######## ppi_port ########
Fig. 1: ppi_port, track usage over the die
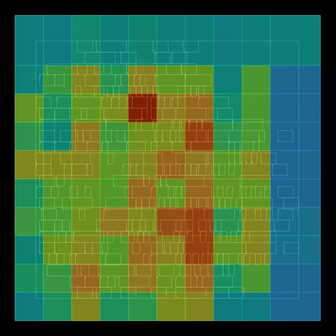

File: src/rtl/ppi_port.sv
// ppi_port: one 8255A-style port with output/input latches, direction control
// and Mode 1 strobed handshake (STB/IBF input, OBF/ACK output) with interrupt.
module ppi_port #(
   parameter int unsigned WIDTH = 8
) (
   input  logic             clk,
   input  logic             rst,
   input  logic             mode_wr,
   input  logic [1:0]       mode_in,
   input  logic             inte,
   input  logic             wr_en,
   input  logic [WIDTH-1:0] wr_data,
   input  logic             rd_en,
   output logic [WIDTH-1:0] rd_data,
   input  logic [WIDTH-1:0] pad_in,
   output logic [WIDTH-1:0] pad_out,
   output logic [WIDTH-1:0] pad_oe,
   input  logic             stb_n,
   input  logic             ack_n,
   output logic             ibf,
   output logic             obf_n,
   output logic             intr,
   output logic             ovr
);

   typedef enum logic [1:0] {
      ModeOut    = 2'b00,
      ModeIn     = 2'b01,
      ModeStbIn  = 2'b10,
      ModeStbOut = 2'b11
   } mode_e;

   mode_e            mode_q, mode_d;
   logic [WIDTH-1:0] out_q, out_d;
   logic [WIDTH-1:0] in_q, in_d;
   logic [WIDTH-1:0] rd_q, rd_d;
   logic             ibf_q, ibf_d;
   logic             obf_n_q, obf_n_d;
   logic             intr_q, intr_d;
   logic             ovr_q, ovr_d;

   // Synchroniser stage 1, stage 2 and previous-value flop per handshake line
   logic stb_s1_q, stb_s2_q, stb_prev_q;
   logic ack_s1_q, ack_s2_q, ack_prev_q;
   logic stb_fall, stb_rise, ack_fall, ack_rise;

   assign stb_fall = stb_prev_q & ~stb_s2_q;
   assign stb_rise = ~stb_prev_q & stb_s2_q;
   assign ack_fall = ack_prev_q & ~ack_s2_q;
   assign ack_rise = ~ack_prev_q & ack_s2_q;

   assign rd_data = rd_q;
   assign pad_out = out_q;
   assign pad_oe  = {WIDTH{(mode_q == ModeOut) || (mode_q == ModeStbOut)}};
   assign ibf     = ibf_q;
   assign obf_n   = obf_n_q;
   assign intr    = intr_q;
   assign ovr     = ovr_q;

   // Next-state: statement order encodes which simultaneous event wins
   always_comb begin
      mode_d  = mode_q;
      out_d   = out_q;
      in_d    = in_q;
      rd_d    = rd_q;
      ibf_d   = ibf_q;
      obf_n_d = obf_n_q;
      intr_d  = intr_q;
      ovr_d   = ovr_q;
      if (wr_en) out_d = wr_data;
      unique case (mode_q)
         ModeOut: if (rd_en) rd_d = out_q;
         ModeIn:  if (rd_en) rd_d = pad_in;
         ModeStbIn: begin
            if (rd_en) begin
               rd_d   = in_q;
               ibf_d  = 1'b0;
               intr_d = 1'b0;
            end
            // A capture in the same cycle as a read refills the buffer
            if (stb_fall) begin
               in_d  = pad_in;
               ibf_d = 1'b1;
               if (ibf_q && !rd_en) ovr_d = 1'b1;
            end
            if (stb_rise && inte) intr_d = 1'b1;
         end
         ModeStbOut: begin
            if (rd_en) rd_d = out_q;
            if (ack_fall) obf_n_d = 1'b1;
            if (wr_en) begin
               obf_n_d = 1'b0;
               intr_d  = 1'b0;
            end
            if (ack_rise && inte) intr_d = 1'b1;
         end
         default: ;
      endcase
      if (!inte) intr_d = 1'b0;
      if (mode_wr) begin
         mode_d  = mode_e'(mode_in);
         out_d   = '0;
         in_d    = in_q;
         rd_d    = rd_q;
         ibf_d   = 1'b0;
         obf_n_d = 1'b1;
         intr_d  = 1'b0;
         ovr_d   = 1'b0;
      end
   end

   // State registers and handshake synchronisers
   always_ff @(posedge clk) begin
      if (rst) begin
         mode_q     <= ModeIn;
         out_q      <= '0;
         in_q       <= '0;
         rd_q       <= '0;
         ibf_q      <= 1'b0;
         obf_n_q    <= 1'b1;
         intr_q     <= 1'b0;
         ovr_q      <= 1'b0;
         stb_s1_q   <= 1'b1;
         stb_s2_q   <= 1'b1;
         stb_prev_q <= 1'b1;
         ack_s1_q   <= 1'b1;
         ack_s2_q   <= 1'b1;
         ack_prev_q <= 1'b1;
      end else begin
         mode_q     <= mode_d;
         out_q      <= out_d;
         in_q       <= in_d;
         rd_q       <= rd_d;
         ibf_q      <= ibf_d;
         obf_n_q    <= obf_n_d;
         intr_q     <= intr_d;
         ovr_q      <= ovr_d;
         stb_s1_q   <= stb_n;
         stb_s2_q   <= stb_s1_q;
         stb_prev_q <= stb_s2_q;
         ack_s1_q   <= ack_n;
         ack_s2_q   <= ack_s1_q;
         ack_prev_q <= ack_s2_q;
      end
   end

endmodule

File: config.mk
export PLATFORM = sky130hd
export DESIGN_NAME = ppi_port
export DESIGN_NICKNAME = d
export VERILOG_FILES = /design/src/rtl/ppi_port.sv
export SDC_FILE = /design/constraint.sdc
export NUM_CORES = 1
export LEC_CHECK = 0
export ABC_AREA = 1
export CORE_MARGIN = 5
export CORE_UTILIZATION = 40
export CTS_BUF_LIST = sky130_fd_sc_hd__clkbuf_16
export DETAILED_ROUTE_END_ITERATION = 16
export PLACE_DENSITY = 0.72
export SKIP_CTS_REPAIR_TIMING = 1
export SYNTH_ARGS = -nofsm -noshare
export SYNTH_HDL_FRONTEND = slang
export SYNTH_SLANG_ARGS = --single-unit
File: constraint.sdc
create_clock -name clk -period 4 [get_ports clk]
set_clock_uncertainty 0.2 [all_clocks]
set_input_delay 0.8 -clock clk [delete_from_list [all_inputs] [get_ports clk]]
set_output_delay 0.8 -clock clk [all_outputs]
set_load 0.02 [all_outputs]
######## imem_loader ########
<file path="src/rtl/imem_loader.sv">
// Assembles a little-endian byte stream into 32-bit words and writes them to instruction memory.
// Write pulses the cycle after the 4th byte; s_ready drops during WRITE/IDLE/DONE so bytes wait.
module imem_loader #(
    parameter int Width    = 32,
    parameter int MemBytes = 1024
) (
    input  logic             clk,
    input  logic             reset,
    input  logic             start,
    input  logic [Width-1:0] base_addr,
    input  logic [10:0]      word_count,
    input  logic             s_valid,
    input  logic [7:0]       s_data,
    output logic             s_ready,
    output logic             mem_we,
    output logic [Width-1:0] mem_addr,
    output logic [Width-1:0] mem_wdata,
    output logic             busy,
    output logic             done,
    output logic             error,
    output logic             cpu_hold
);

    typedef enum logic [1:0] {IDLE, COLLECT, WRITE, DONE} state_t;

    localparam int ExtW = Width + 13;

    state_t          state, state_nxt;
    logic [Width-1:0] addr;
    logic [10:0]     remaining;
    logic [1:0]      byte_cnt;
    logic [23:0]     low_bytes;
    logic [ExtW-1:0] end_addr;
    logic            misaligned, out_of_range, reject, hs;

    // Range check is done wide enough that base+4*count cannot overflow.
    assign end_addr     = ExtW'(base_addr) + (ExtW'(word_count) << 2);
    assign out_of_range = end_addr > ExtW'(MemBytes);
    assign misaligned   = base_addr[1:0] != 2'b00;
    assign reject       = misaligned || out_of_range;
    assign hs           = s_valid && s_ready;
    assign cpu_hold     = busy;

    always_ff @(posedge clk or posedge reset) begin
        if (reset) state <= IDLE;
        else       state <= state_nxt;
    end

    always_comb begin
        state_nxt = state;
        s_ready   = 1'b0;
        mem_we    = 1'b0;
        busy      = 1'b0;
        done      = 1'b0;
        case (state)
            IDLE: begin
                if (start && !reject)
                    state_nxt = (word_count == 11'd0) ? DONE : COLLECT;
            end
            COLLECT: begin
                s_ready = 1'b1;
                busy    = 1'b1;
                if (hs && byte_cnt == 2'd3) state_nxt = WRITE;
            end
            WRITE: begin
                mem_we    = 1'b1;
                busy      = 1'b1;
                state_nxt = (remaining == 11'd1) ? DONE : COLLECT;
            end
            DONE: begin
                done      = 1'b1;
                state_nxt = IDLE;
            end
            default: state_nxt = IDLE;
        endcase
    end

    always_ff @(posedge clk or posedge reset) begin
        if (reset) begin
            addr      <= '0;
            remaining <= '0;
            byte_cnt  <= '0;
            low_bytes <= '0;
            mem_addr  <= '0;
            mem_wdata <= '0;
            error     <= 1'b0;
        end else begin
            case (state)
                IDLE: begin
                    if (start) begin
                        error <= reject;
                        if (!reject) begin
                            addr      <= base_addr;
                            remaining <= word_count;
                            byte_cnt  <= 2'd0;
                        end
                    end
                end
                COLLECT: begin
                    if (hs) begin
                        // The 4th byte goes straight into the write register so the
                        // memory sees a stable address/data for the WRITE cycle.
                        if (byte_cnt == 2'd3) begin
                            mem_addr  <= addr;
                            mem_wdata <= Width'({s_data, low_bytes});
                        end else begin
                            low_bytes[{byte_cnt, 3'b000} +: 8] <= s_data;
                        end
                        byte_cnt <= byte_cnt + 2'd1;
                    end
                end
                WRITE: begin
                    addr      <= addr + Width'(4);
                    remaining <= remaining - 11'd1;
                    byte_cnt  <= 2'd0;
                end
                default: ;
            endcase
        end
    end

endmodule
</file>
<file path="config.mk">
export PLATFORM = sky130hd
export DESIGN_NAME = imem_loader
export DESIGN_NICKNAME = d
export VERILOG_FILES = /design/src/rtl/imem_loader.sv
export SDC_FILE = /design/constraint.sdc
export NUM_CORES = 1
export LEC_CHECK = 0
export CAP_MARGIN = 20
export CORE_MARGIN = 1
export CORE_UTILIZATION = 59
export CTS_CLUSTER_DIAMETER = 120
export DETAILED_ROUTE_END_ITERATION = 8
export PLACE_DENSITY = 0.85
export SLEW_MARGIN = 20
export SYNTH_ARGS = -nofsm -noshare
export SYNTH_HDL_FRONTEND = slang
export SYNTH_SLANG_ARGS = --single-unit
</file>
<file path="constraint.sdc">
create_clock -name clk -period 12.5 [get_ports clk]
set_input_delay 2.5 -clock clk [delete_from_list [all_inputs] [get_ports clk]]
set_output_delay 2.5 -clock clk [all_outputs]
set_load 0.02 [all_outputs]
</file>
######## serial_frame_receiver_flat ########
## config.mk

```make
export PLATFORM = sky130hd
export DESIGN_NAME = serial_frame_receiver_flat
export DESIGN_NICKNAME = d
export VERILOG_FILES = /design/src/rtl/serial_rx_pkg.sv /design/src/rtl/serial_frame_receiver_if.sv /design/src/rtl/rx_frame_fifo.sv /design/src/rtl/serial_frame_receiver.sv /design/src/flat_wrapper.sv
export SDC_FILE = /design/constraint.sdc
export NUM_CORES = 1
export LEC_CHECK = 0
export CAP_MARGIN = 5
export CORE_MARGIN = 8
export CORE_UTILIZATION = 42
export CTS_CLUSTER_SIZE = 24
export DETAILED_ROUTE_END_ITERATION = 6
export GPL_TIMING_DRIVEN = 0
export MAX_ROUTING_LAYER = met4
export PLACE_DENSITY = 0.73
export SLEW_MARGIN = 0
export SYNTH_ARGS = -nofsm -noshare
export SYNTH_HDL_FRONTEND = slang
export SYNTH_SLANG_ARGS = --single-unit
export TNS_END_PERCENT = 5
```

## constraint.sdc

```tcl
create_clock -name clk -period 3.7 [get_ports clk]
set_input_delay 1.11 -clock clk [delete_from_list [all_inputs] [get_ports clk]]
set_output_delay 1.11 -clock clk [all_outputs]
set_load 0.1 [all_outputs]
```

## src/rtl/serial_rx_pkg.sv

```systemverilog
// ---------------------------------------------------------------------------
// serial_rx_pkg
// Shared types and constants for the serial frame receiver slice.
//   rx_state_e   : receiver FSM states (IDLE, RECEIVE)
//   FRAME_CNT_W  : width of the pushed-frame counter
//   beats_of()   : number of clock beats per frame
//   cnt_width()  : counter width able to index n beats (minimum 1 bit)
// ---------------------------------------------------------------------------
package serial_rx_pkg;

   typedef enum logic {
      IDLE    = 1'b0,
      RECEIVE = 1'b1
   } rx_state_e;

   localparam int FRAME_CNT_W = 16;

   function automatic int beats_of(input int width, input int lanes);
      return width / lanes;
   endfunction

   function automatic int cnt_width(input int n);
      return (n > 1) ? $clog2(n) : 1;
   endfunction

endpackage

```

## src/rtl/serial_frame_receiver_if.sv

```systemverilog
// ---------------------------------------------------------------------------
// serial_frame_receiver_if
// Bundles the serial input side and the word-wide valid/ready output side of
// the receiver.
//   slave  : the receiver (samples RxStart/RxD/RxAbort/DataReady/OverrunClr,
//            drives DataOut/DataValid/RxBusy/RxDone/Overrun/FrameCount)
//   master : the environment around it (serial source plus word consumer)
// ---------------------------------------------------------------------------
interface serial_frame_receiver_if #(
   parameter int WIDTH = 32,
   parameter int LANES = 1
);

   logic                                RxStart;
   logic [LANES-1:0]                    RxD;
   logic                                RxAbort;
   logic [WIDTH-1:0]                    DataOut;
   logic                                DataValid;
   logic                                DataReady;
   logic                                RxBusy;
   logic                                RxDone;
   logic                                Overrun;
   logic                                OverrunClr;
   logic [serial_rx_pkg::FRAME_CNT_W-1:0] FrameCount;

   modport slave (
      input  RxStart, RxD, RxAbort, DataReady, OverrunClr,
      output DataOut, DataValid, RxBusy, RxDone, Overrun, FrameCount
   );

   modport master (
      output RxStart, RxD, RxAbort, DataReady, OverrunClr,
      input  DataOut, DataValid, RxBusy, RxDone, Overrun, FrameCount
   );

endinterface

```

## src/rtl/rx_frame_fifo.sv

```systemverilog
// ---------------------------------------------------------------------------
// rx_frame_fifo
// Synchronous first-word fall-through FIFO for completed frames.
//   clk, reset  : clock, synchronous active-low reset
//   push        : write push_data (accepted when not full, or when full and
//                 popping in the same cycle)
//   push_data   : frame to store
//   pop         : consume the head entry (ignored when empty)
//   pop_data    : head entry, zero while empty
//   full, empty : occupancy flags
// Pointers carry one wrap bit beyond the address so full and empty are
// distinguishable when the addresses match.
// ---------------------------------------------------------------------------
module rx_frame_fifo #(
   parameter int WIDTH = 32,
   parameter int DEPTH = 2
) (
   input  logic             clk,
   input  logic             reset,
   input  logic             push,
   input  logic [WIDTH-1:0] push_data,
   input  logic             pop,
   output logic [WIDTH-1:0] pop_data,
   output logic             full,
   output logic             empty
);

   localparam int AW = (DEPTH > 1) ? $clog2(DEPTH) : 1;

   logic [WIDTH-1:0] mem [DEPTH];
   logic [AW:0]      wr_ptr;
   logic [AW:0]      rd_ptr;
   logic             do_push;
   logic             do_pop;

   assign empty   = (wr_ptr == rd_ptr);
   assign full    = (wr_ptr[AW] != rd_ptr[AW]) && (wr_ptr[AW-1:0] == rd_ptr[AW-1:0]);
   assign do_pop  = pop && !empty;
   // A full FIFO still takes a push when the head leaves in the same cycle.
   assign do_push = push && (!full || do_pop);

   always_ff @(posedge clk) begin
      if (!reset) begin
         wr_ptr <= '0;
         rd_ptr <= '0;
      end else begin
         // NOTE: sequential state uses non-blocking assignments so every
         // register samples pre-edge values regardless of statement order.
         if (do_push) wr_ptr <= wr_ptr + 1'b1;
         if (do_pop)  rd_ptr <= rd_ptr + 1'b1;
      end
   end

   // NOTE: the storage array is deliberately not reset; the pointers define
   // which entries are meaningful, and pop_data is masked while empty.
   always_ff @(posedge clk) begin
      if (do_push) mem[wr_ptr[AW-1:0]] <= push_data;
   end

   assign pop_data = empty ? '0 : mem[rd_ptr[AW-1:0]];

endmodule

```

## src/rtl/serial_frame_receiver.sv

```systemverilog
// ---------------------------------------------------------------------------
// serial_frame_receiver
// Assembles WIDTH-bit frames from LANES bits per clock and queues completed
// frames in an FWFT FIFO with a valid/ready output.
//   clk    : system clock
//   reset  : synchronous active-low reset
//   bus    : serial_frame_receiver_if.slave
//            RxStart/RxD/RxAbort in, DataOut/DataValid/DataReady handshake,
//            RxBusy, RxDone pulse, sticky Overrun with OverrunClr, FrameCount
// Beats are sampled on the cycles after RxStart; the frame is pushed on the
// edge that samples its last beat, so DataValid and RxDone appear one cycle
// later. RxStart on the last beat chains straight into the next frame.
// ---------------------------------------------------------------------------
module serial_frame_receiver
   import serial_rx_pkg::*;
#(
   parameter int WIDTH      = 32,
   parameter int LANES      = 1,
   parameter int MSB_FIRST  = 0,
   parameter int FIFO_DEPTH = 2
) (
   input  logic                    clk,
   input  logic                    reset,
   serial_frame_receiver_if.slave  bus
);

   localparam int BEATS  = beats_of(WIDTH, LANES);
   localparam int BEAT_W = cnt_width(BEATS);
   localparam logic [BEAT_W-1:0] LAST_BEAT = BEAT_W'(BEATS - 1);

   rx_state_e                state_q;
   rx_state_e                state_next;
   logic [BEAT_W-1:0]        beat_q;
   logic [WIDTH-1:0]         sr_q;
   logic [WIDTH-1:0]         sr_next;
   logic                     sample;
   logic                     frame_end;
   logic                     done_q;
   logic                     overrun_q;
   logic [FRAME_CNT_W-1:0]   frame_cnt_q;
   logic                     fifo_full;
   logic                     fifo_empty;
   logic                     fifo_pop;
   logic                     fifo_accept;
   logic                     drop;

   // ---------------- FSM: state register ----------------
   always_ff @(posedge clk) begin
      if (!reset) state_q <= IDLE;
      else        state_q <= state_next;
   end

   // ---------------- FSM: next-state logic ----------------
   always_comb begin
      // NOTE: every combinational output gets a default first so no path
      // leaves it unassigned and no latch is inferred.
      state_next = state_q;
      sample     = 1'b0;
      frame_end  = 1'b0;
      unique case (state_q)
         IDLE: begin
            if (bus.RxStart) state_next = RECEIVE;
         end
         RECEIVE: begin
            // Abort outranks both the last beat and a chained RxStart.
            if (bus.RxAbort) begin
               state_next = IDLE;
            end else begin
               sample = 1'b1;
               if (beat_q == LAST_BEAT) begin
                  frame_end = 1'b1;
                  if (!bus.RxStart) state_next = IDLE;
               end
            end
         end
         default: state_next = IDLE;
      endcase
   end

   // ---------------- FSM: outputs ----------------
   always_comb begin
      bus.RxBusy = (state_q == RECEIVE);
   end

   // ---------------- assembly shift register ----------------
   // LSB-first shifts beats in from the top so beat 0 ends in the low lanes;
   // MSB-first shifts in from the bottom so beat 0 ends in the high lanes.
   generate
      if (BEATS == 1) begin : g_single
         assign sr_next = bus.RxD;
      end else if (MSB_FIRST != 0) begin : g_msb
         assign sr_next = {sr_q[WIDTH-LANES-1:0], bus.RxD};
      end else begin : g_lsb
         assign sr_next = {bus.RxD, sr_q[WIDTH-1:LANES]};
      end
   endgenerate

   always_ff @(posedge clk) begin
      if (!reset) begin
         beat_q <= '0;
         sr_q   <= '0;
      end else begin
         // Beat restarts at 0 in IDLE, on abort and after the last beat.
         beat_q <= (sample && !frame_end) ? beat_q + 1'b1 : '0;
         if (sample) sr_q <= sr_next;
      end
   end

   // ---------------- frame buffer ----------------
   assign fifo_pop    = !fifo_empty && bus.DataReady;
   assign fifo_accept = frame_end && (!fifo_full || fifo_pop);
   assign drop        = frame_end && fifo_full && !fifo_pop;

   rx_frame_fifo #(
      .WIDTH (WIDTH),
      .DEPTH (FIFO_DEPTH)
   ) u_fifo (
      .clk       (clk),
      .reset     (reset),
      .push      (frame_end),
      .push_data (sr_next),
      .pop       (fifo_pop),
      .pop_data  (bus.DataOut),
      .full      (fifo_full),
      .empty     (fifo_empty)
   );

   assign bus.DataValid = !fifo_empty;

   // ---------------- status: RxDone, Overrun, FrameCount ----------------
   always_ff @(posedge clk) begin
      if (!reset) begin
         done_q      <= 1'b0;
         overrun_q   <= 1'b0;
         frame_cnt_q <= '0;
      end else begin
         done_q <= frame_end;
         // A drop in the same cycle as OverrunClr keeps Overrun set.
         if (drop)                 overrun_q <= 1'b1;
         else if (bus.OverrunClr)  overrun_q <= 1'b0;
         if (fifo_accept) frame_cnt_q <= frame_cnt_q + 1'b1;
      end
   end

   assign bus.RxDone     = done_q;
   assign bus.Overrun    = overrun_q;
   assign bus.FrameCount = frame_cnt_q;

endmodule

```

## src/flat_wrapper.sv

```systemverilog
// flat-port wrapper written by rule: the top's interface ports become plain ports
module serial_frame_receiver_flat import serial_rx_pkg::*;
#(
   parameter int WIDTH      = 32,
   parameter int LANES      = 1,
   parameter int MSB_FIRST  = 0,
   parameter int FIFO_DEPTH = 2
)
  (clk, reset, bus_RxStart, bus_RxD, bus_RxAbort, bus_DataReady, bus_OverrunClr, bus_DataOut, bus_DataValid, bus_RxBusy, bus_RxDone, bus_Overrun, bus_FrameCount);
  serial_frame_receiver_if #(.WIDTH(WIDTH), .LANES(LANES)) bus_i ();
  input  logic clk;
  input  logic reset;
  input wire logic [$bits(bus_i.RxStart)-1:0] bus_RxStart;
  input wire logic [$bits(bus_i.RxD)-1:0] bus_RxD;
  input wire logic [$bits(bus_i.RxAbort)-1:0] bus_RxAbort;
  input wire logic [$bits(bus_i.DataReady)-1:0] bus_DataReady;
  input wire logic [$bits(bus_i.OverrunClr)-1:0] bus_OverrunClr;
  output wire logic [$bits(bus_i.DataOut)-1:0] bus_DataOut;
  output wire logic [$bits(bus_i.DataValid)-1:0] bus_DataValid;
  output wire logic [$bits(bus_i.RxBusy)-1:0] bus_RxBusy;
  output wire logic [$bits(bus_i.RxDone)-1:0] bus_RxDone;
  output wire logic [$bits(bus_i.Overrun)-1:0] bus_Overrun;
  output wire logic [$bits(bus_i.FrameCount)-1:0] bus_FrameCount;
  assign bus_i.RxStart = bus_RxStart;
  assign bus_i.RxD = bus_RxD;
  assign bus_i.RxAbort = bus_RxAbort;
  assign bus_i.DataReady = bus_DataReady;
  assign bus_i.OverrunClr = bus_OverrunClr;
  assign bus_DataOut = bus_i.DataOut;
  assign bus_DataValid = bus_i.DataValid;
  assign bus_RxBusy = bus_i.RxBusy;
  assign bus_RxDone = bus_i.RxDone;
  assign bus_Overrun = bus_i.Overrun;
  assign bus_FrameCount = bus_i.FrameCount;
  serial_frame_receiver #(.WIDTH(WIDTH), .LANES(LANES), .MSB_FIRST(MSB_FIRST), .FIFO_DEPTH(FIFO_DEPTH)) u_core (.clk(clk), .reset(reset), .bus(bus_i));
endmodule
```

######## tone_detector ########
## config.mk

```make
export PLATFORM = sky130hd
export DESIGN_NAME = tone_detector
export DESIGN_NICKNAME = d
export VERILOG_FILES = /design/src/rtl/tone_detector.sv
export SDC_FILE = /design/constraint.sdc
export NUM_CORES = 1
export LEC_CHECK = 0
export ABC_AREA = 1
export CAP_MARGIN = 20
export CELL_PAD_IN_SITES_DETAIL_PLACEMENT = 0
export CELL_PAD_IN_SITES_GLOBAL_PLACEMENT = 1
export CORE_ASPECT_RATIO = 1.1
export CORE_UTILIZATION = 25
export CTS_BUF_LIST = sky130_fd_sc_hd__clkbuf_16
export DETAILED_ROUTE_END_ITERATION = 6
export PLACE_DENSITY_LB_ADDON = 0.1
export SLEW_MARGIN = 20
export SYNTH_ARGS = -nofsm -noshare
export SYNTH_HDL_FRONTEND = slang
export SYNTH_SLANG_ARGS = --single-unit
```

## constraint.sdc

```tcl
create_clock -name CLK -period 3.76 [get_ports CLK]
set_input_delay 0.94 -clock CLK [delete_from_list [all_inputs] [get_ports CLK]]
set_output_delay 0.94 -clock CLK [all_outputs]
set_load 0.01 [all_outputs]
```

## src/rtl/tone_detector.sv

```systemverilog
// rtl/tone_detector.sv - half-period note classifier with lock hysteresis and silence timeout
// Optional GLITCH_FILTER_EN adds an 8-cycle stability filter after the synchroniser.
module tone_detector #(
   parameter int CNT_W   = 15,
   parameter int HP0     = 13515,
   parameter int HP1     = 11364,
   parameter int HP2     = 9021,
   parameter int HP3     = 7585,
   parameter int TOL     = 64,
   parameter int CONFIRM = 4,
   parameter int TIMEOUT = 20000
) (
   input  logic       CLK,
   input  logic       RST,
   input  logic       AUDIO_IN,
   output logic [1:0] NOTE,
   output logic       VALID,
   output logic       NOTE_STRB
);

   localparam int MC_W = $clog2(CONFIRM + 1);
   localparam logic [CNT_W-1:0] CNT_MAX = '1;

   typedef enum logic [1:0] {IDLE, ACQUIRE, LOCKED} state_t;

   logic             sync1, sync2, lvl, lvl_d, edge_p;
   logic [CNT_W-1:0] per_cnt;
   logic             hit;
   logic [1:0]       hit_note;

   state_t           state, state_n;
   logic [1:0]       cand, cand_n;
   logic             cand_v, cand_v_n;
   logic [MC_W-1:0]  mcnt, mcnt_n;
   logic [1:0]       note_n;
   logic             valid_n, strb_n;

   always_ff @(posedge CLK or posedge RST) begin
      if (RST) begin
         sync1 <= 1'b0;
         sync2 <= 1'b0;
      end else begin
         sync1 <= AUDIO_IN;
         sync2 <= sync1;
      end
   end

`ifdef GLITCH_FILTER_EN
   logic [2:0] stab_cnt;
   logic       filt;

   // New level is taken only after sync2 has disagreed with it for 8 straight cycles.
   always_ff @(posedge CLK or posedge RST) begin
      if (RST) begin
         stab_cnt <= 3'd0;
         filt     <= 1'b0;
      end else if (sync2 == filt) begin
         stab_cnt <= 3'd0;
      end else if (stab_cnt == 3'd7) begin
         stab_cnt <= 3'd0;
         filt     <= sync2;
      end else begin
         stab_cnt <= stab_cnt + 3'd1;
      end
   end

   assign lvl = filt;
`else
   assign lvl = sync2;
`endif

   always_ff @(posedge CLK or posedge RST) begin
      if (RST) begin
         lvl_d  <= 1'b0;
         edge_p <= 1'b0;
      end else begin
         lvl_d  <= lvl;
         edge_p <= lvl ^ lvl_d;
      end
   end

   // per_cnt holds the cycles since the last edge pulse, so on an edge it equals M.
   always_ff @(posedge CLK or posedge RST) begin
      if (RST) begin
         per_cnt <= '0;
      end else if (edge_p) begin
         per_cnt <= CNT_W'(1);
      end else if (per_cnt != CNT_MAX) begin
         per_cnt <= per_cnt + CNT_W'(1);
      end
   end

   function automatic logic in_win(input logic [CNT_W-1:0] m, input int hp);
      logic [31:0] m32;
      m32 = 32'(m);
      return (m32 + 32'(TOL) >= 32'(hp)) && (m32 <= 32'(hp + TOL));
   endfunction

   always_comb begin
      hit      = 1'b1;
      hit_note = 2'd0;
      if (in_win(per_cnt, HP0))      hit_note = 2'd0;
      else if (in_win(per_cnt, HP1)) hit_note = 2'd1;
      else if (in_win(per_cnt, HP2)) hit_note = 2'd2;
      else if (in_win(per_cnt, HP3)) hit_note = 2'd3;
      else                           hit      = 1'b0;
   end

   always_comb begin
      state_n  = state;
      cand_n   = cand;
      cand_v_n = cand_v;
      mcnt_n   = mcnt;
      note_n   = NOTE;
      valid_n  = VALID;
      strb_n   = 1'b0;
      if (edge_p) begin
         case (state)
            IDLE: begin
               state_n  = ACQUIRE;
               cand_v_n = 1'b0;
               mcnt_n   = '0;
            end
            ACQUIRE: begin
               if (hit && cand_v && hit_note == cand) begin
                  mcnt_n = mcnt + MC_W'(1);
               end else if (hit) begin
                  cand_n   = hit_note;
                  cand_v_n = 1'b1;
                  mcnt_n   = MC_W'(1);
               end else begin
                  cand_v_n = 1'b0;
                  mcnt_n   = '0;
               end
               if (hit && mcnt_n >= MC_W'(CONFIRM)) begin
                  state_n = LOCKED;
                  valid_n = 1'b1;
                  note_n  = cand_n;
                  strb_n  = 1'b1;
               end
            end
            LOCKED: begin
               if (!(hit && hit_note == cand)) begin
                  state_n  = ACQUIRE;
                  valid_n  = 1'b0;
                  cand_n   = hit ? hit_note : cand;
                  cand_v_n = hit;
                  mcnt_n   = hit ? MC_W'(1) : '0;
               end
            end
            default: state_n = IDLE;
         endcase
      end else if (per_cnt >= CNT_W'(TIMEOUT)) begin
         // An edge in the same cycle takes priority over the silence timeout.
         state_n  = IDLE;
         valid_n  = 1'b0;
         cand_v_n = 1'b0;
         mcnt_n   = '0;
      end
   end

   always_ff @(posedge CLK or posedge RST) begin
      if (RST) begin
         state     <= IDLE;
         cand      <= 2'd0;
         cand_v    <= 1'b0;
         mcnt      <= '0;
         NOTE      <= 2'd0;
         VALID     <= 1'b0;
         NOTE_STRB <= 1'b0;
      end else begin
         state     <= state_n;
         cand      <= cand_n;
         cand_v    <= cand_v_n;
         mcnt      <= mcnt_n;
         NOTE      <= note_n;
         VALID     <= valid_n;
         NOTE_STRB <= strb_n;
      end
   end

endmodule

```

Fig. 2: serial_frame_receiver_flat, placed cells, one color a class
Scale bar: 20 µm.
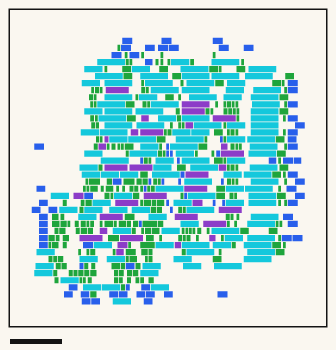
[cyan] flip-flops | cells: 124 | share of their area: 53%
[purple] clock drivers and dummy loads | cells: 32 | share of their area: 9.7%
[blue] other buffers and delay cells | cells: 80 | share of their area: 12%
[green] all other logic | cells: 271 | share of their area: 26%

==> results.tsv, serial_frame_receiver_flat <==
metric	value	unit
outcome	complete, no violations	
CLK BUF	17	
fin crit period	3.60	ns
DP Wirelength	6.16	mm
Fin Clk Skew	0.00851	ns
Max IR drop VDD	0.361	mV
GP Congestion	0.806	
sequential area share after synthesis	66.0	%
Critical Path Source	u_core.u_fifo.wr_ptr[0]$_SDFFE_PN0N_	
multi-input combinational area share	24.6	%
Slowest cell on crit path	dlygate4sd2_1	
Largest type area fraction	40.6	%
Port Buffers	58	
count of library flops with an enable pin	64	
crit-path max FO	10	
Yosys reg bits	124	
vias in the first global route	3153	
DP Area	5500	µm²
NumNets Final	504	
Mapped Area	4730	µm²
most numerous logic cell after layout	nand2_1	
Gate power share	2.0	%
worst r2r src	u_core.beat_q[0]$_SDFF_PN0_	
total gr overflow	0	
worst skew pair latency	0.40	ns
Setup-failing EPs final	0	
RSZ-0062 raised after global routing	yes	
Chip Area, Yosys	4730	µm²
yosys simple share	14.0	%
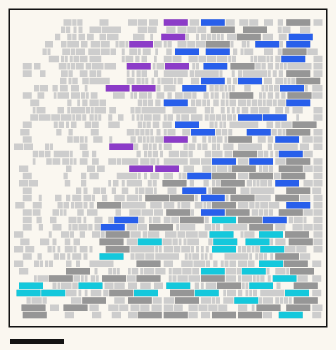
Fig. 3. Sequential cells colored by netlist name (imem_loader).
Scale bar: 20 µm.
[blue] addr | placed flops: 32
[cyan] low_bytes | placed flops: 24
[purple] remaining | placed flops: 11

Fig. 4: imem_loader, gate-type map
Scale bar: 20 µm.
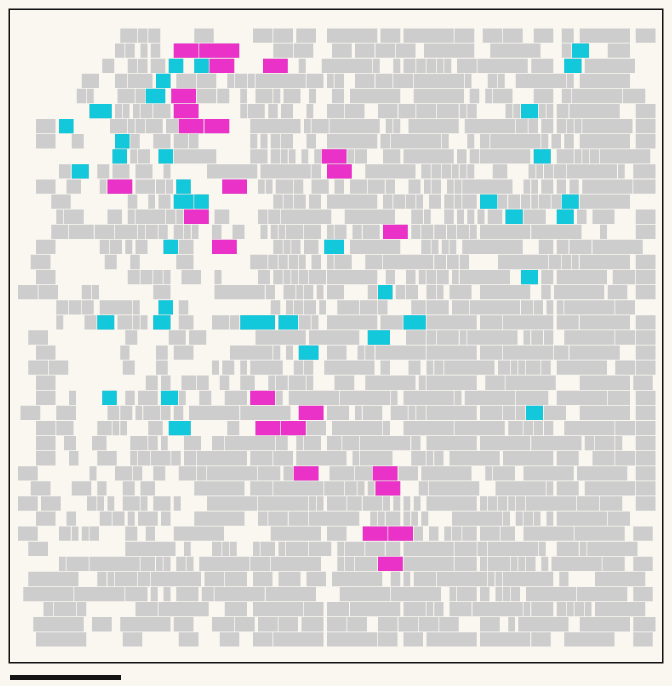
[cyan] AND-OR and OR-AND gates | cells: 37
[magenta] adder and majority cells | cells: 25

==> results.tsv, imem_loader <==
metric	value	unit
met2 wire length	10.9	mm
crit path cell chain	clkdlybuf4s50_1 > ha_1 > fa_1 > a21o_1 > a221o_1 > a221oi_2 > nor3_1 > mux2i_1 > nor4_1 > and4_1 > nand3_1 > nor2_2 > a222oi_1	
vias	7206	
Flop area	3400	µm²
worst r2r src	addr[2]$_DFFE_PP0P_	
hold wc startpoint	low_bytes[5]$_DFFE_PP0P_	
outcome	complete, no violations	
Iter 0 DRT Violations	994	
Nets at Floorplan	910	
Leak	4.19	nW
DP Area	9150	µm²
Commonest flop	dfrtp_1	
sequential area share after synthesis	43.2	%
Pint	0.00113	W
WHS	0.481	ns
clock share of power	25.3	%
Hold Crit Class	reg2reg	
Setup TNS	0	ns
Slowest cell on crit path	nor2_2	
post-synthesis area per instance	9.48	µm²
Met1 Wirelength	9.13	mm
pin count of the biggest net entering global routing	76	
Final ANT Viol Nets	0	
yosys xor share	0.556	%
most numerous logic cell after layout	dfrtp_1	
floorplan core density	61.4	%
drt via density	6.43	
yosys cell count	830	
Tapcells	172	
crit-path max FO	12	
Worst R2R Path Depth	10	
global-route total usage across every layer	33.1	%
Synth Area in Adders	4.07	%
die span in x	117	µm
Chip Area, Yosys	7870	µm²
Max-cap violations	0	
Die ar.	13800	µm²
drt pass-1 iters	6	
Net Sw Frac	39.4	%
GRT met1 Usage	42.1	%
worst setup margin	5.94	ns
largest cell class by area	logic gates	
Pwr Density	192	nW/µm²
Fig. 5: ppi_port, gate-type map
Scale bar: 20 µm.
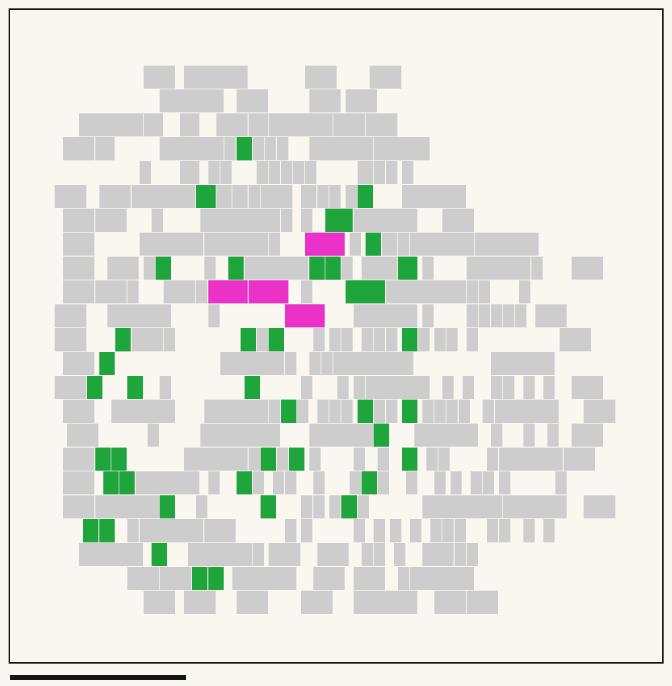
[green] inverting AOI/OAI gates | cells: 40
[magenta] adder and majority cells | cells: 4 | where: center

Fig. 6: ppi_port, placed cells, one color a class
Scale bar: 20 µm.
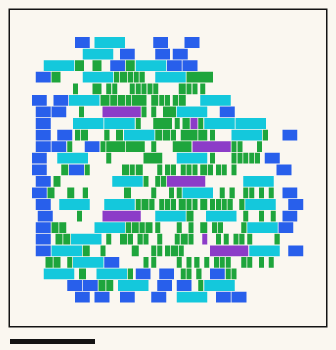
[purple] clock drivers and dummy loads | cells: 7 | share of their area: 6.0%
[green] all other logic | cells: 187 | share of their area: 38%
[cyan] flip-flops | cells: 36 | share of their area: 32%
[blue] other buffers and delay cells | cells: 53 | share of their area: 24%

## Picture notes: Fig. 1
busiest grt layer: met2
GR Layer Usage met3: 4.86%
Core Util, Final: 57.3%

==> results.tsv, ppi_port <==
metric	value	unit
Leak	1.02	nW
fin crit share	71.4	%
I/O pin count	54	
Gate power share	19.0	%
non-clk buf share	23.1	%
cts bufs inserted	5	
post-route insts no fill	333	
Pwr Density	397	nW/µm²
sequential group power	0.000383	W
most frequent cells in the layout	nand2_1, clkdlybuf4s50_1, nor2_1, dfxtp_1, inv_1	
clk slew on worst S/H paths	0.05	ns
Inverters	32	
Flops	36	
Final ANT Viol Nets	0	
Fillers	377	
Area growth syn-to-layout	38.8	%
Core Region	4000	µm²
Clock buf/inv share	5.84	%
DP Wirelength	2.68	mm
Unique cell types	22	
Setup-failing EPs final	0	
f_max	350	MHz
outcome	complete, no violations	
Top non-seq family	simple AND/OR/NAND/NOR gates	
worst r2r dst	rd_data[5]$_SDFFE_PP0P_	
Critical Path Source	mode_q[0]$_SDFFE_PP1P_	
comb pwr	0.000173	W
residual DRC count	0	
WP buf/inv	2	
post-synthesis area per instance	7.03	µm²
hold wc startpoint	ack_s1_q$_SDFF_PP1_	
Max transition margin	58.5	%
largest cell class by area	logic gates	
sequential cell area share	31.4	%
Nets at Floorplan	265	
Top Layer Used	met4	
Fig. 7: tone_detector, placed cells, one color a class
Scale bar: 20 µm.
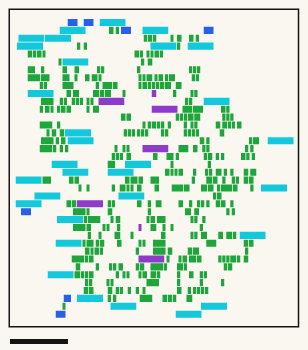
[purple] clock drivers and dummy loads | cells: 7 | share of their area: 4.8%
[green] all other logic | cells: 366 | share of their area: 65%
[cyan] flip-flops | cells: 31 | share of their area: 28%
[blue] other buffers and delay cells | cells: 7 | share of their area: 2.4%

Fig. 8: tone_detector, gate-type map
Scale bar: 20 µm.
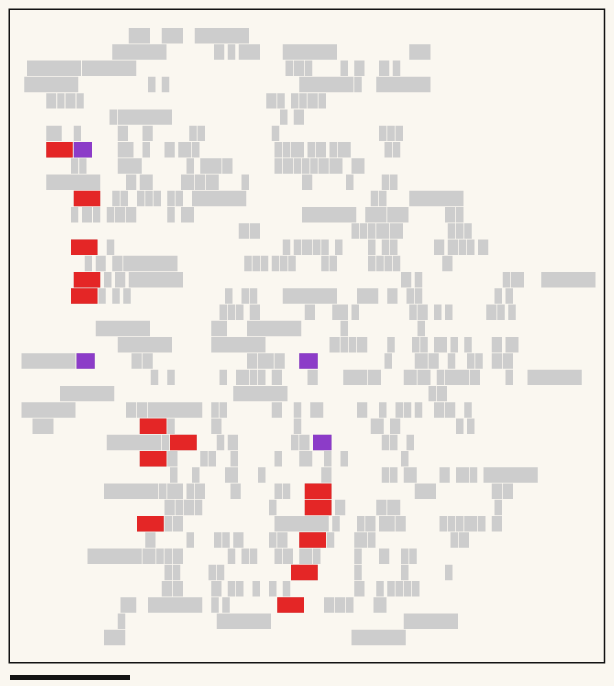
[red] adder and majority cells | cells: 14
[purple] XOR/XNOR gates | cells: 4

==> results.tsv, tone_detector <==
metric	value	unit
outcome	complete, no violations	
Clk. pwr	0.000398	W
critical path depth	16	
Final Cell Area	2910	µm²
Net Switching	0.000313	W
non-clk buf share	2.32	%
CP most frequent cell	nand2_1	
cts bufs inserted	5	
GR Layer Usage met3	2.63	%
Tapcells	120	
Pwr top	clock	
first-pass GRT wire length	14.1	mm
Post-CTS Setup Repair Bufs	0	
Setup TNS	0	ns
post-route insts no fill	531	
Worst R2R Path Depth	16	
CP peak stage delay	0.57	ns
#MultiIn Comb	309	
Area growth syn-to-layout	11.9	%
r2r setup slk	1.05	ns
die height	109	µm
busiest grt layer	met2	
Fillers	1118	
Hold Crit Class	reg2reg	
WL met3	241	µm
total gr overflow	0	
clk slew on worst S/H paths	0.06	ns
worst r2r src	per_cnt[6]$_DFFE_PP0P_	
CP required	3.93	ns
worst skew pair latency	0.29	ns
TritonCTS sink count	31	
die span in x	99.3	µm
CP Launch Type	register	
post-synthesis area per instance	6.43	µm²
Hold Crit Depth	0	
CP endpoint	NOTE[0]$_DFFE_PP0P_	
Pint	0.000648	W
worst r2r dst	NOTE[0]$_DFFE_PP0P_	
met2 wire length	3.81	mm
Slew @ Worst Pin	0.556	ns
Pwr Total	0.000961	W
Top non-seq family	simple AND/OR/NAND/NOR gates	
yosys simple share	42.1	%

==> screenshots <==
Track usage over the die.
image #1
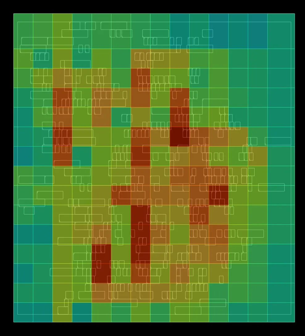
image #2
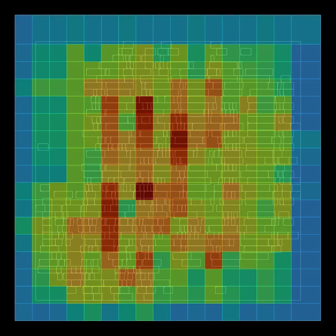
image #3
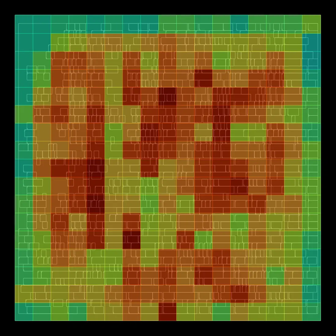
The one with the highest utilization is image #3.
The one with the highest track usage is image #3.
image #2 -> serial_frame_receiver_flat
image #3 -> imem_loader
image #1 -> tone_detector


######## gemm_stream_controller_flat ########
Fig. 9: gemm_stream_controller_flat, sequential cells colored by netlist name
Scale bar: 50 µm.
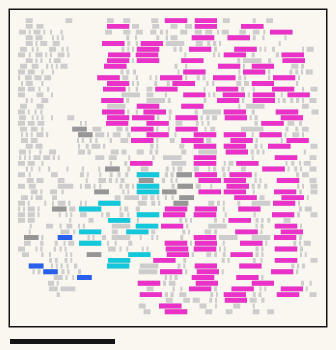

$ cat src/rtl/gemm_stream_controller_pkg.sv
// Shared types and helpers for the GEMM stream controller.
package gemm_stream_controller_pkg;

  typedef enum logic {
    STREAM = 1'b0,
    FLUSH  = 1'b1
  } gemm_ctrl_state_t;

  typedef struct packed {
    logic valid;
    logic last;
  } gemm_tag_t;

  function automatic int gemm_latency(input int sa_size);
    return 2 * sa_size;
  endfunction

endpackage

$ cat src/rtl/gemm_stream_controller_if.sv
// Upstream activation stream and downstream result stream of the controller.
interface gemm_stream_controller_if #(
  parameter int ROW_W = 32
) ();
  logic             in_valid;
  logic             in_ready;
  logic [ROW_W-1:0] in_row;
  logic             in_last;
  logic             out_valid;
  logic             out_ready;
  logic [ROW_W-1:0] out_row;
  logic             out_last;

  modport master (
    output in_valid, in_row, in_last, out_ready,
    input  in_ready, out_valid, out_row, out_last
  );

  modport slave (
    input  in_valid, in_row, in_last, out_ready,
    output in_ready, out_valid, out_row, out_last
  );
endinterface

$ cat src/rtl/gemm_stream_controller_result_fifo.sv
// Synchronous FIFO with combinational read data; a write into a full FIFO is
// taken only when a read happens in the same cycle.
module gemm_stream_controller_result_fifo #(
  parameter int WIDTH = 33,
  parameter int DEPTH = 4
) (
  input  logic                     clk,
  input  logic                     resetn,
  input  logic                     wr_en_i,
  input  logic [WIDTH-1:0]         wr_data_i,
  input  logic                     rd_en_i,
  output logic [WIDTH-1:0]         rd_data_o,
  output logic                     full_o,
  output logic                     empty_o,
  output logic [$clog2(DEPTH):0]   count_o
);
  localparam int AW = $clog2(DEPTH);

  logic [WIDTH-1:0] mem_q [DEPTH];
  logic [AW-1:0]    wr_ptr_q, rd_ptr_q;
  logic [AW:0]      count_q;
  logic             wr_fire, rd_fire;

  assign full_o    = (count_q == (AW+1)'(DEPTH));
  assign empty_o   = (count_q == '0);
  assign rd_fire   = rd_en_i && !empty_o;
  assign wr_fire   = wr_en_i && (!full_o || rd_fire);
  assign rd_data_o = mem_q[rd_ptr_q];
  assign count_o   = count_q;

  always_ff @(posedge clk) begin
    if (wr_fire) mem_q[wr_ptr_q] <= wr_data_i;
  end

  always_ff @(posedge clk) begin
    if (!resetn) begin
      wr_ptr_q <= '0;
      rd_ptr_q <= '0;
      count_q  <= '0;
    end else begin
      if (wr_fire) wr_ptr_q <= wr_ptr_q + 1'b1;
      if (rd_fire) rd_ptr_q <= rd_ptr_q + 1'b1;
      case ({wr_fire, rd_fire})
        2'b10:   count_q <= count_q + 1'b1;
        2'b01:   count_q <= count_q - 1'b1;
        default: count_q <= count_q;
      endcase
    end
  end
endmodule

$ cat src/rtl/gemm_stream_controller.sv
// Host-side GEMM stream controller: feeds activation rows into the array,
// flushes it after the last row of a matrix and buffers the result rows.
//
// state  | meaning
// STREAM | accepting upstream rows, one advance per accepted row
// FLUSH  | injecting zero rows until every real row has reached the head
module gemm_stream_controller
  import gemm_stream_controller_pkg::*;
#(
  parameter int SA_SIZE                = 4,
  parameter int WEIGHT_ACTIVATION_SIZE = 8,
  parameter int LATENCY                = gemm_latency(SA_SIZE),
  parameter int OUT_DEPTH              = 4
) (
  input  logic                                      clk,
  input  logic                                      resetn,
  gemm_stream_controller_if.slave                   strm,
  output logic [SA_SIZE*WEIGHT_ACTIVATION_SIZE-1:0] gemm_activation_inputs,
  input  logic [SA_SIZE*WEIGHT_ACTIVATION_SIZE-1:0] gemm_activation_outputs,
  output logic                                      gemm_should_advance,
  input  logic                                      gemm_output_valid,
  output logic                                      err
);
  localparam int ROW_W = SA_SIZE * WEIGHT_ACTIVATION_SIZE;
  localparam int IW    = $clog2(LATENCY + 1);
  localparam int CW    = $clog2(OUT_DEPTH) + 1;

  gemm_ctrl_state_t state_q;
  gemm_tag_t        tags_q [LATENCY];
  logic [IW-1:0]    inflight_q, inflight_d;
  logic             cap_q, cap_last_q, err_q;
  logic             adv, push_real, head_arrives;
  logic             fifo_full, fifo_empty, fifo_full_eff, fifo_rd;
  logic [CW-1:0]    fifo_count;
  logic [ROW_W:0]   fifo_rd_data;

  // A capture scheduled by last cycle's advance already owns a FIFO slot.
  assign fifo_full_eff = fifo_full || (cap_q && fifo_count == CW'(OUT_DEPTH - 1));

  always_comb begin
    strm.in_ready          = 1'b0;
    adv                    = 1'b0;
    gemm_activation_inputs = '0;
    if (resetn) begin
      case (state_q)
        STREAM: begin
          strm.in_ready = !fifo_full_eff;
          adv           = strm.in_valid && !fifo_full_eff;
          if (adv) gemm_activation_inputs = strm.in_row;
        end
        FLUSH:   adv = !fifo_full_eff && (inflight_q != '0);
        default: adv = 1'b0;
      endcase
    end
  end

  assign gemm_should_advance = adv;
  assign push_real           = adv && (state_q == STREAM);
  // inflight counts real rows that still need advances to reach the head.
  assign head_arrives        = adv && tags_q[LATENCY-2].valid;

  always_comb begin
    inflight_d = inflight_q;
    if (push_real && !head_arrives)      inflight_d = inflight_q + 1'b1;
    else if (!push_real && head_arrives) inflight_d = inflight_q - 1'b1;
  end

  always_ff @(posedge clk) begin
    if (!resetn) begin
      state_q    <= STREAM;
      inflight_q <= '0;
      cap_q      <= 1'b0;
      cap_last_q <= 1'b0;
      err_q      <= 1'b0;
      for (int i = 0; i < LATENCY; i++) tags_q[i] <= '0;
    end else begin
      inflight_q <= inflight_d;
      cap_q      <= head_arrives;
      cap_last_q <= tags_q[LATENCY-2].last;
      if (cap_q && !gemm_output_valid) err_q <= 1'b1;
      if (adv) begin
        for (int i = LATENCY - 1; i > 0; i--) tags_q[i] <= tags_q[i-1];
        tags_q[0] <= push_real ? gemm_tag_t'{valid: 1'b1, last: strm.in_last} : gemm_tag_t'('0);
      end
      case (state_q)
        STREAM:  if (push_real && strm.in_last) state_q <= FLUSH;
        FLUSH:   if (inflight_q == '0) state_q <= STREAM;
        default: state_q <= STREAM;
      endcase
    end
  end

  assign err = err_q;

  gemm_stream_controller_result_fifo #(
    .WIDTH(ROW_W + 1),
    .DEPTH(OUT_DEPTH)
  ) u_result_fifo (
    .clk       (clk),
    .resetn    (resetn),
    .wr_en_i   (cap_q),
    .wr_data_i ({cap_last_q, gemm_activation_outputs}),
    .rd_en_i   (fifo_rd),
    .rd_data_o (fifo_rd_data),
    .full_o    (fifo_full),
    .empty_o   (fifo_empty),
    .count_o   (fifo_count)
  );

  assign strm.out_valid = !fifo_empty;
  assign fifo_rd        = strm.out_valid && strm.out_ready;
  assign strm.out_row   = fifo_empty ? '0 : fifo_rd_data[ROW_W-1:0];
  assign strm.out_last  = !fifo_empty && fifo_rd_data[ROW_W];
endmodule

$ cat src/flat_wrapper.sv
// flat-port wrapper written by rule: the top's interface ports become plain ports
module gemm_stream_controller_flat import gemm_stream_controller_pkg::*;
#(
  parameter int SA_SIZE                = 4,
  parameter int WEIGHT_ACTIVATION_SIZE = 8,
  parameter int LATENCY                = gemm_latency(SA_SIZE),
  parameter int OUT_DEPTH              = 4
)
  (clk, resetn, gemm_activation_inputs, gemm_activation_outputs, gemm_should_advance, gemm_output_valid, err, strm_in_valid, strm_in_row, strm_in_last, strm_out_ready, strm_in_ready, strm_out_valid, strm_out_row, strm_out_last);
  gemm_stream_controller_if #(.ROW_W(((4) * (8)))) strm_i ();
  input  logic clk;
  input  logic resetn;
  output logic [SA_SIZE*WEIGHT_ACTIVATION_SIZE-1:0] gemm_activation_inputs;
  input  logic [SA_SIZE*WEIGHT_ACTIVATION_SIZE-1:0] gemm_activation_outputs;
  output logic gemm_should_advance;
  input  logic gemm_output_valid;
  output logic err;
  input wire logic [$bits(strm_i.in_valid)-1:0] strm_in_valid;
  input wire logic [$bits(strm_i.in_row)-1:0] strm_in_row;
  input wire logic [$bits(strm_i.in_last)-1:0] strm_in_last;
  input wire logic [$bits(strm_i.out_ready)-1:0] strm_out_ready;
  output wire logic [$bits(strm_i.in_ready)-1:0] strm_in_ready;
  output wire logic [$bits(strm_i.out_valid)-1:0] strm_out_valid;
  output wire logic [$bits(strm_i.out_row)-1:0] strm_out_row;
  output wire logic [$bits(strm_i.out_last)-1:0] strm_out_last;
  assign strm_i.in_valid = strm_in_valid;
  assign strm_i.in_row = strm_in_row;
  assign strm_i.in_last = strm_in_last;
  assign strm_i.out_ready = strm_out_ready;
  assign strm_in_ready = strm_i.in_ready;
  assign strm_out_valid = strm_i.out_valid;
  assign strm_out_row = strm_i.out_row;
  assign strm_out_last = strm_i.out_last;
  gemm_stream_controller #(.SA_SIZE(SA_SIZE), .WEIGHT_ACTIVATION_SIZE(WEIGHT_ACTIVATION_SIZE), .LATENCY(LATENCY), .OUT_DEPTH(OUT_DEPTH)) u_core (.clk(clk), .resetn(resetn), .strm(strm_i), .gemm_activation_inputs(gemm_activation_inputs), .gemm_activation_outputs(gemm_activation_outputs), .gemm_should_advance(gemm_should_advance), .gemm_output_valid(gemm_output_valid), .err(err));
endmodule
$ cat config.mk
export PLATFORM = sky130hd
export DESIGN_NAME = gemm_stream_controller_flat
export DESIGN_NICKNAME = d
export VERILOG_FILES = /design/src/rtl/gemm_stream_controller_pkg.sv /design/src/rtl/gemm_stream_controller_if.sv /design/src/rtl/gemm_stream_controller_result_fifo.sv /design/src/rtl/gemm_stream_controller.sv /design/src/flat_wrapper.sv
export SDC_FILE = /design/constraint.sdc
export NUM_CORES = 1
export LEC_CHECK = 0
export ABC_AREA = 1
export CELL_PAD_IN_SITES_DETAIL_PLACEMENT = 1
export CELL_PAD_IN_SITES_GLOBAL_PLACEMENT = 2
export CORE_MARGIN = 3
export CORE_UTILIZATION = 33
export DETAILED_ROUTE_END_ITERATION = 10
export HOLD_SLACK_MARGIN = 0.03
export PLACE_DENSITY_LB_ADDON = 0.15
export SLEW_MARGIN = 40
export SYNTH_ARGS = -nofsm -noshare
export SYNTH_HDL_FRONTEND = slang
export SYNTH_SLANG_ARGS = --single-unit
$ cat constraint.sdc
create_clock -name clk -period 3.5 [get_ports clk]
set_input_delay 0.7 -clock clk [delete_from_list [all_inputs] [get_ports clk]]
set_output_delay 0.7 -clock clk [all_outputs]
set_load 0.01 [all_outputs]
######## ps2_command_sequencer ########
File: src/rtl/ps2_pkg.sv
// Shared PS/2 protocol constants and the command sequencer state encoding.
package ps2_pkg;

  localparam logic [7:0] CMD_RESET     = 8'hFF;
  localparam logic [7:0] CMD_SET_LEDS  = 8'hED;
  localparam logic [7:0] CMD_TYPEMATIC = 8'hF3;
  localparam logic [7:0] CMD_ENABLE    = 8'hF4;

  localparam logic [7:0] RSP_ACK       = 8'hFA;
  localparam logic [7:0] RSP_RESEND    = 8'hFE;
  localparam logic [7:0] RSP_SELF_TEST = 8'hAA;

  typedef enum logic [2:0] {
    ST_IDLE,
    ST_OFFER,
    ST_WAIT_LINE_ACK,
    ST_WAIT_RESPONSE,
    ST_WAIT_SELF_TEST,
    ST_FAULT
  } seq_state_e;

endpackage

File: src/rtl/ps2_timeout_timer.sv
// Loadable down-counter; expired is high while the count sits at zero.
module ps2_timeout_timer #(
  parameter int WIDTH = 20
) (
  input  logic             clk,
  input  logic             rst_n,
  input  logic             load,
  input  logic [WIDTH-1:0] load_value,
  input  logic             run,
  output logic             expired
);

  logic [WIDTH-1:0] count;

  // NOTE: sequential state uses non-blocking assignments so every register samples pre-edge values.
  always_ff @(posedge clk or negedge rst_n) begin
    if (!rst_n) begin
      count <= '0;
    end else if (load) begin
      count <= load_value;
    end else if (run && count != '0) begin
      count <= count - 1'b1;
    end
  end

  assign expired = (count == '0);

endmodule

File: src/rtl/ps2_command_sequencer.sv
// Arbitrates the PS/2 host-to-device command channel between the power-on
// init sequence and LED updates, with per-byte retry and timeout handling.
module ps2_command_sequencer
  import ps2_pkg::*;
#(
  parameter int          RESPONSE_TIMEOUT  = 540000,
  parameter int          SELF_TEST_TIMEOUT = 27000000,
  parameter int          MAX_RETRIES       = 3,
  parameter logic [7:0]  TYPEMATIC_BYTE    = 8'h20
) (
  input  logic       clk,
  input  logic       reset_low,
  input  logic       command_ready,
  output logic       command_valid,
  output logic [7:0] command_byte,
  output logic       command_ack_ready,
  input  logic       command_ack_valid,
  input  logic       command_ack_error,
  input  logic       acknowledge,
  input  logic       resend,
  input  logic       self_test_passed,
  input  logic       set_status,
  input  logic       set_status_caps_lock,
  input  logic       set_status_num_lock,
  input  logic       set_status_scroll_lock,
  output logic       init_done,
  output logic       busy,
  output logic       fault
);

  localparam int TIMER_MAX = (SELF_TEST_TIMEOUT > RESPONSE_TIMEOUT) ? SELF_TEST_TIMEOUT
                                                                    : RESPONSE_TIMEOUT;
  localparam int TW = $clog2(TIMER_MAX + 1);
  localparam int RW = $clog2(MAX_RETRIES + 2);

  seq_state_e      state, state_next;
  logic            seq_led, seq_led_next;
  logic [1:0]      idx, idx_next;
  logic [RW-1:0]   retry, retry_next;
  logic            init_done_next, fault_next;
  logic [7:0]      byte_next;
  logic            retry_hit, led_start;
  logic            led_pending;
  logic [2:0]      led_shadow;
  logic            timer_load, timer_run, timer_expired;
  logic [TW-1:0]   timer_value;

  // Inline sequence ROM: init = FF,F3,typematic,F4; LED = ED,data.
  function automatic logic [7:0] rom_byte(input logic led, input logic [1:0] i,
                                          input logic [2:0] shadow);
    if (led) return (i == 2'd0) ? CMD_SET_LEDS : {5'b00000, shadow};
    case (i)
      2'd0:    return CMD_RESET;
      2'd1:    return CMD_TYPEMATIC;
      2'd2:    return TYPEMATIC_BYTE;
      default: return CMD_ENABLE;
    endcase
  endfunction

  ps2_timeout_timer #(.WIDTH(TW)) u_timer (
    .clk        (clk),
    .rst_n      (reset_low),
    .load       (timer_load),
    .load_value (timer_value),
    .run        (timer_run),
    .expired    (timer_expired)
  );

  // NOTE: every always_comb output gets a default first so no path infers a latch.
  always_comb begin
    state_next     = state;
    seq_led_next   = seq_led;
    idx_next       = idx;
    retry_next     = retry;
    init_done_next = init_done;
    fault_next     = fault;
    retry_hit      = 1'b0;
    led_start      = 1'b0;
    timer_load     = 1'b0;
    timer_value    = TW'(RESPONSE_TIMEOUT);
    timer_run      = (state == ST_WAIT_RESPONSE) || (state == ST_WAIT_SELF_TEST);

    case (state)
      ST_IDLE: begin
        if (!init_done) begin
          state_next   = ST_OFFER;
          seq_led_next = 1'b0;
          idx_next     = 2'd0;
          retry_next   = '0;
        end else if (led_pending) begin
          state_next   = ST_OFFER;
          seq_led_next = 1'b1;
          idx_next     = 2'd0;
          retry_next   = '0;
          led_start    = 1'b1;
        end
      end
      ST_OFFER: if (command_ready) state_next = ST_WAIT_LINE_ACK;
      ST_WAIT_LINE_ACK: begin
        if (command_ack_valid) begin
          if (command_ack_error) begin
            retry_hit = 1'b1;
          end else begin
            state_next = ST_WAIT_RESPONSE;
            timer_load = 1'b1;
          end
        end
      end
      ST_WAIT_RESPONSE: begin
        if (acknowledge) begin
          if (!seq_led && idx == 2'd0) begin
            // FF's ack is not an advance: retries keep counting across self-test timeouts.
            state_next  = ST_WAIT_SELF_TEST;
            timer_load  = 1'b1;
            timer_value = TW'(SELF_TEST_TIMEOUT);
          end else if (seq_led ? (idx == 2'd1) : (idx == 2'd3)) begin
            state_next = ST_IDLE;
            retry_next = '0;
            if (!seq_led) init_done_next = 1'b1;
          end else begin
            state_next = ST_OFFER;
            idx_next   = idx + 2'd1;
            retry_next = '0;
          end
        end else if (resend || timer_expired) begin
          retry_hit = 1'b1;
        end
      end
      ST_WAIT_SELF_TEST: begin
        if (self_test_passed) begin
          state_next = ST_OFFER;
          idx_next   = 2'd1;
          retry_next = '0;
        end else if (timer_expired) begin
          retry_hit = 1'b1;
        end
      end
      ST_FAULT: state_next = ST_FAULT;
      default:  state_next = ST_IDLE;
    endcase

    if (retry_hit) begin
      if (retry < RW'(MAX_RETRIES)) begin
        retry_next = retry + 1'b1;
        state_next = ST_OFFER;
      end else if (seq_led) begin
        retry_next = '0;
        state_next = ST_IDLE;
      end else begin
        state_next = ST_FAULT;
        fault_next = 1'b1;
      end
    end

    byte_next = command_byte;
    if (state_next == ST_OFFER && state != ST_OFFER)
      byte_next = rom_byte(seq_led_next, idx_next, led_shadow);
  end

  always_ff @(posedge clk or negedge reset_low) begin
    if (!reset_low) begin
      state        <= ST_IDLE;
      seq_led      <= 1'b0;
      idx          <= 2'd0;
      retry        <= '0;
      init_done    <= 1'b0;
      fault        <= 1'b0;
      command_byte <= 8'h00;
    end else begin
      state        <= state_next;
      seq_led      <= seq_led_next;
      idx          <= idx_next;
      retry        <= retry_next;
      init_done    <= init_done_next;
      fault        <= fault_next;
      command_byte <= byte_next;
    end
  end

  // A new request wins over a simultaneous start so it is never lost.
  always_ff @(posedge clk or negedge reset_low) begin
    if (!reset_low) begin
      led_pending <= 1'b0;
      led_shadow  <= 3'b000;
    end else if (set_status) begin
      led_pending <= 1'b1;
      led_shadow  <= {set_status_caps_lock, set_status_num_lock, set_status_scroll_lock};
    end else if (led_start) begin
      led_pending <= 1'b0;
    end
  end

  assign command_valid     = (state == ST_OFFER);
  assign command_ack_ready = (state == ST_WAIT_LINE_ACK);
  assign busy              = (state != ST_IDLE) && (state != ST_FAULT);

endmodule

File: config.mk
export PLATFORM = sky130hd
export DESIGN_NAME = ps2_command_sequencer
export DESIGN_NICKNAME = d
export VERILOG_FILES = /design/src/rtl/ps2_pkg.sv /design/src/rtl/ps2_timeout_timer.sv /design/src/rtl/ps2_command_sequencer.sv
export SDC_FILE = /design/constraint.sdc
export NUM_CORES = 1
export LEC_CHECK = 0
export CORE_MARGIN = 5
export CORE_UTILIZATION = 35
export CTS_CLUSTER_DIAMETER = 30
export DETAILED_ROUTE_END_ITERATION = 12
export GPL_TIMING_DRIVEN = 0
export MAX_ROUTING_LAYER = met4
export PLACE_DENSITY = 0.61
export SYNTH_ARGS = -nofsm -noshare
export SYNTH_HDL_FRONTEND = slang
export SYNTH_SLANG_ARGS = --single-unit
File: constraint.sdc
create_clock -name clk -period 2.8 [get_ports clk]
set_input_delay 0.28 -clock clk [delete_from_list [all_inputs] [get_ports clk]]
set_output_delay 0.28 -clock clk [all_outputs]
set_load 0.05 [all_outputs]
######## rop_dst_fetch ########
## src/rtl/rop_dst_fetch.sv

```systemverilog
// Destination-fetch stage: reads the framebuffer pixel for each fragment, realigns it with the
// fragment's source colors for the blender, and blocks same-pixel hazards until writeback.
module rop_dst_fetch #(
  parameter int AW     = 20,
  parameter int RD_LAT = 3,
  parameter int DEPTH  = 8
) (
  input  logic                       clk,
  input  logic                       rst,
  input  logic                       frag_valid,
  output logic                       frag_ready,
  input  logic [AW-1:0]              frag_addr,
  input  logic [31:0]                frag_src0,
  input  logic [31:0]                frag_src1,
  output logic                       mem_rd_en,
  output logic [AW-1:0]              mem_rd_addr,
  input  logic [31:0]                mem_rd_data,
  output logic                       blend_valid,
  output logic [31:0]                blend_src0,
  output logic [31:0]                blend_src1,
  output logic [31:0]                blend_dst,
  input  logic                       wb_valid,
  input  logic [AW-1:0]              wb_addr,
  input  logic                       flush_req,
  output logic                       flush_done,
  output logic                       wb_err,
  output logic [$clog2(DEPTH+1)-1:0] occupancy
);

  localparam int OW = $clog2(DEPTH+1);
  localparam int PW = (DEPTH > 1) ? $clog2(DEPTH) : 1;

  typedef enum logic [1:0] {RUN, DRAIN, DONE} state_e;
  state_e state_q, state_d;

  logic [AW-1:0]    sb_addr_q [DEPTH];
  logic [DEPTH-1:0] sb_vld_q;
  logic [PW-1:0]    head_q, tail_q;
  logic [OW-1:0]    occ_q;
  logic             wb_err_q;

  logic             rd_en_q;
  logic [AW-1:0]    rd_addr_q;
  logic [31:0]      iss_s0_q, iss_s1_q;

  logic [RD_LAT-1:0] dl_v_q;
  logic [31:0]       dl_s0_q [RD_LAT];
  logic [31:0]       dl_s1_q [RD_LAT];

  logic              blend_valid_q;
  logic [31:0]       blend_s0_q, blend_s1_q, blend_dst_q;

  logic hazard, accept, pop;

  function automatic logic [PW-1:0] ptr_inc(input logic [PW-1:0] p);
    return (p == PW'(DEPTH-1)) ? '0 : p + 1'b1;
  endfunction

  // A popping entry still counts as a hazard: no bypass from writeback.
  always_comb begin
    hazard = 1'b0;
    for (int unsigned i = 0; i < DEPTH; i++) begin
      if (sb_vld_q[i] && (sb_addr_q[i] == frag_addr)) hazard = 1'b1;
    end
  end

  assign frag_ready = !rst && (state_q == RUN) && (occ_q < OW'(DEPTH)) && !hazard;
  assign accept     = frag_valid && frag_ready;
  assign pop        = wb_valid && (occ_q != '0);

  always_ff @(posedge clk or posedge rst) begin
    if (rst) begin
      sb_vld_q <= '0;
      head_q   <= '0;
      tail_q   <= '0;
      occ_q    <= '0;
      wb_err_q <= 1'b0;
    end else begin
      if (accept) begin
        sb_vld_q[tail_q] <= 1'b1;
        tail_q           <= ptr_inc(tail_q);
      end
      if (pop) begin
        sb_vld_q[head_q] <= 1'b0;
        head_q           <= ptr_inc(head_q);
      end
      case ({accept, pop})
        2'b10:   occ_q <= occ_q + 1'b1;
        2'b01:   occ_q <= occ_q - 1'b1;
        default: occ_q <= occ_q;
      endcase
      if (wb_valid && ((occ_q == '0) || (wb_addr != sb_addr_q[head_q]))) wb_err_q <= 1'b1;
    end
  end

  always_ff @(posedge clk) begin
    if (accept) sb_addr_q[tail_q] <= frag_addr;
  end

  always_ff @(posedge clk or posedge rst) begin
    if (rst) begin
      rd_en_q   <= 1'b0;
      rd_addr_q <= '0;
      iss_s0_q  <= '0;
      iss_s1_q  <= '0;
    end else begin
      rd_en_q <= accept;
      if (accept) begin
        rd_addr_q <= frag_addr;
        iss_s0_q  <= frag_src0;
        iss_s1_q  <= frag_src1;
      end
    end
  end

  // Source colors ride alongside the outstanding read so they meet the data on return.
  always_ff @(posedge clk or posedge rst) begin
    if (rst) begin
      dl_v_q <= '0;
      for (int unsigned i = 0; i < RD_LAT; i++) begin
        dl_s0_q[i] <= '0;
        dl_s1_q[i] <= '0;
      end
    end else begin
      dl_v_q[0]  <= rd_en_q;
      dl_s0_q[0] <= iss_s0_q;
      dl_s1_q[0] <= iss_s1_q;
      for (int unsigned i = 1; i < RD_LAT; i++) begin
        dl_v_q[i]  <= dl_v_q[i-1];
        dl_s0_q[i] <= dl_s0_q[i-1];
        dl_s1_q[i] <= dl_s1_q[i-1];
      end
    end
  end

  always_ff @(posedge clk or posedge rst) begin
    if (rst) begin
      blend_valid_q <= 1'b0;
      blend_s0_q    <= '0;
      blend_s1_q    <= '0;
      blend_dst_q   <= '0;
    end else begin
      blend_valid_q <= dl_v_q[RD_LAT-1];
      if (dl_v_q[RD_LAT-1]) begin
        blend_s0_q  <= dl_s0_q[RD_LAT-1];
        blend_s1_q  <= dl_s1_q[RD_LAT-1];
        blend_dst_q <= mem_rd_data;
      end
    end
  end

  always_ff @(posedge clk or posedge rst) begin
    if (rst) state_q <= RUN;
    else     state_q <= state_d;
  end

  always_comb begin
    state_d    = state_q;
    flush_done = 1'b0;
    case (state_q)
      RUN:   if (flush_req) state_d = DRAIN;
      DRAIN: begin
        if (!flush_req)        state_d = RUN;
        else if (occ_q == '0)  state_d = DONE;
      end
      DONE: begin
        flush_done = 1'b1;
        if (!flush_req) state_d = RUN;
      end
      default: state_d = RUN;
    endcase
  end

  assign mem_rd_en   = rd_en_q;
  assign mem_rd_addr = rd_addr_q;
  assign blend_valid = blend_valid_q;
  assign blend_src0  = blend_s0_q;
  assign blend_src1  = blend_s1_q;
  assign blend_dst   = blend_dst_q;
  assign wb_err      = wb_err_q;
  assign occupancy   = occ_q;

endmodule
```

## config.mk

```make
export PLATFORM = sky130hd
export DESIGN_NAME = rop_dst_fetch
export DESIGN_NICKNAME = d
export VERILOG_FILES = /design/src/rtl/rop_dst_fetch.sv
export SDC_FILE = /design/constraint.sdc
export NUM_CORES = 1
export LEC_CHECK = 0
export ABC_CLOCK_PERIOD_IN_PS = 27900
export CAP_MARGIN = 20
export CORE_MARGIN = 1
export CORE_UTILIZATION = 59
export CTS_CLUSTER_DIAMETER = 100
export DETAILED_ROUTE_END_ITERATION = 8
export GPL_TIMING_DRIVEN = 0
export PLACE_DENSITY = 0.82
export SYNTH_ARGS = -nofsm -noshare
export SYNTH_HDL_FRONTEND = slang
export SYNTH_SLANG_ARGS = --single-unit
export TNS_END_PERCENT = 50
```

## constraint.sdc

```tcl
create_clock -name clk -period 27.9 [get_ports clk]
set_clock_uncertainty 0.1 [all_clocks]
set_input_delay 2.79 -clock clk [delete_from_list [all_inputs] [get_ports clk]]
set_output_delay 2.79 -clock clk [all_outputs]
set_load 0.03 [all_outputs]
```

######## if_fetch_unit ########
`src/rtl/if_fetch_unit.sv`:
```
// if_fetch_unit: instruction fetch front-end.
// Issues PC requests, pairs in-order responses with PCs, flushes on redirect.
module if_fetch_unit #(
  parameter int DEPTH = 2
) (
  input  logic        clk,
  input  logic        rst,
  input  logic [31:0] pc_i,
  output logic        pc_enable_o,
  output logic [31:0] next_pc_o,
  input  logic        redirect_i,
  input  logic [31:0] redirect_pc_i,
  output logic        imem_req_valid_o,
  input  logic        imem_req_ready_i,
  output logic [31:0] imem_req_addr_o,
  input  logic        imem_resp_valid_i,
  input  logic [31:0] imem_resp_data_i,
  output logic        inst_valid_o,
  input  logic        inst_ready_i,
  output logic [31:0] inst_o,
  output logic [31:0] inst_pc_o
);
  localparam int AW = $clog2(DEPTH);
  localparam int CW = AW + 1;
  localparam logic [CW:0] LIMIT = (CW+1)'(DEPTH);

  logic [CW-1:0] outstanding;
  logic [CW-1:0] drops;
  logic [CW-1:0] count;
  logic [AW-1:0] pend_wr;
  logic [AW-1:0] pend_rd;
  logic [AW-1:0] buf_wr;
  logic [AW-1:0] buf_rd;
  logic [31:0]   pend_pc [DEPTH];
  logic [31:0]   buf_pc [DEPTH];
  logic [31:0]   buf_inst [DEPTH];
  logic [CW:0]   credit;
  logic          fire;
  logic          resp;
  logic          keep;
  logic          pop;

  always_comb begin
    credit = {1'b0, outstanding} + {1'b0, count};
    imem_req_valid_o = !rst && !redirect_i && (credit < LIMIT);
    fire = imem_req_valid_o && imem_req_ready_i;
    // a response with nothing outstanding is a protocol error: ignore it
    resp = !rst && imem_resp_valid_i && (outstanding != '0);
    keep = resp && !redirect_i && (drops == '0);
    pop = !rst && !redirect_i && inst_ready_i && (count != '0);
    pc_enable_o = !rst && (redirect_i || fire);
    next_pc_o = pc_i;
    if (redirect_i)
      next_pc_o = redirect_pc_i;
    else if (fire)
      next_pc_o = pc_i + 32'd4;
  end

  assign imem_req_addr_o = pc_i;
  assign inst_valid_o = !rst && (count != '0);
  assign inst_o = buf_inst[buf_rd];
  assign inst_pc_o = buf_pc[buf_rd];

  always_ff @(posedge clk) begin
    if (rst) begin
      outstanding <= '0;
      drops <= '0;
      count <= '0;
      pend_wr <= '0;
      pend_rd <= '0;
      buf_wr <= '0;
      buf_rd <= '0;
    end else begin
      outstanding <= outstanding + CW'(fire) - CW'(resp);
      if (fire) begin
        pend_pc[pend_wr] <= pc_i;
        pend_wr <= pend_wr + AW'(1);
      end
      if (resp)
        pend_rd <= pend_rd + AW'(1);
      if (redirect_i) begin
        // every response still in flight belongs to the old path
        drops <= outstanding - CW'(resp);
        count <= '0;
        buf_wr <= '0;
        buf_rd <= '0;
      end else begin
        if (resp && (drops != '0))
          drops <= drops - CW'(1);
        if (keep) begin
          buf_pc[buf_wr] <= pend_pc[pend_rd];
          buf_inst[buf_wr] <= imem_resp_data_i;
          buf_wr <= buf_wr + AW'(1);
        end
        if (pop)
          buf_rd <= buf_rd + AW'(1);
        count <= count + CW'(keep) - CW'(pop);
      end
    end
  end
endmodule

```
`config.mk`:
```
export PLATFORM = sky130hd
export DESIGN_NAME = if_fetch_unit
export DESIGN_NICKNAME = d
export VERILOG_FILES = /design/src/rtl/if_fetch_unit.sv
export SDC_FILE = /design/constraint.sdc
export NUM_CORES = 1
export LEC_CHECK = 0
export ABC_AREA = 1
export CAP_MARGIN = 20
export CORE_ASPECT_RATIO = 2
export CORE_MARGIN = 4
export CORE_UTILIZATION = 53
export CTS_CLUSTER_DIAMETER = 60
export CTS_CLUSTER_SIZE = 40
export DETAILED_ROUTE_END_ITERATION = 10
export PLACE_DENSITY = 0.86
export RECOVER_POWER = 50
export SYNTH_ARGS = -nofsm -noshare
export SYNTH_HDL_FRONTEND = slang
export SYNTH_SLANG_ARGS = --single-unit
```
`constraint.sdc`:
```
create_clock -name clk -period 9 [get_ports clk]
set_input_delay 1.8 -clock clk [delete_from_list [all_inputs] [get_ports clk]]
set_output_delay 1.8 -clock clk [all_outputs]
set_load 0.05 [all_outputs]
```
Fig. 10: gemm_stream_controller_flat, track usage over the die
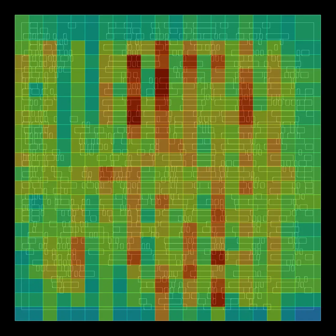
Core Util, Final: 45.1%
busiest grt layer: met2
Avg WL per Cell: 16.3 µm
met2 global-route usage: 27.5%
GR Layer Usage met3: 4.21%

## Picture notes: Fig. 9
[magenta] u_core.u_result_fifo.mem_q | placed flops: 132
[blue] u_core.inflight_q | placed flops: 4 | where: lower left
[cyan] u_core.tags_q | placed flops: 14
not colored: 13

==> results.tsv, gemm_stream_controller_flat <==
metric	value	unit
pre-CTS setup slack	0.105	ns
Slowest cell on crit path	clkdlybuf4s50_1	
Flops	163	
WL met3	867	µm
Core Region	20400	µm²
residual DRC count	0	
vias in the first global route	5420	
Setup TNS	0	ns
vias	4963	
Met1 Wirelength	7.67	mm
Pwr Density	516	nW/µm²
WP buf/inv	3	
drt via density	4.68	
f_max	299	MHz
Iter 0 DRT Violations	271	
Hold Crit Depth	2	
Max IR drop VDD	0.297	mV
yosys simple share	13.7	%
Max transition margin	50.4	%
largest cell class by area	flip-flops and latches	
post-cts resize count	0	
Reg with most FFs	u_core.u_result_fifo.mem_q	
Area growth syn-to-layout	33.2	%
yosys xor share	0.381	%
Gate Area	1750	µm²
Pwr top	registers	
clock share of power	37.0	%
Hold Crit Class	reg2reg	
biggest regs	u_core.u_result_fifo.mem_q x132, u_core.tags_q x14, u_core.inflight_q x4	
drt pass-1 iters	4	
outcome	complete, no violations	
Synth Area in Adders	2.03	%
cell count after synthesis	633	
Net Sw Frac	26.2	%
CP Capture Type	primary output	
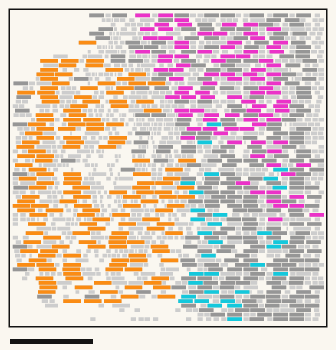
Fig. 11. Sequential cells colored by netlist name (rop_dst_fetch).
Scale bar: 50 µm.
[cyan] iss_s0_q | placed flops: 32
[orange] sb_addr_q | placed flops: 160
[magenta] dl_s1_q | placed flops: 96
not colored: 270

Fig. 12: rop_dst_fetch, cell sizes after repair
Scale bar: 50 µm.
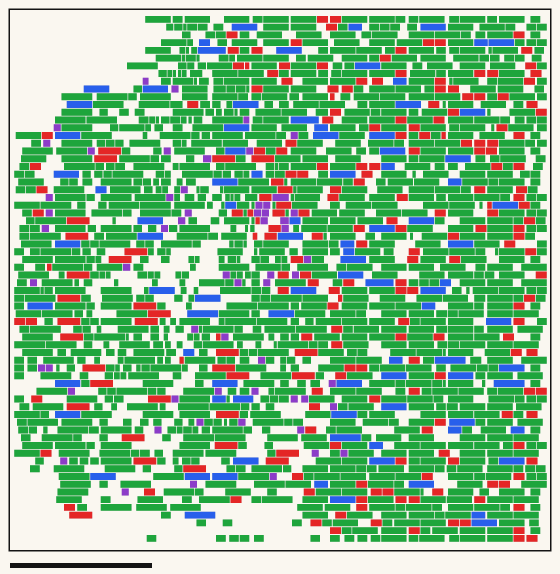
[red] drive 2 | cells: 227
[purple] drive 3 to 4 | cells: 58
[blue] drive 6 and up | cells: 89
[green] drive 1 or less | cells: 1212

==> results.tsv, rop_dst_fetch <==
metric	value	unit
outcome	complete, no violations	
most numerous logic cell after layout	dfrtp_1	
post-synthesis area per instance	17.4	µm²
WHS	0.238	ns
Commonest flop	dfrtp_1	
crit-path max FO	10	
Synth Area in Adders	0.518	%
CP most frequent cell	clkdlybuf4s50_1	
Gate Area	5700	µm²
Clock buf/inv share	7.20	%
drt pass-1 iters	5	
Hold Crit Depth	0	
CP Launch Type	input pin	
asr flop ratio synth	71.3	%
post-cts hold buffer count	0	
critical path depth	10	
DP Area	24400	µm²
post-cts resize count	0	
met2 global-route usage	51.3	%
residual DRC count	0	
f_max	108	MHz
area fraction in compound gates	0.874	%
Max clock buf depth	3	
Core Region	34600	µm²
crit path cell chain	clkdlybuf4s50_1 > buf_4 > xor2_1 > nor4_1 > nand4_1 > o21ai_0 > or4_1 > buf_2 > nor2_1 > clkdlybuf4s50_1	
Net Switching	0.000905	W
H-tree Lvls	2	
Fig. 13: if_fetch_unit, sequential cells colored by netlist name
Scale bar: 20 µm.
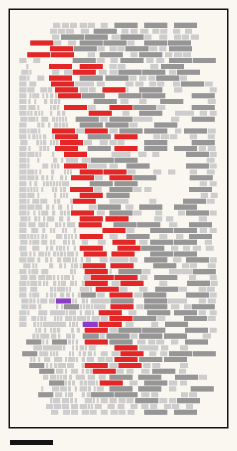
[purple] count | placed flops: 2
[red] pend_pc | placed flops: 64

Fig. 14: if_fetch_unit, placed cells, one color a class
Scale bar: 20 µm.
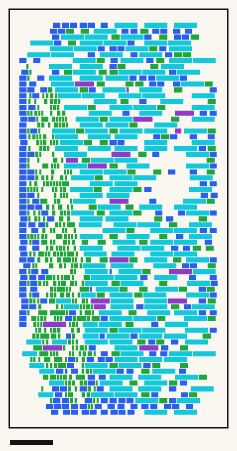
[purple] clock drivers and dummy loads | cells: 17 | share of their area: 3.3%
[green] all other logic | cells: 444 | share of their area: 24%
[cyan] flip-flops | cells: 204 | share of their area: 52%
[blue] other buffers and delay cells | cells: 237 | share of their area: 20%

==> results.tsv, if_fetch_unit <==
metric	value	unit
biggest regs	buf_inst x64, buf_pc x64, pend_pc x64	
Pins Over Slew Limit	197	
WHS	0.461	ns
Max-cap violations	4	
busiest grt layer	met2	
GP Congestion	0.948	
delay-heaviest family, CP	simple AND/OR/NAND/NOR gates	
Tapcells	207	
Max clock buf depth	3	
worst skew pair latency	0.47	ns
Largest type area fraction	63.3	%
floorplan core density	54.1	%
failing checks	max-capacitance violations, max-slew violations	
first-pass GRT wire length	31.8	mm
fin crit period	7.31	ns
drt total wl	20.6	mm
Non-Clock Buffer Count	237	
Pint	0.00142	W
Chip Area, Yosys	9110	µm²
Final ANT Viol Nets	0	
Setup TNS	0	ns
largest cell class by area	flip-flops and latches	
outcome	finished with violations	
RSZ-0062 raised after global routing	no	
ant diodes	0	
Fig. 15: ps2_command_sequencer, track usage over the die
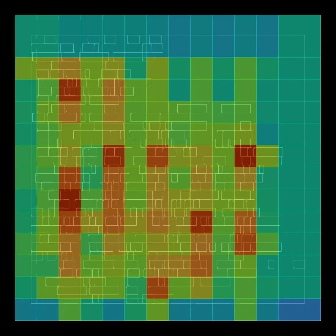
global-route total usage across every layer: 13.7%
GRT met1 Usage: 17.1%
Avg WL per Cell: 14.3 µm
met2 global-route usage: 22.2%

==> results.tsv, ps2_command_sequencer <==
metric	value	unit
busiest grt layer	met2	
outcome	complete, no violations	
yosys simple share	21.5	%
Slew @ Worst Pin	0.881	ns
Non-Clock Buffer Count	42	
worst setup margin	0.0671	ns
die span in x	96.1	µm
fin crit period	2.73	ns
sequential area share after synthesis	45.3	%
count of library flops with an enable pin	0	
multi-input combinational area share	42.8	%
Crit Path Category	reg2reg	
Commonest flop	dfrtp_1	
die height	96.1	µm
layout cells sized above 1	14.3	%
CTS tree	built	
Pwr Total	0.00323	W
f_max	366	MHz
ant diodes	0	
Fin Clk Skew	0.0105	ns
first-pass GRT wire length	9.69	mm
Setup TNS	0	ns
clock share of power	16.1	%
Leak	1.19	nW
Die ar.	9230	µm²
pre-CTS setup slack	-0.00458	ns


==> screenshots <==
Gate-type map.
Plate I
Scale bar: 20 µm.
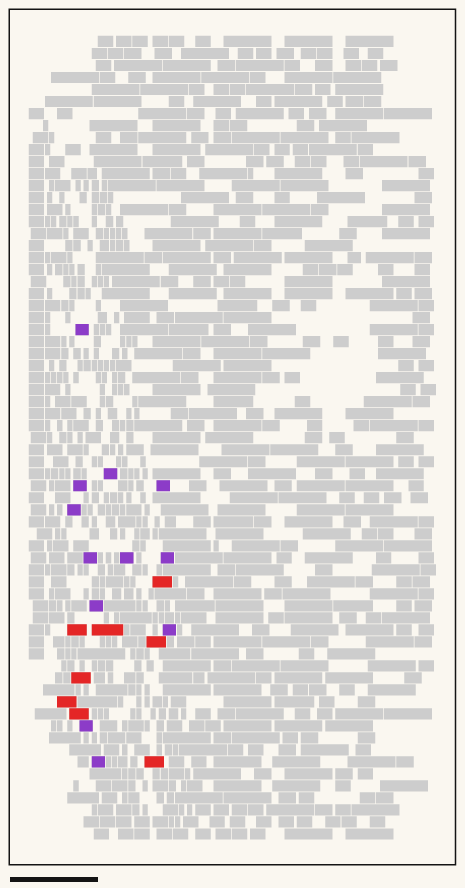
Plate II
Scale bar: 50 µm.
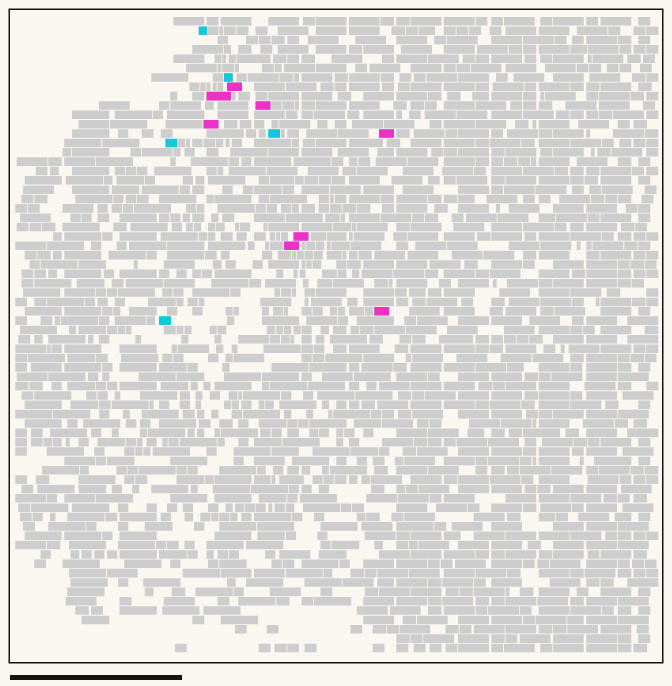
Plate III
Scale bar: 20 µm.
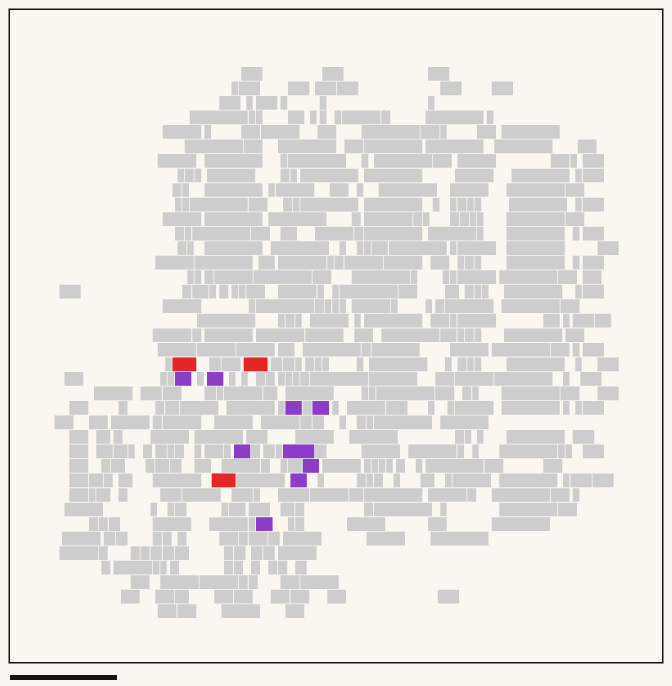
Plate IV
Scale bar: 20 µm.
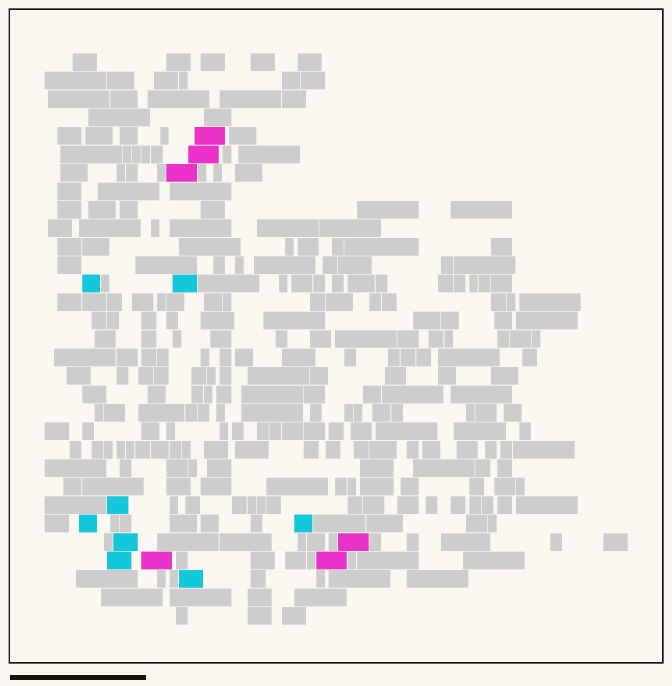
Plate V
Scale bar: 50 µm.
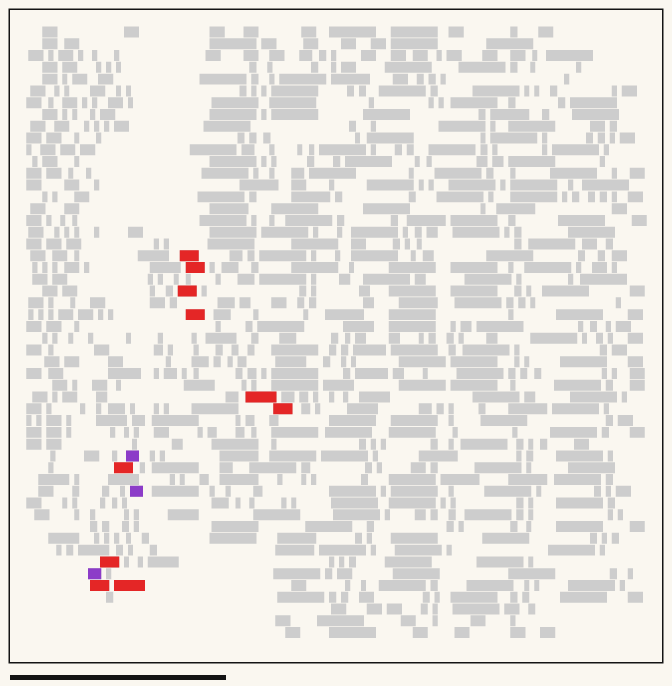
For ps2_command_sequencer, see Plate IV.
For serial_frame_receiver_flat, see Plate III.
For rop_dst_fetch, see Plate II.
For if_fetch_unit, see Plate I.
For gemm_stream_controller_flat, see Plate V.
- most cells: Plate II
- fewest cells: Plate IV

Key to Plate V:
[purple] XOR/XNOR gates | cells: 3
[red] adder and majority cells | cells: 10


## Gallery

Cell sizes after repair.
panel A
Scale bar: 20 µm.
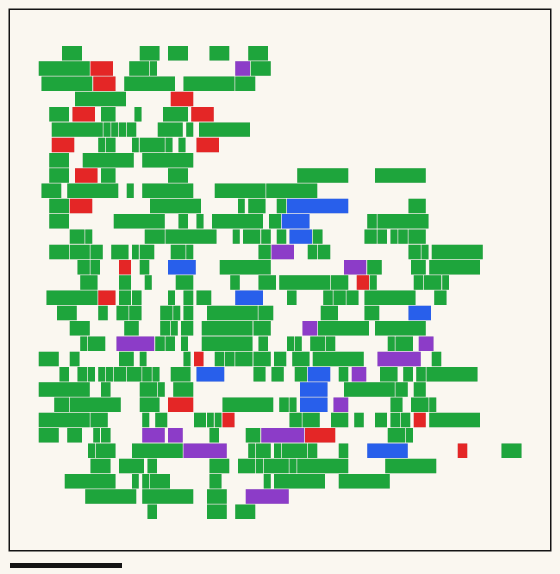
panel B
Scale bar: 50 µm.
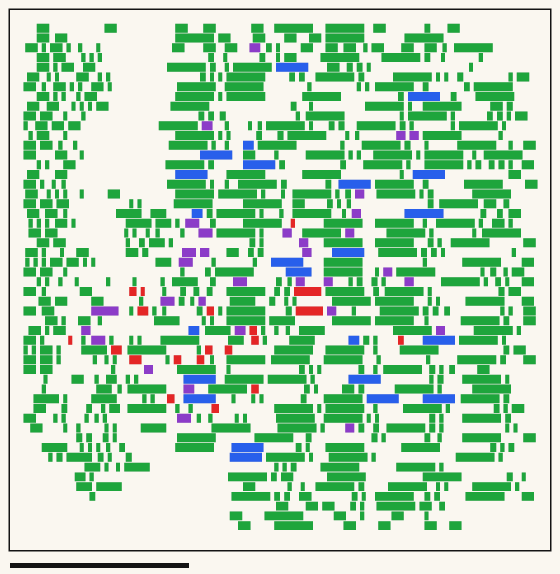
panel C
Scale bar: 20 µm.
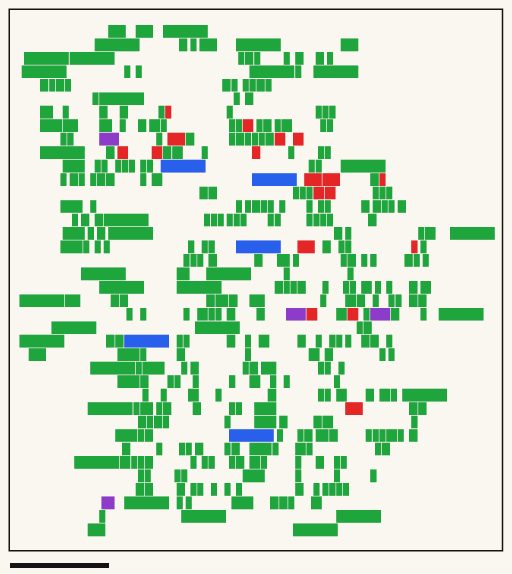
panel D
Scale bar: 20 µm.
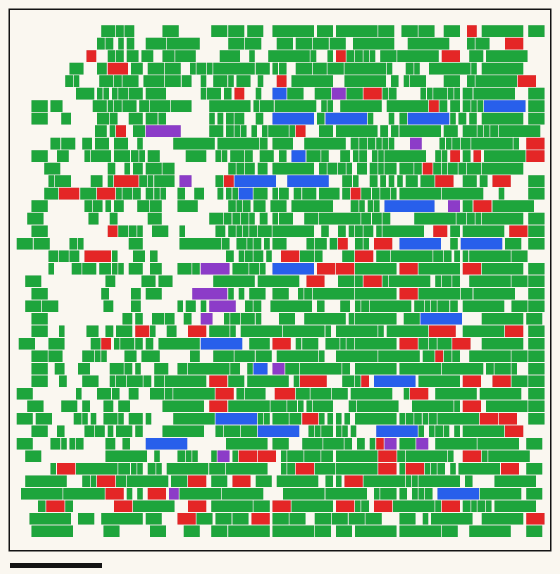
panel E
Scale bar: 20 µm.
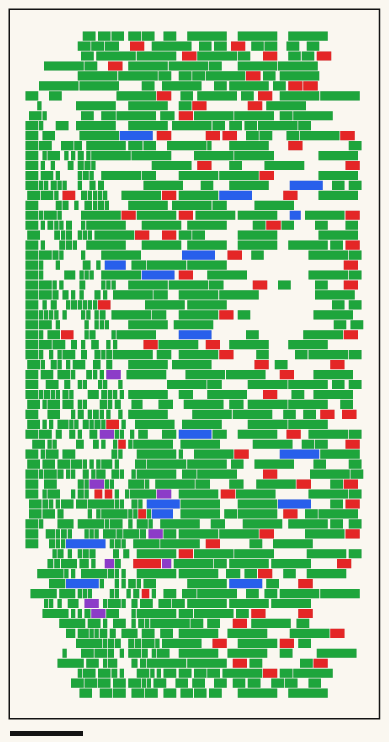
panel F
Scale bar: 20 µm.
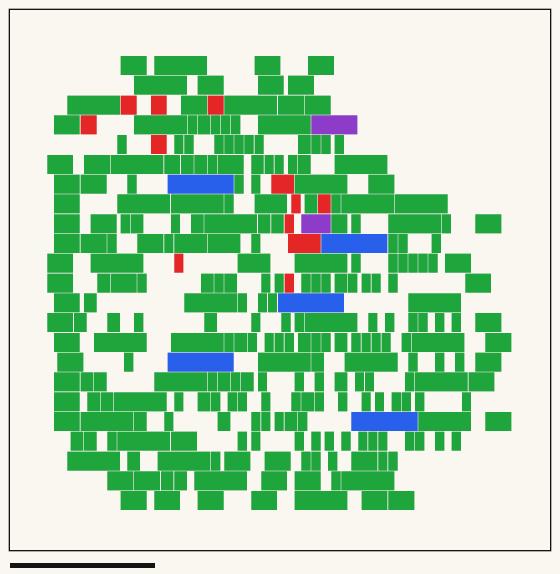
ps2_command_sequencer: panel A
imem_loader: panel D
ppi_port: panel F
gemm_stream_controller_flat: panel B
if_fetch_unit: panel E
tone_detector: panel C

Power is estimated from default activity; no workload was simulated.
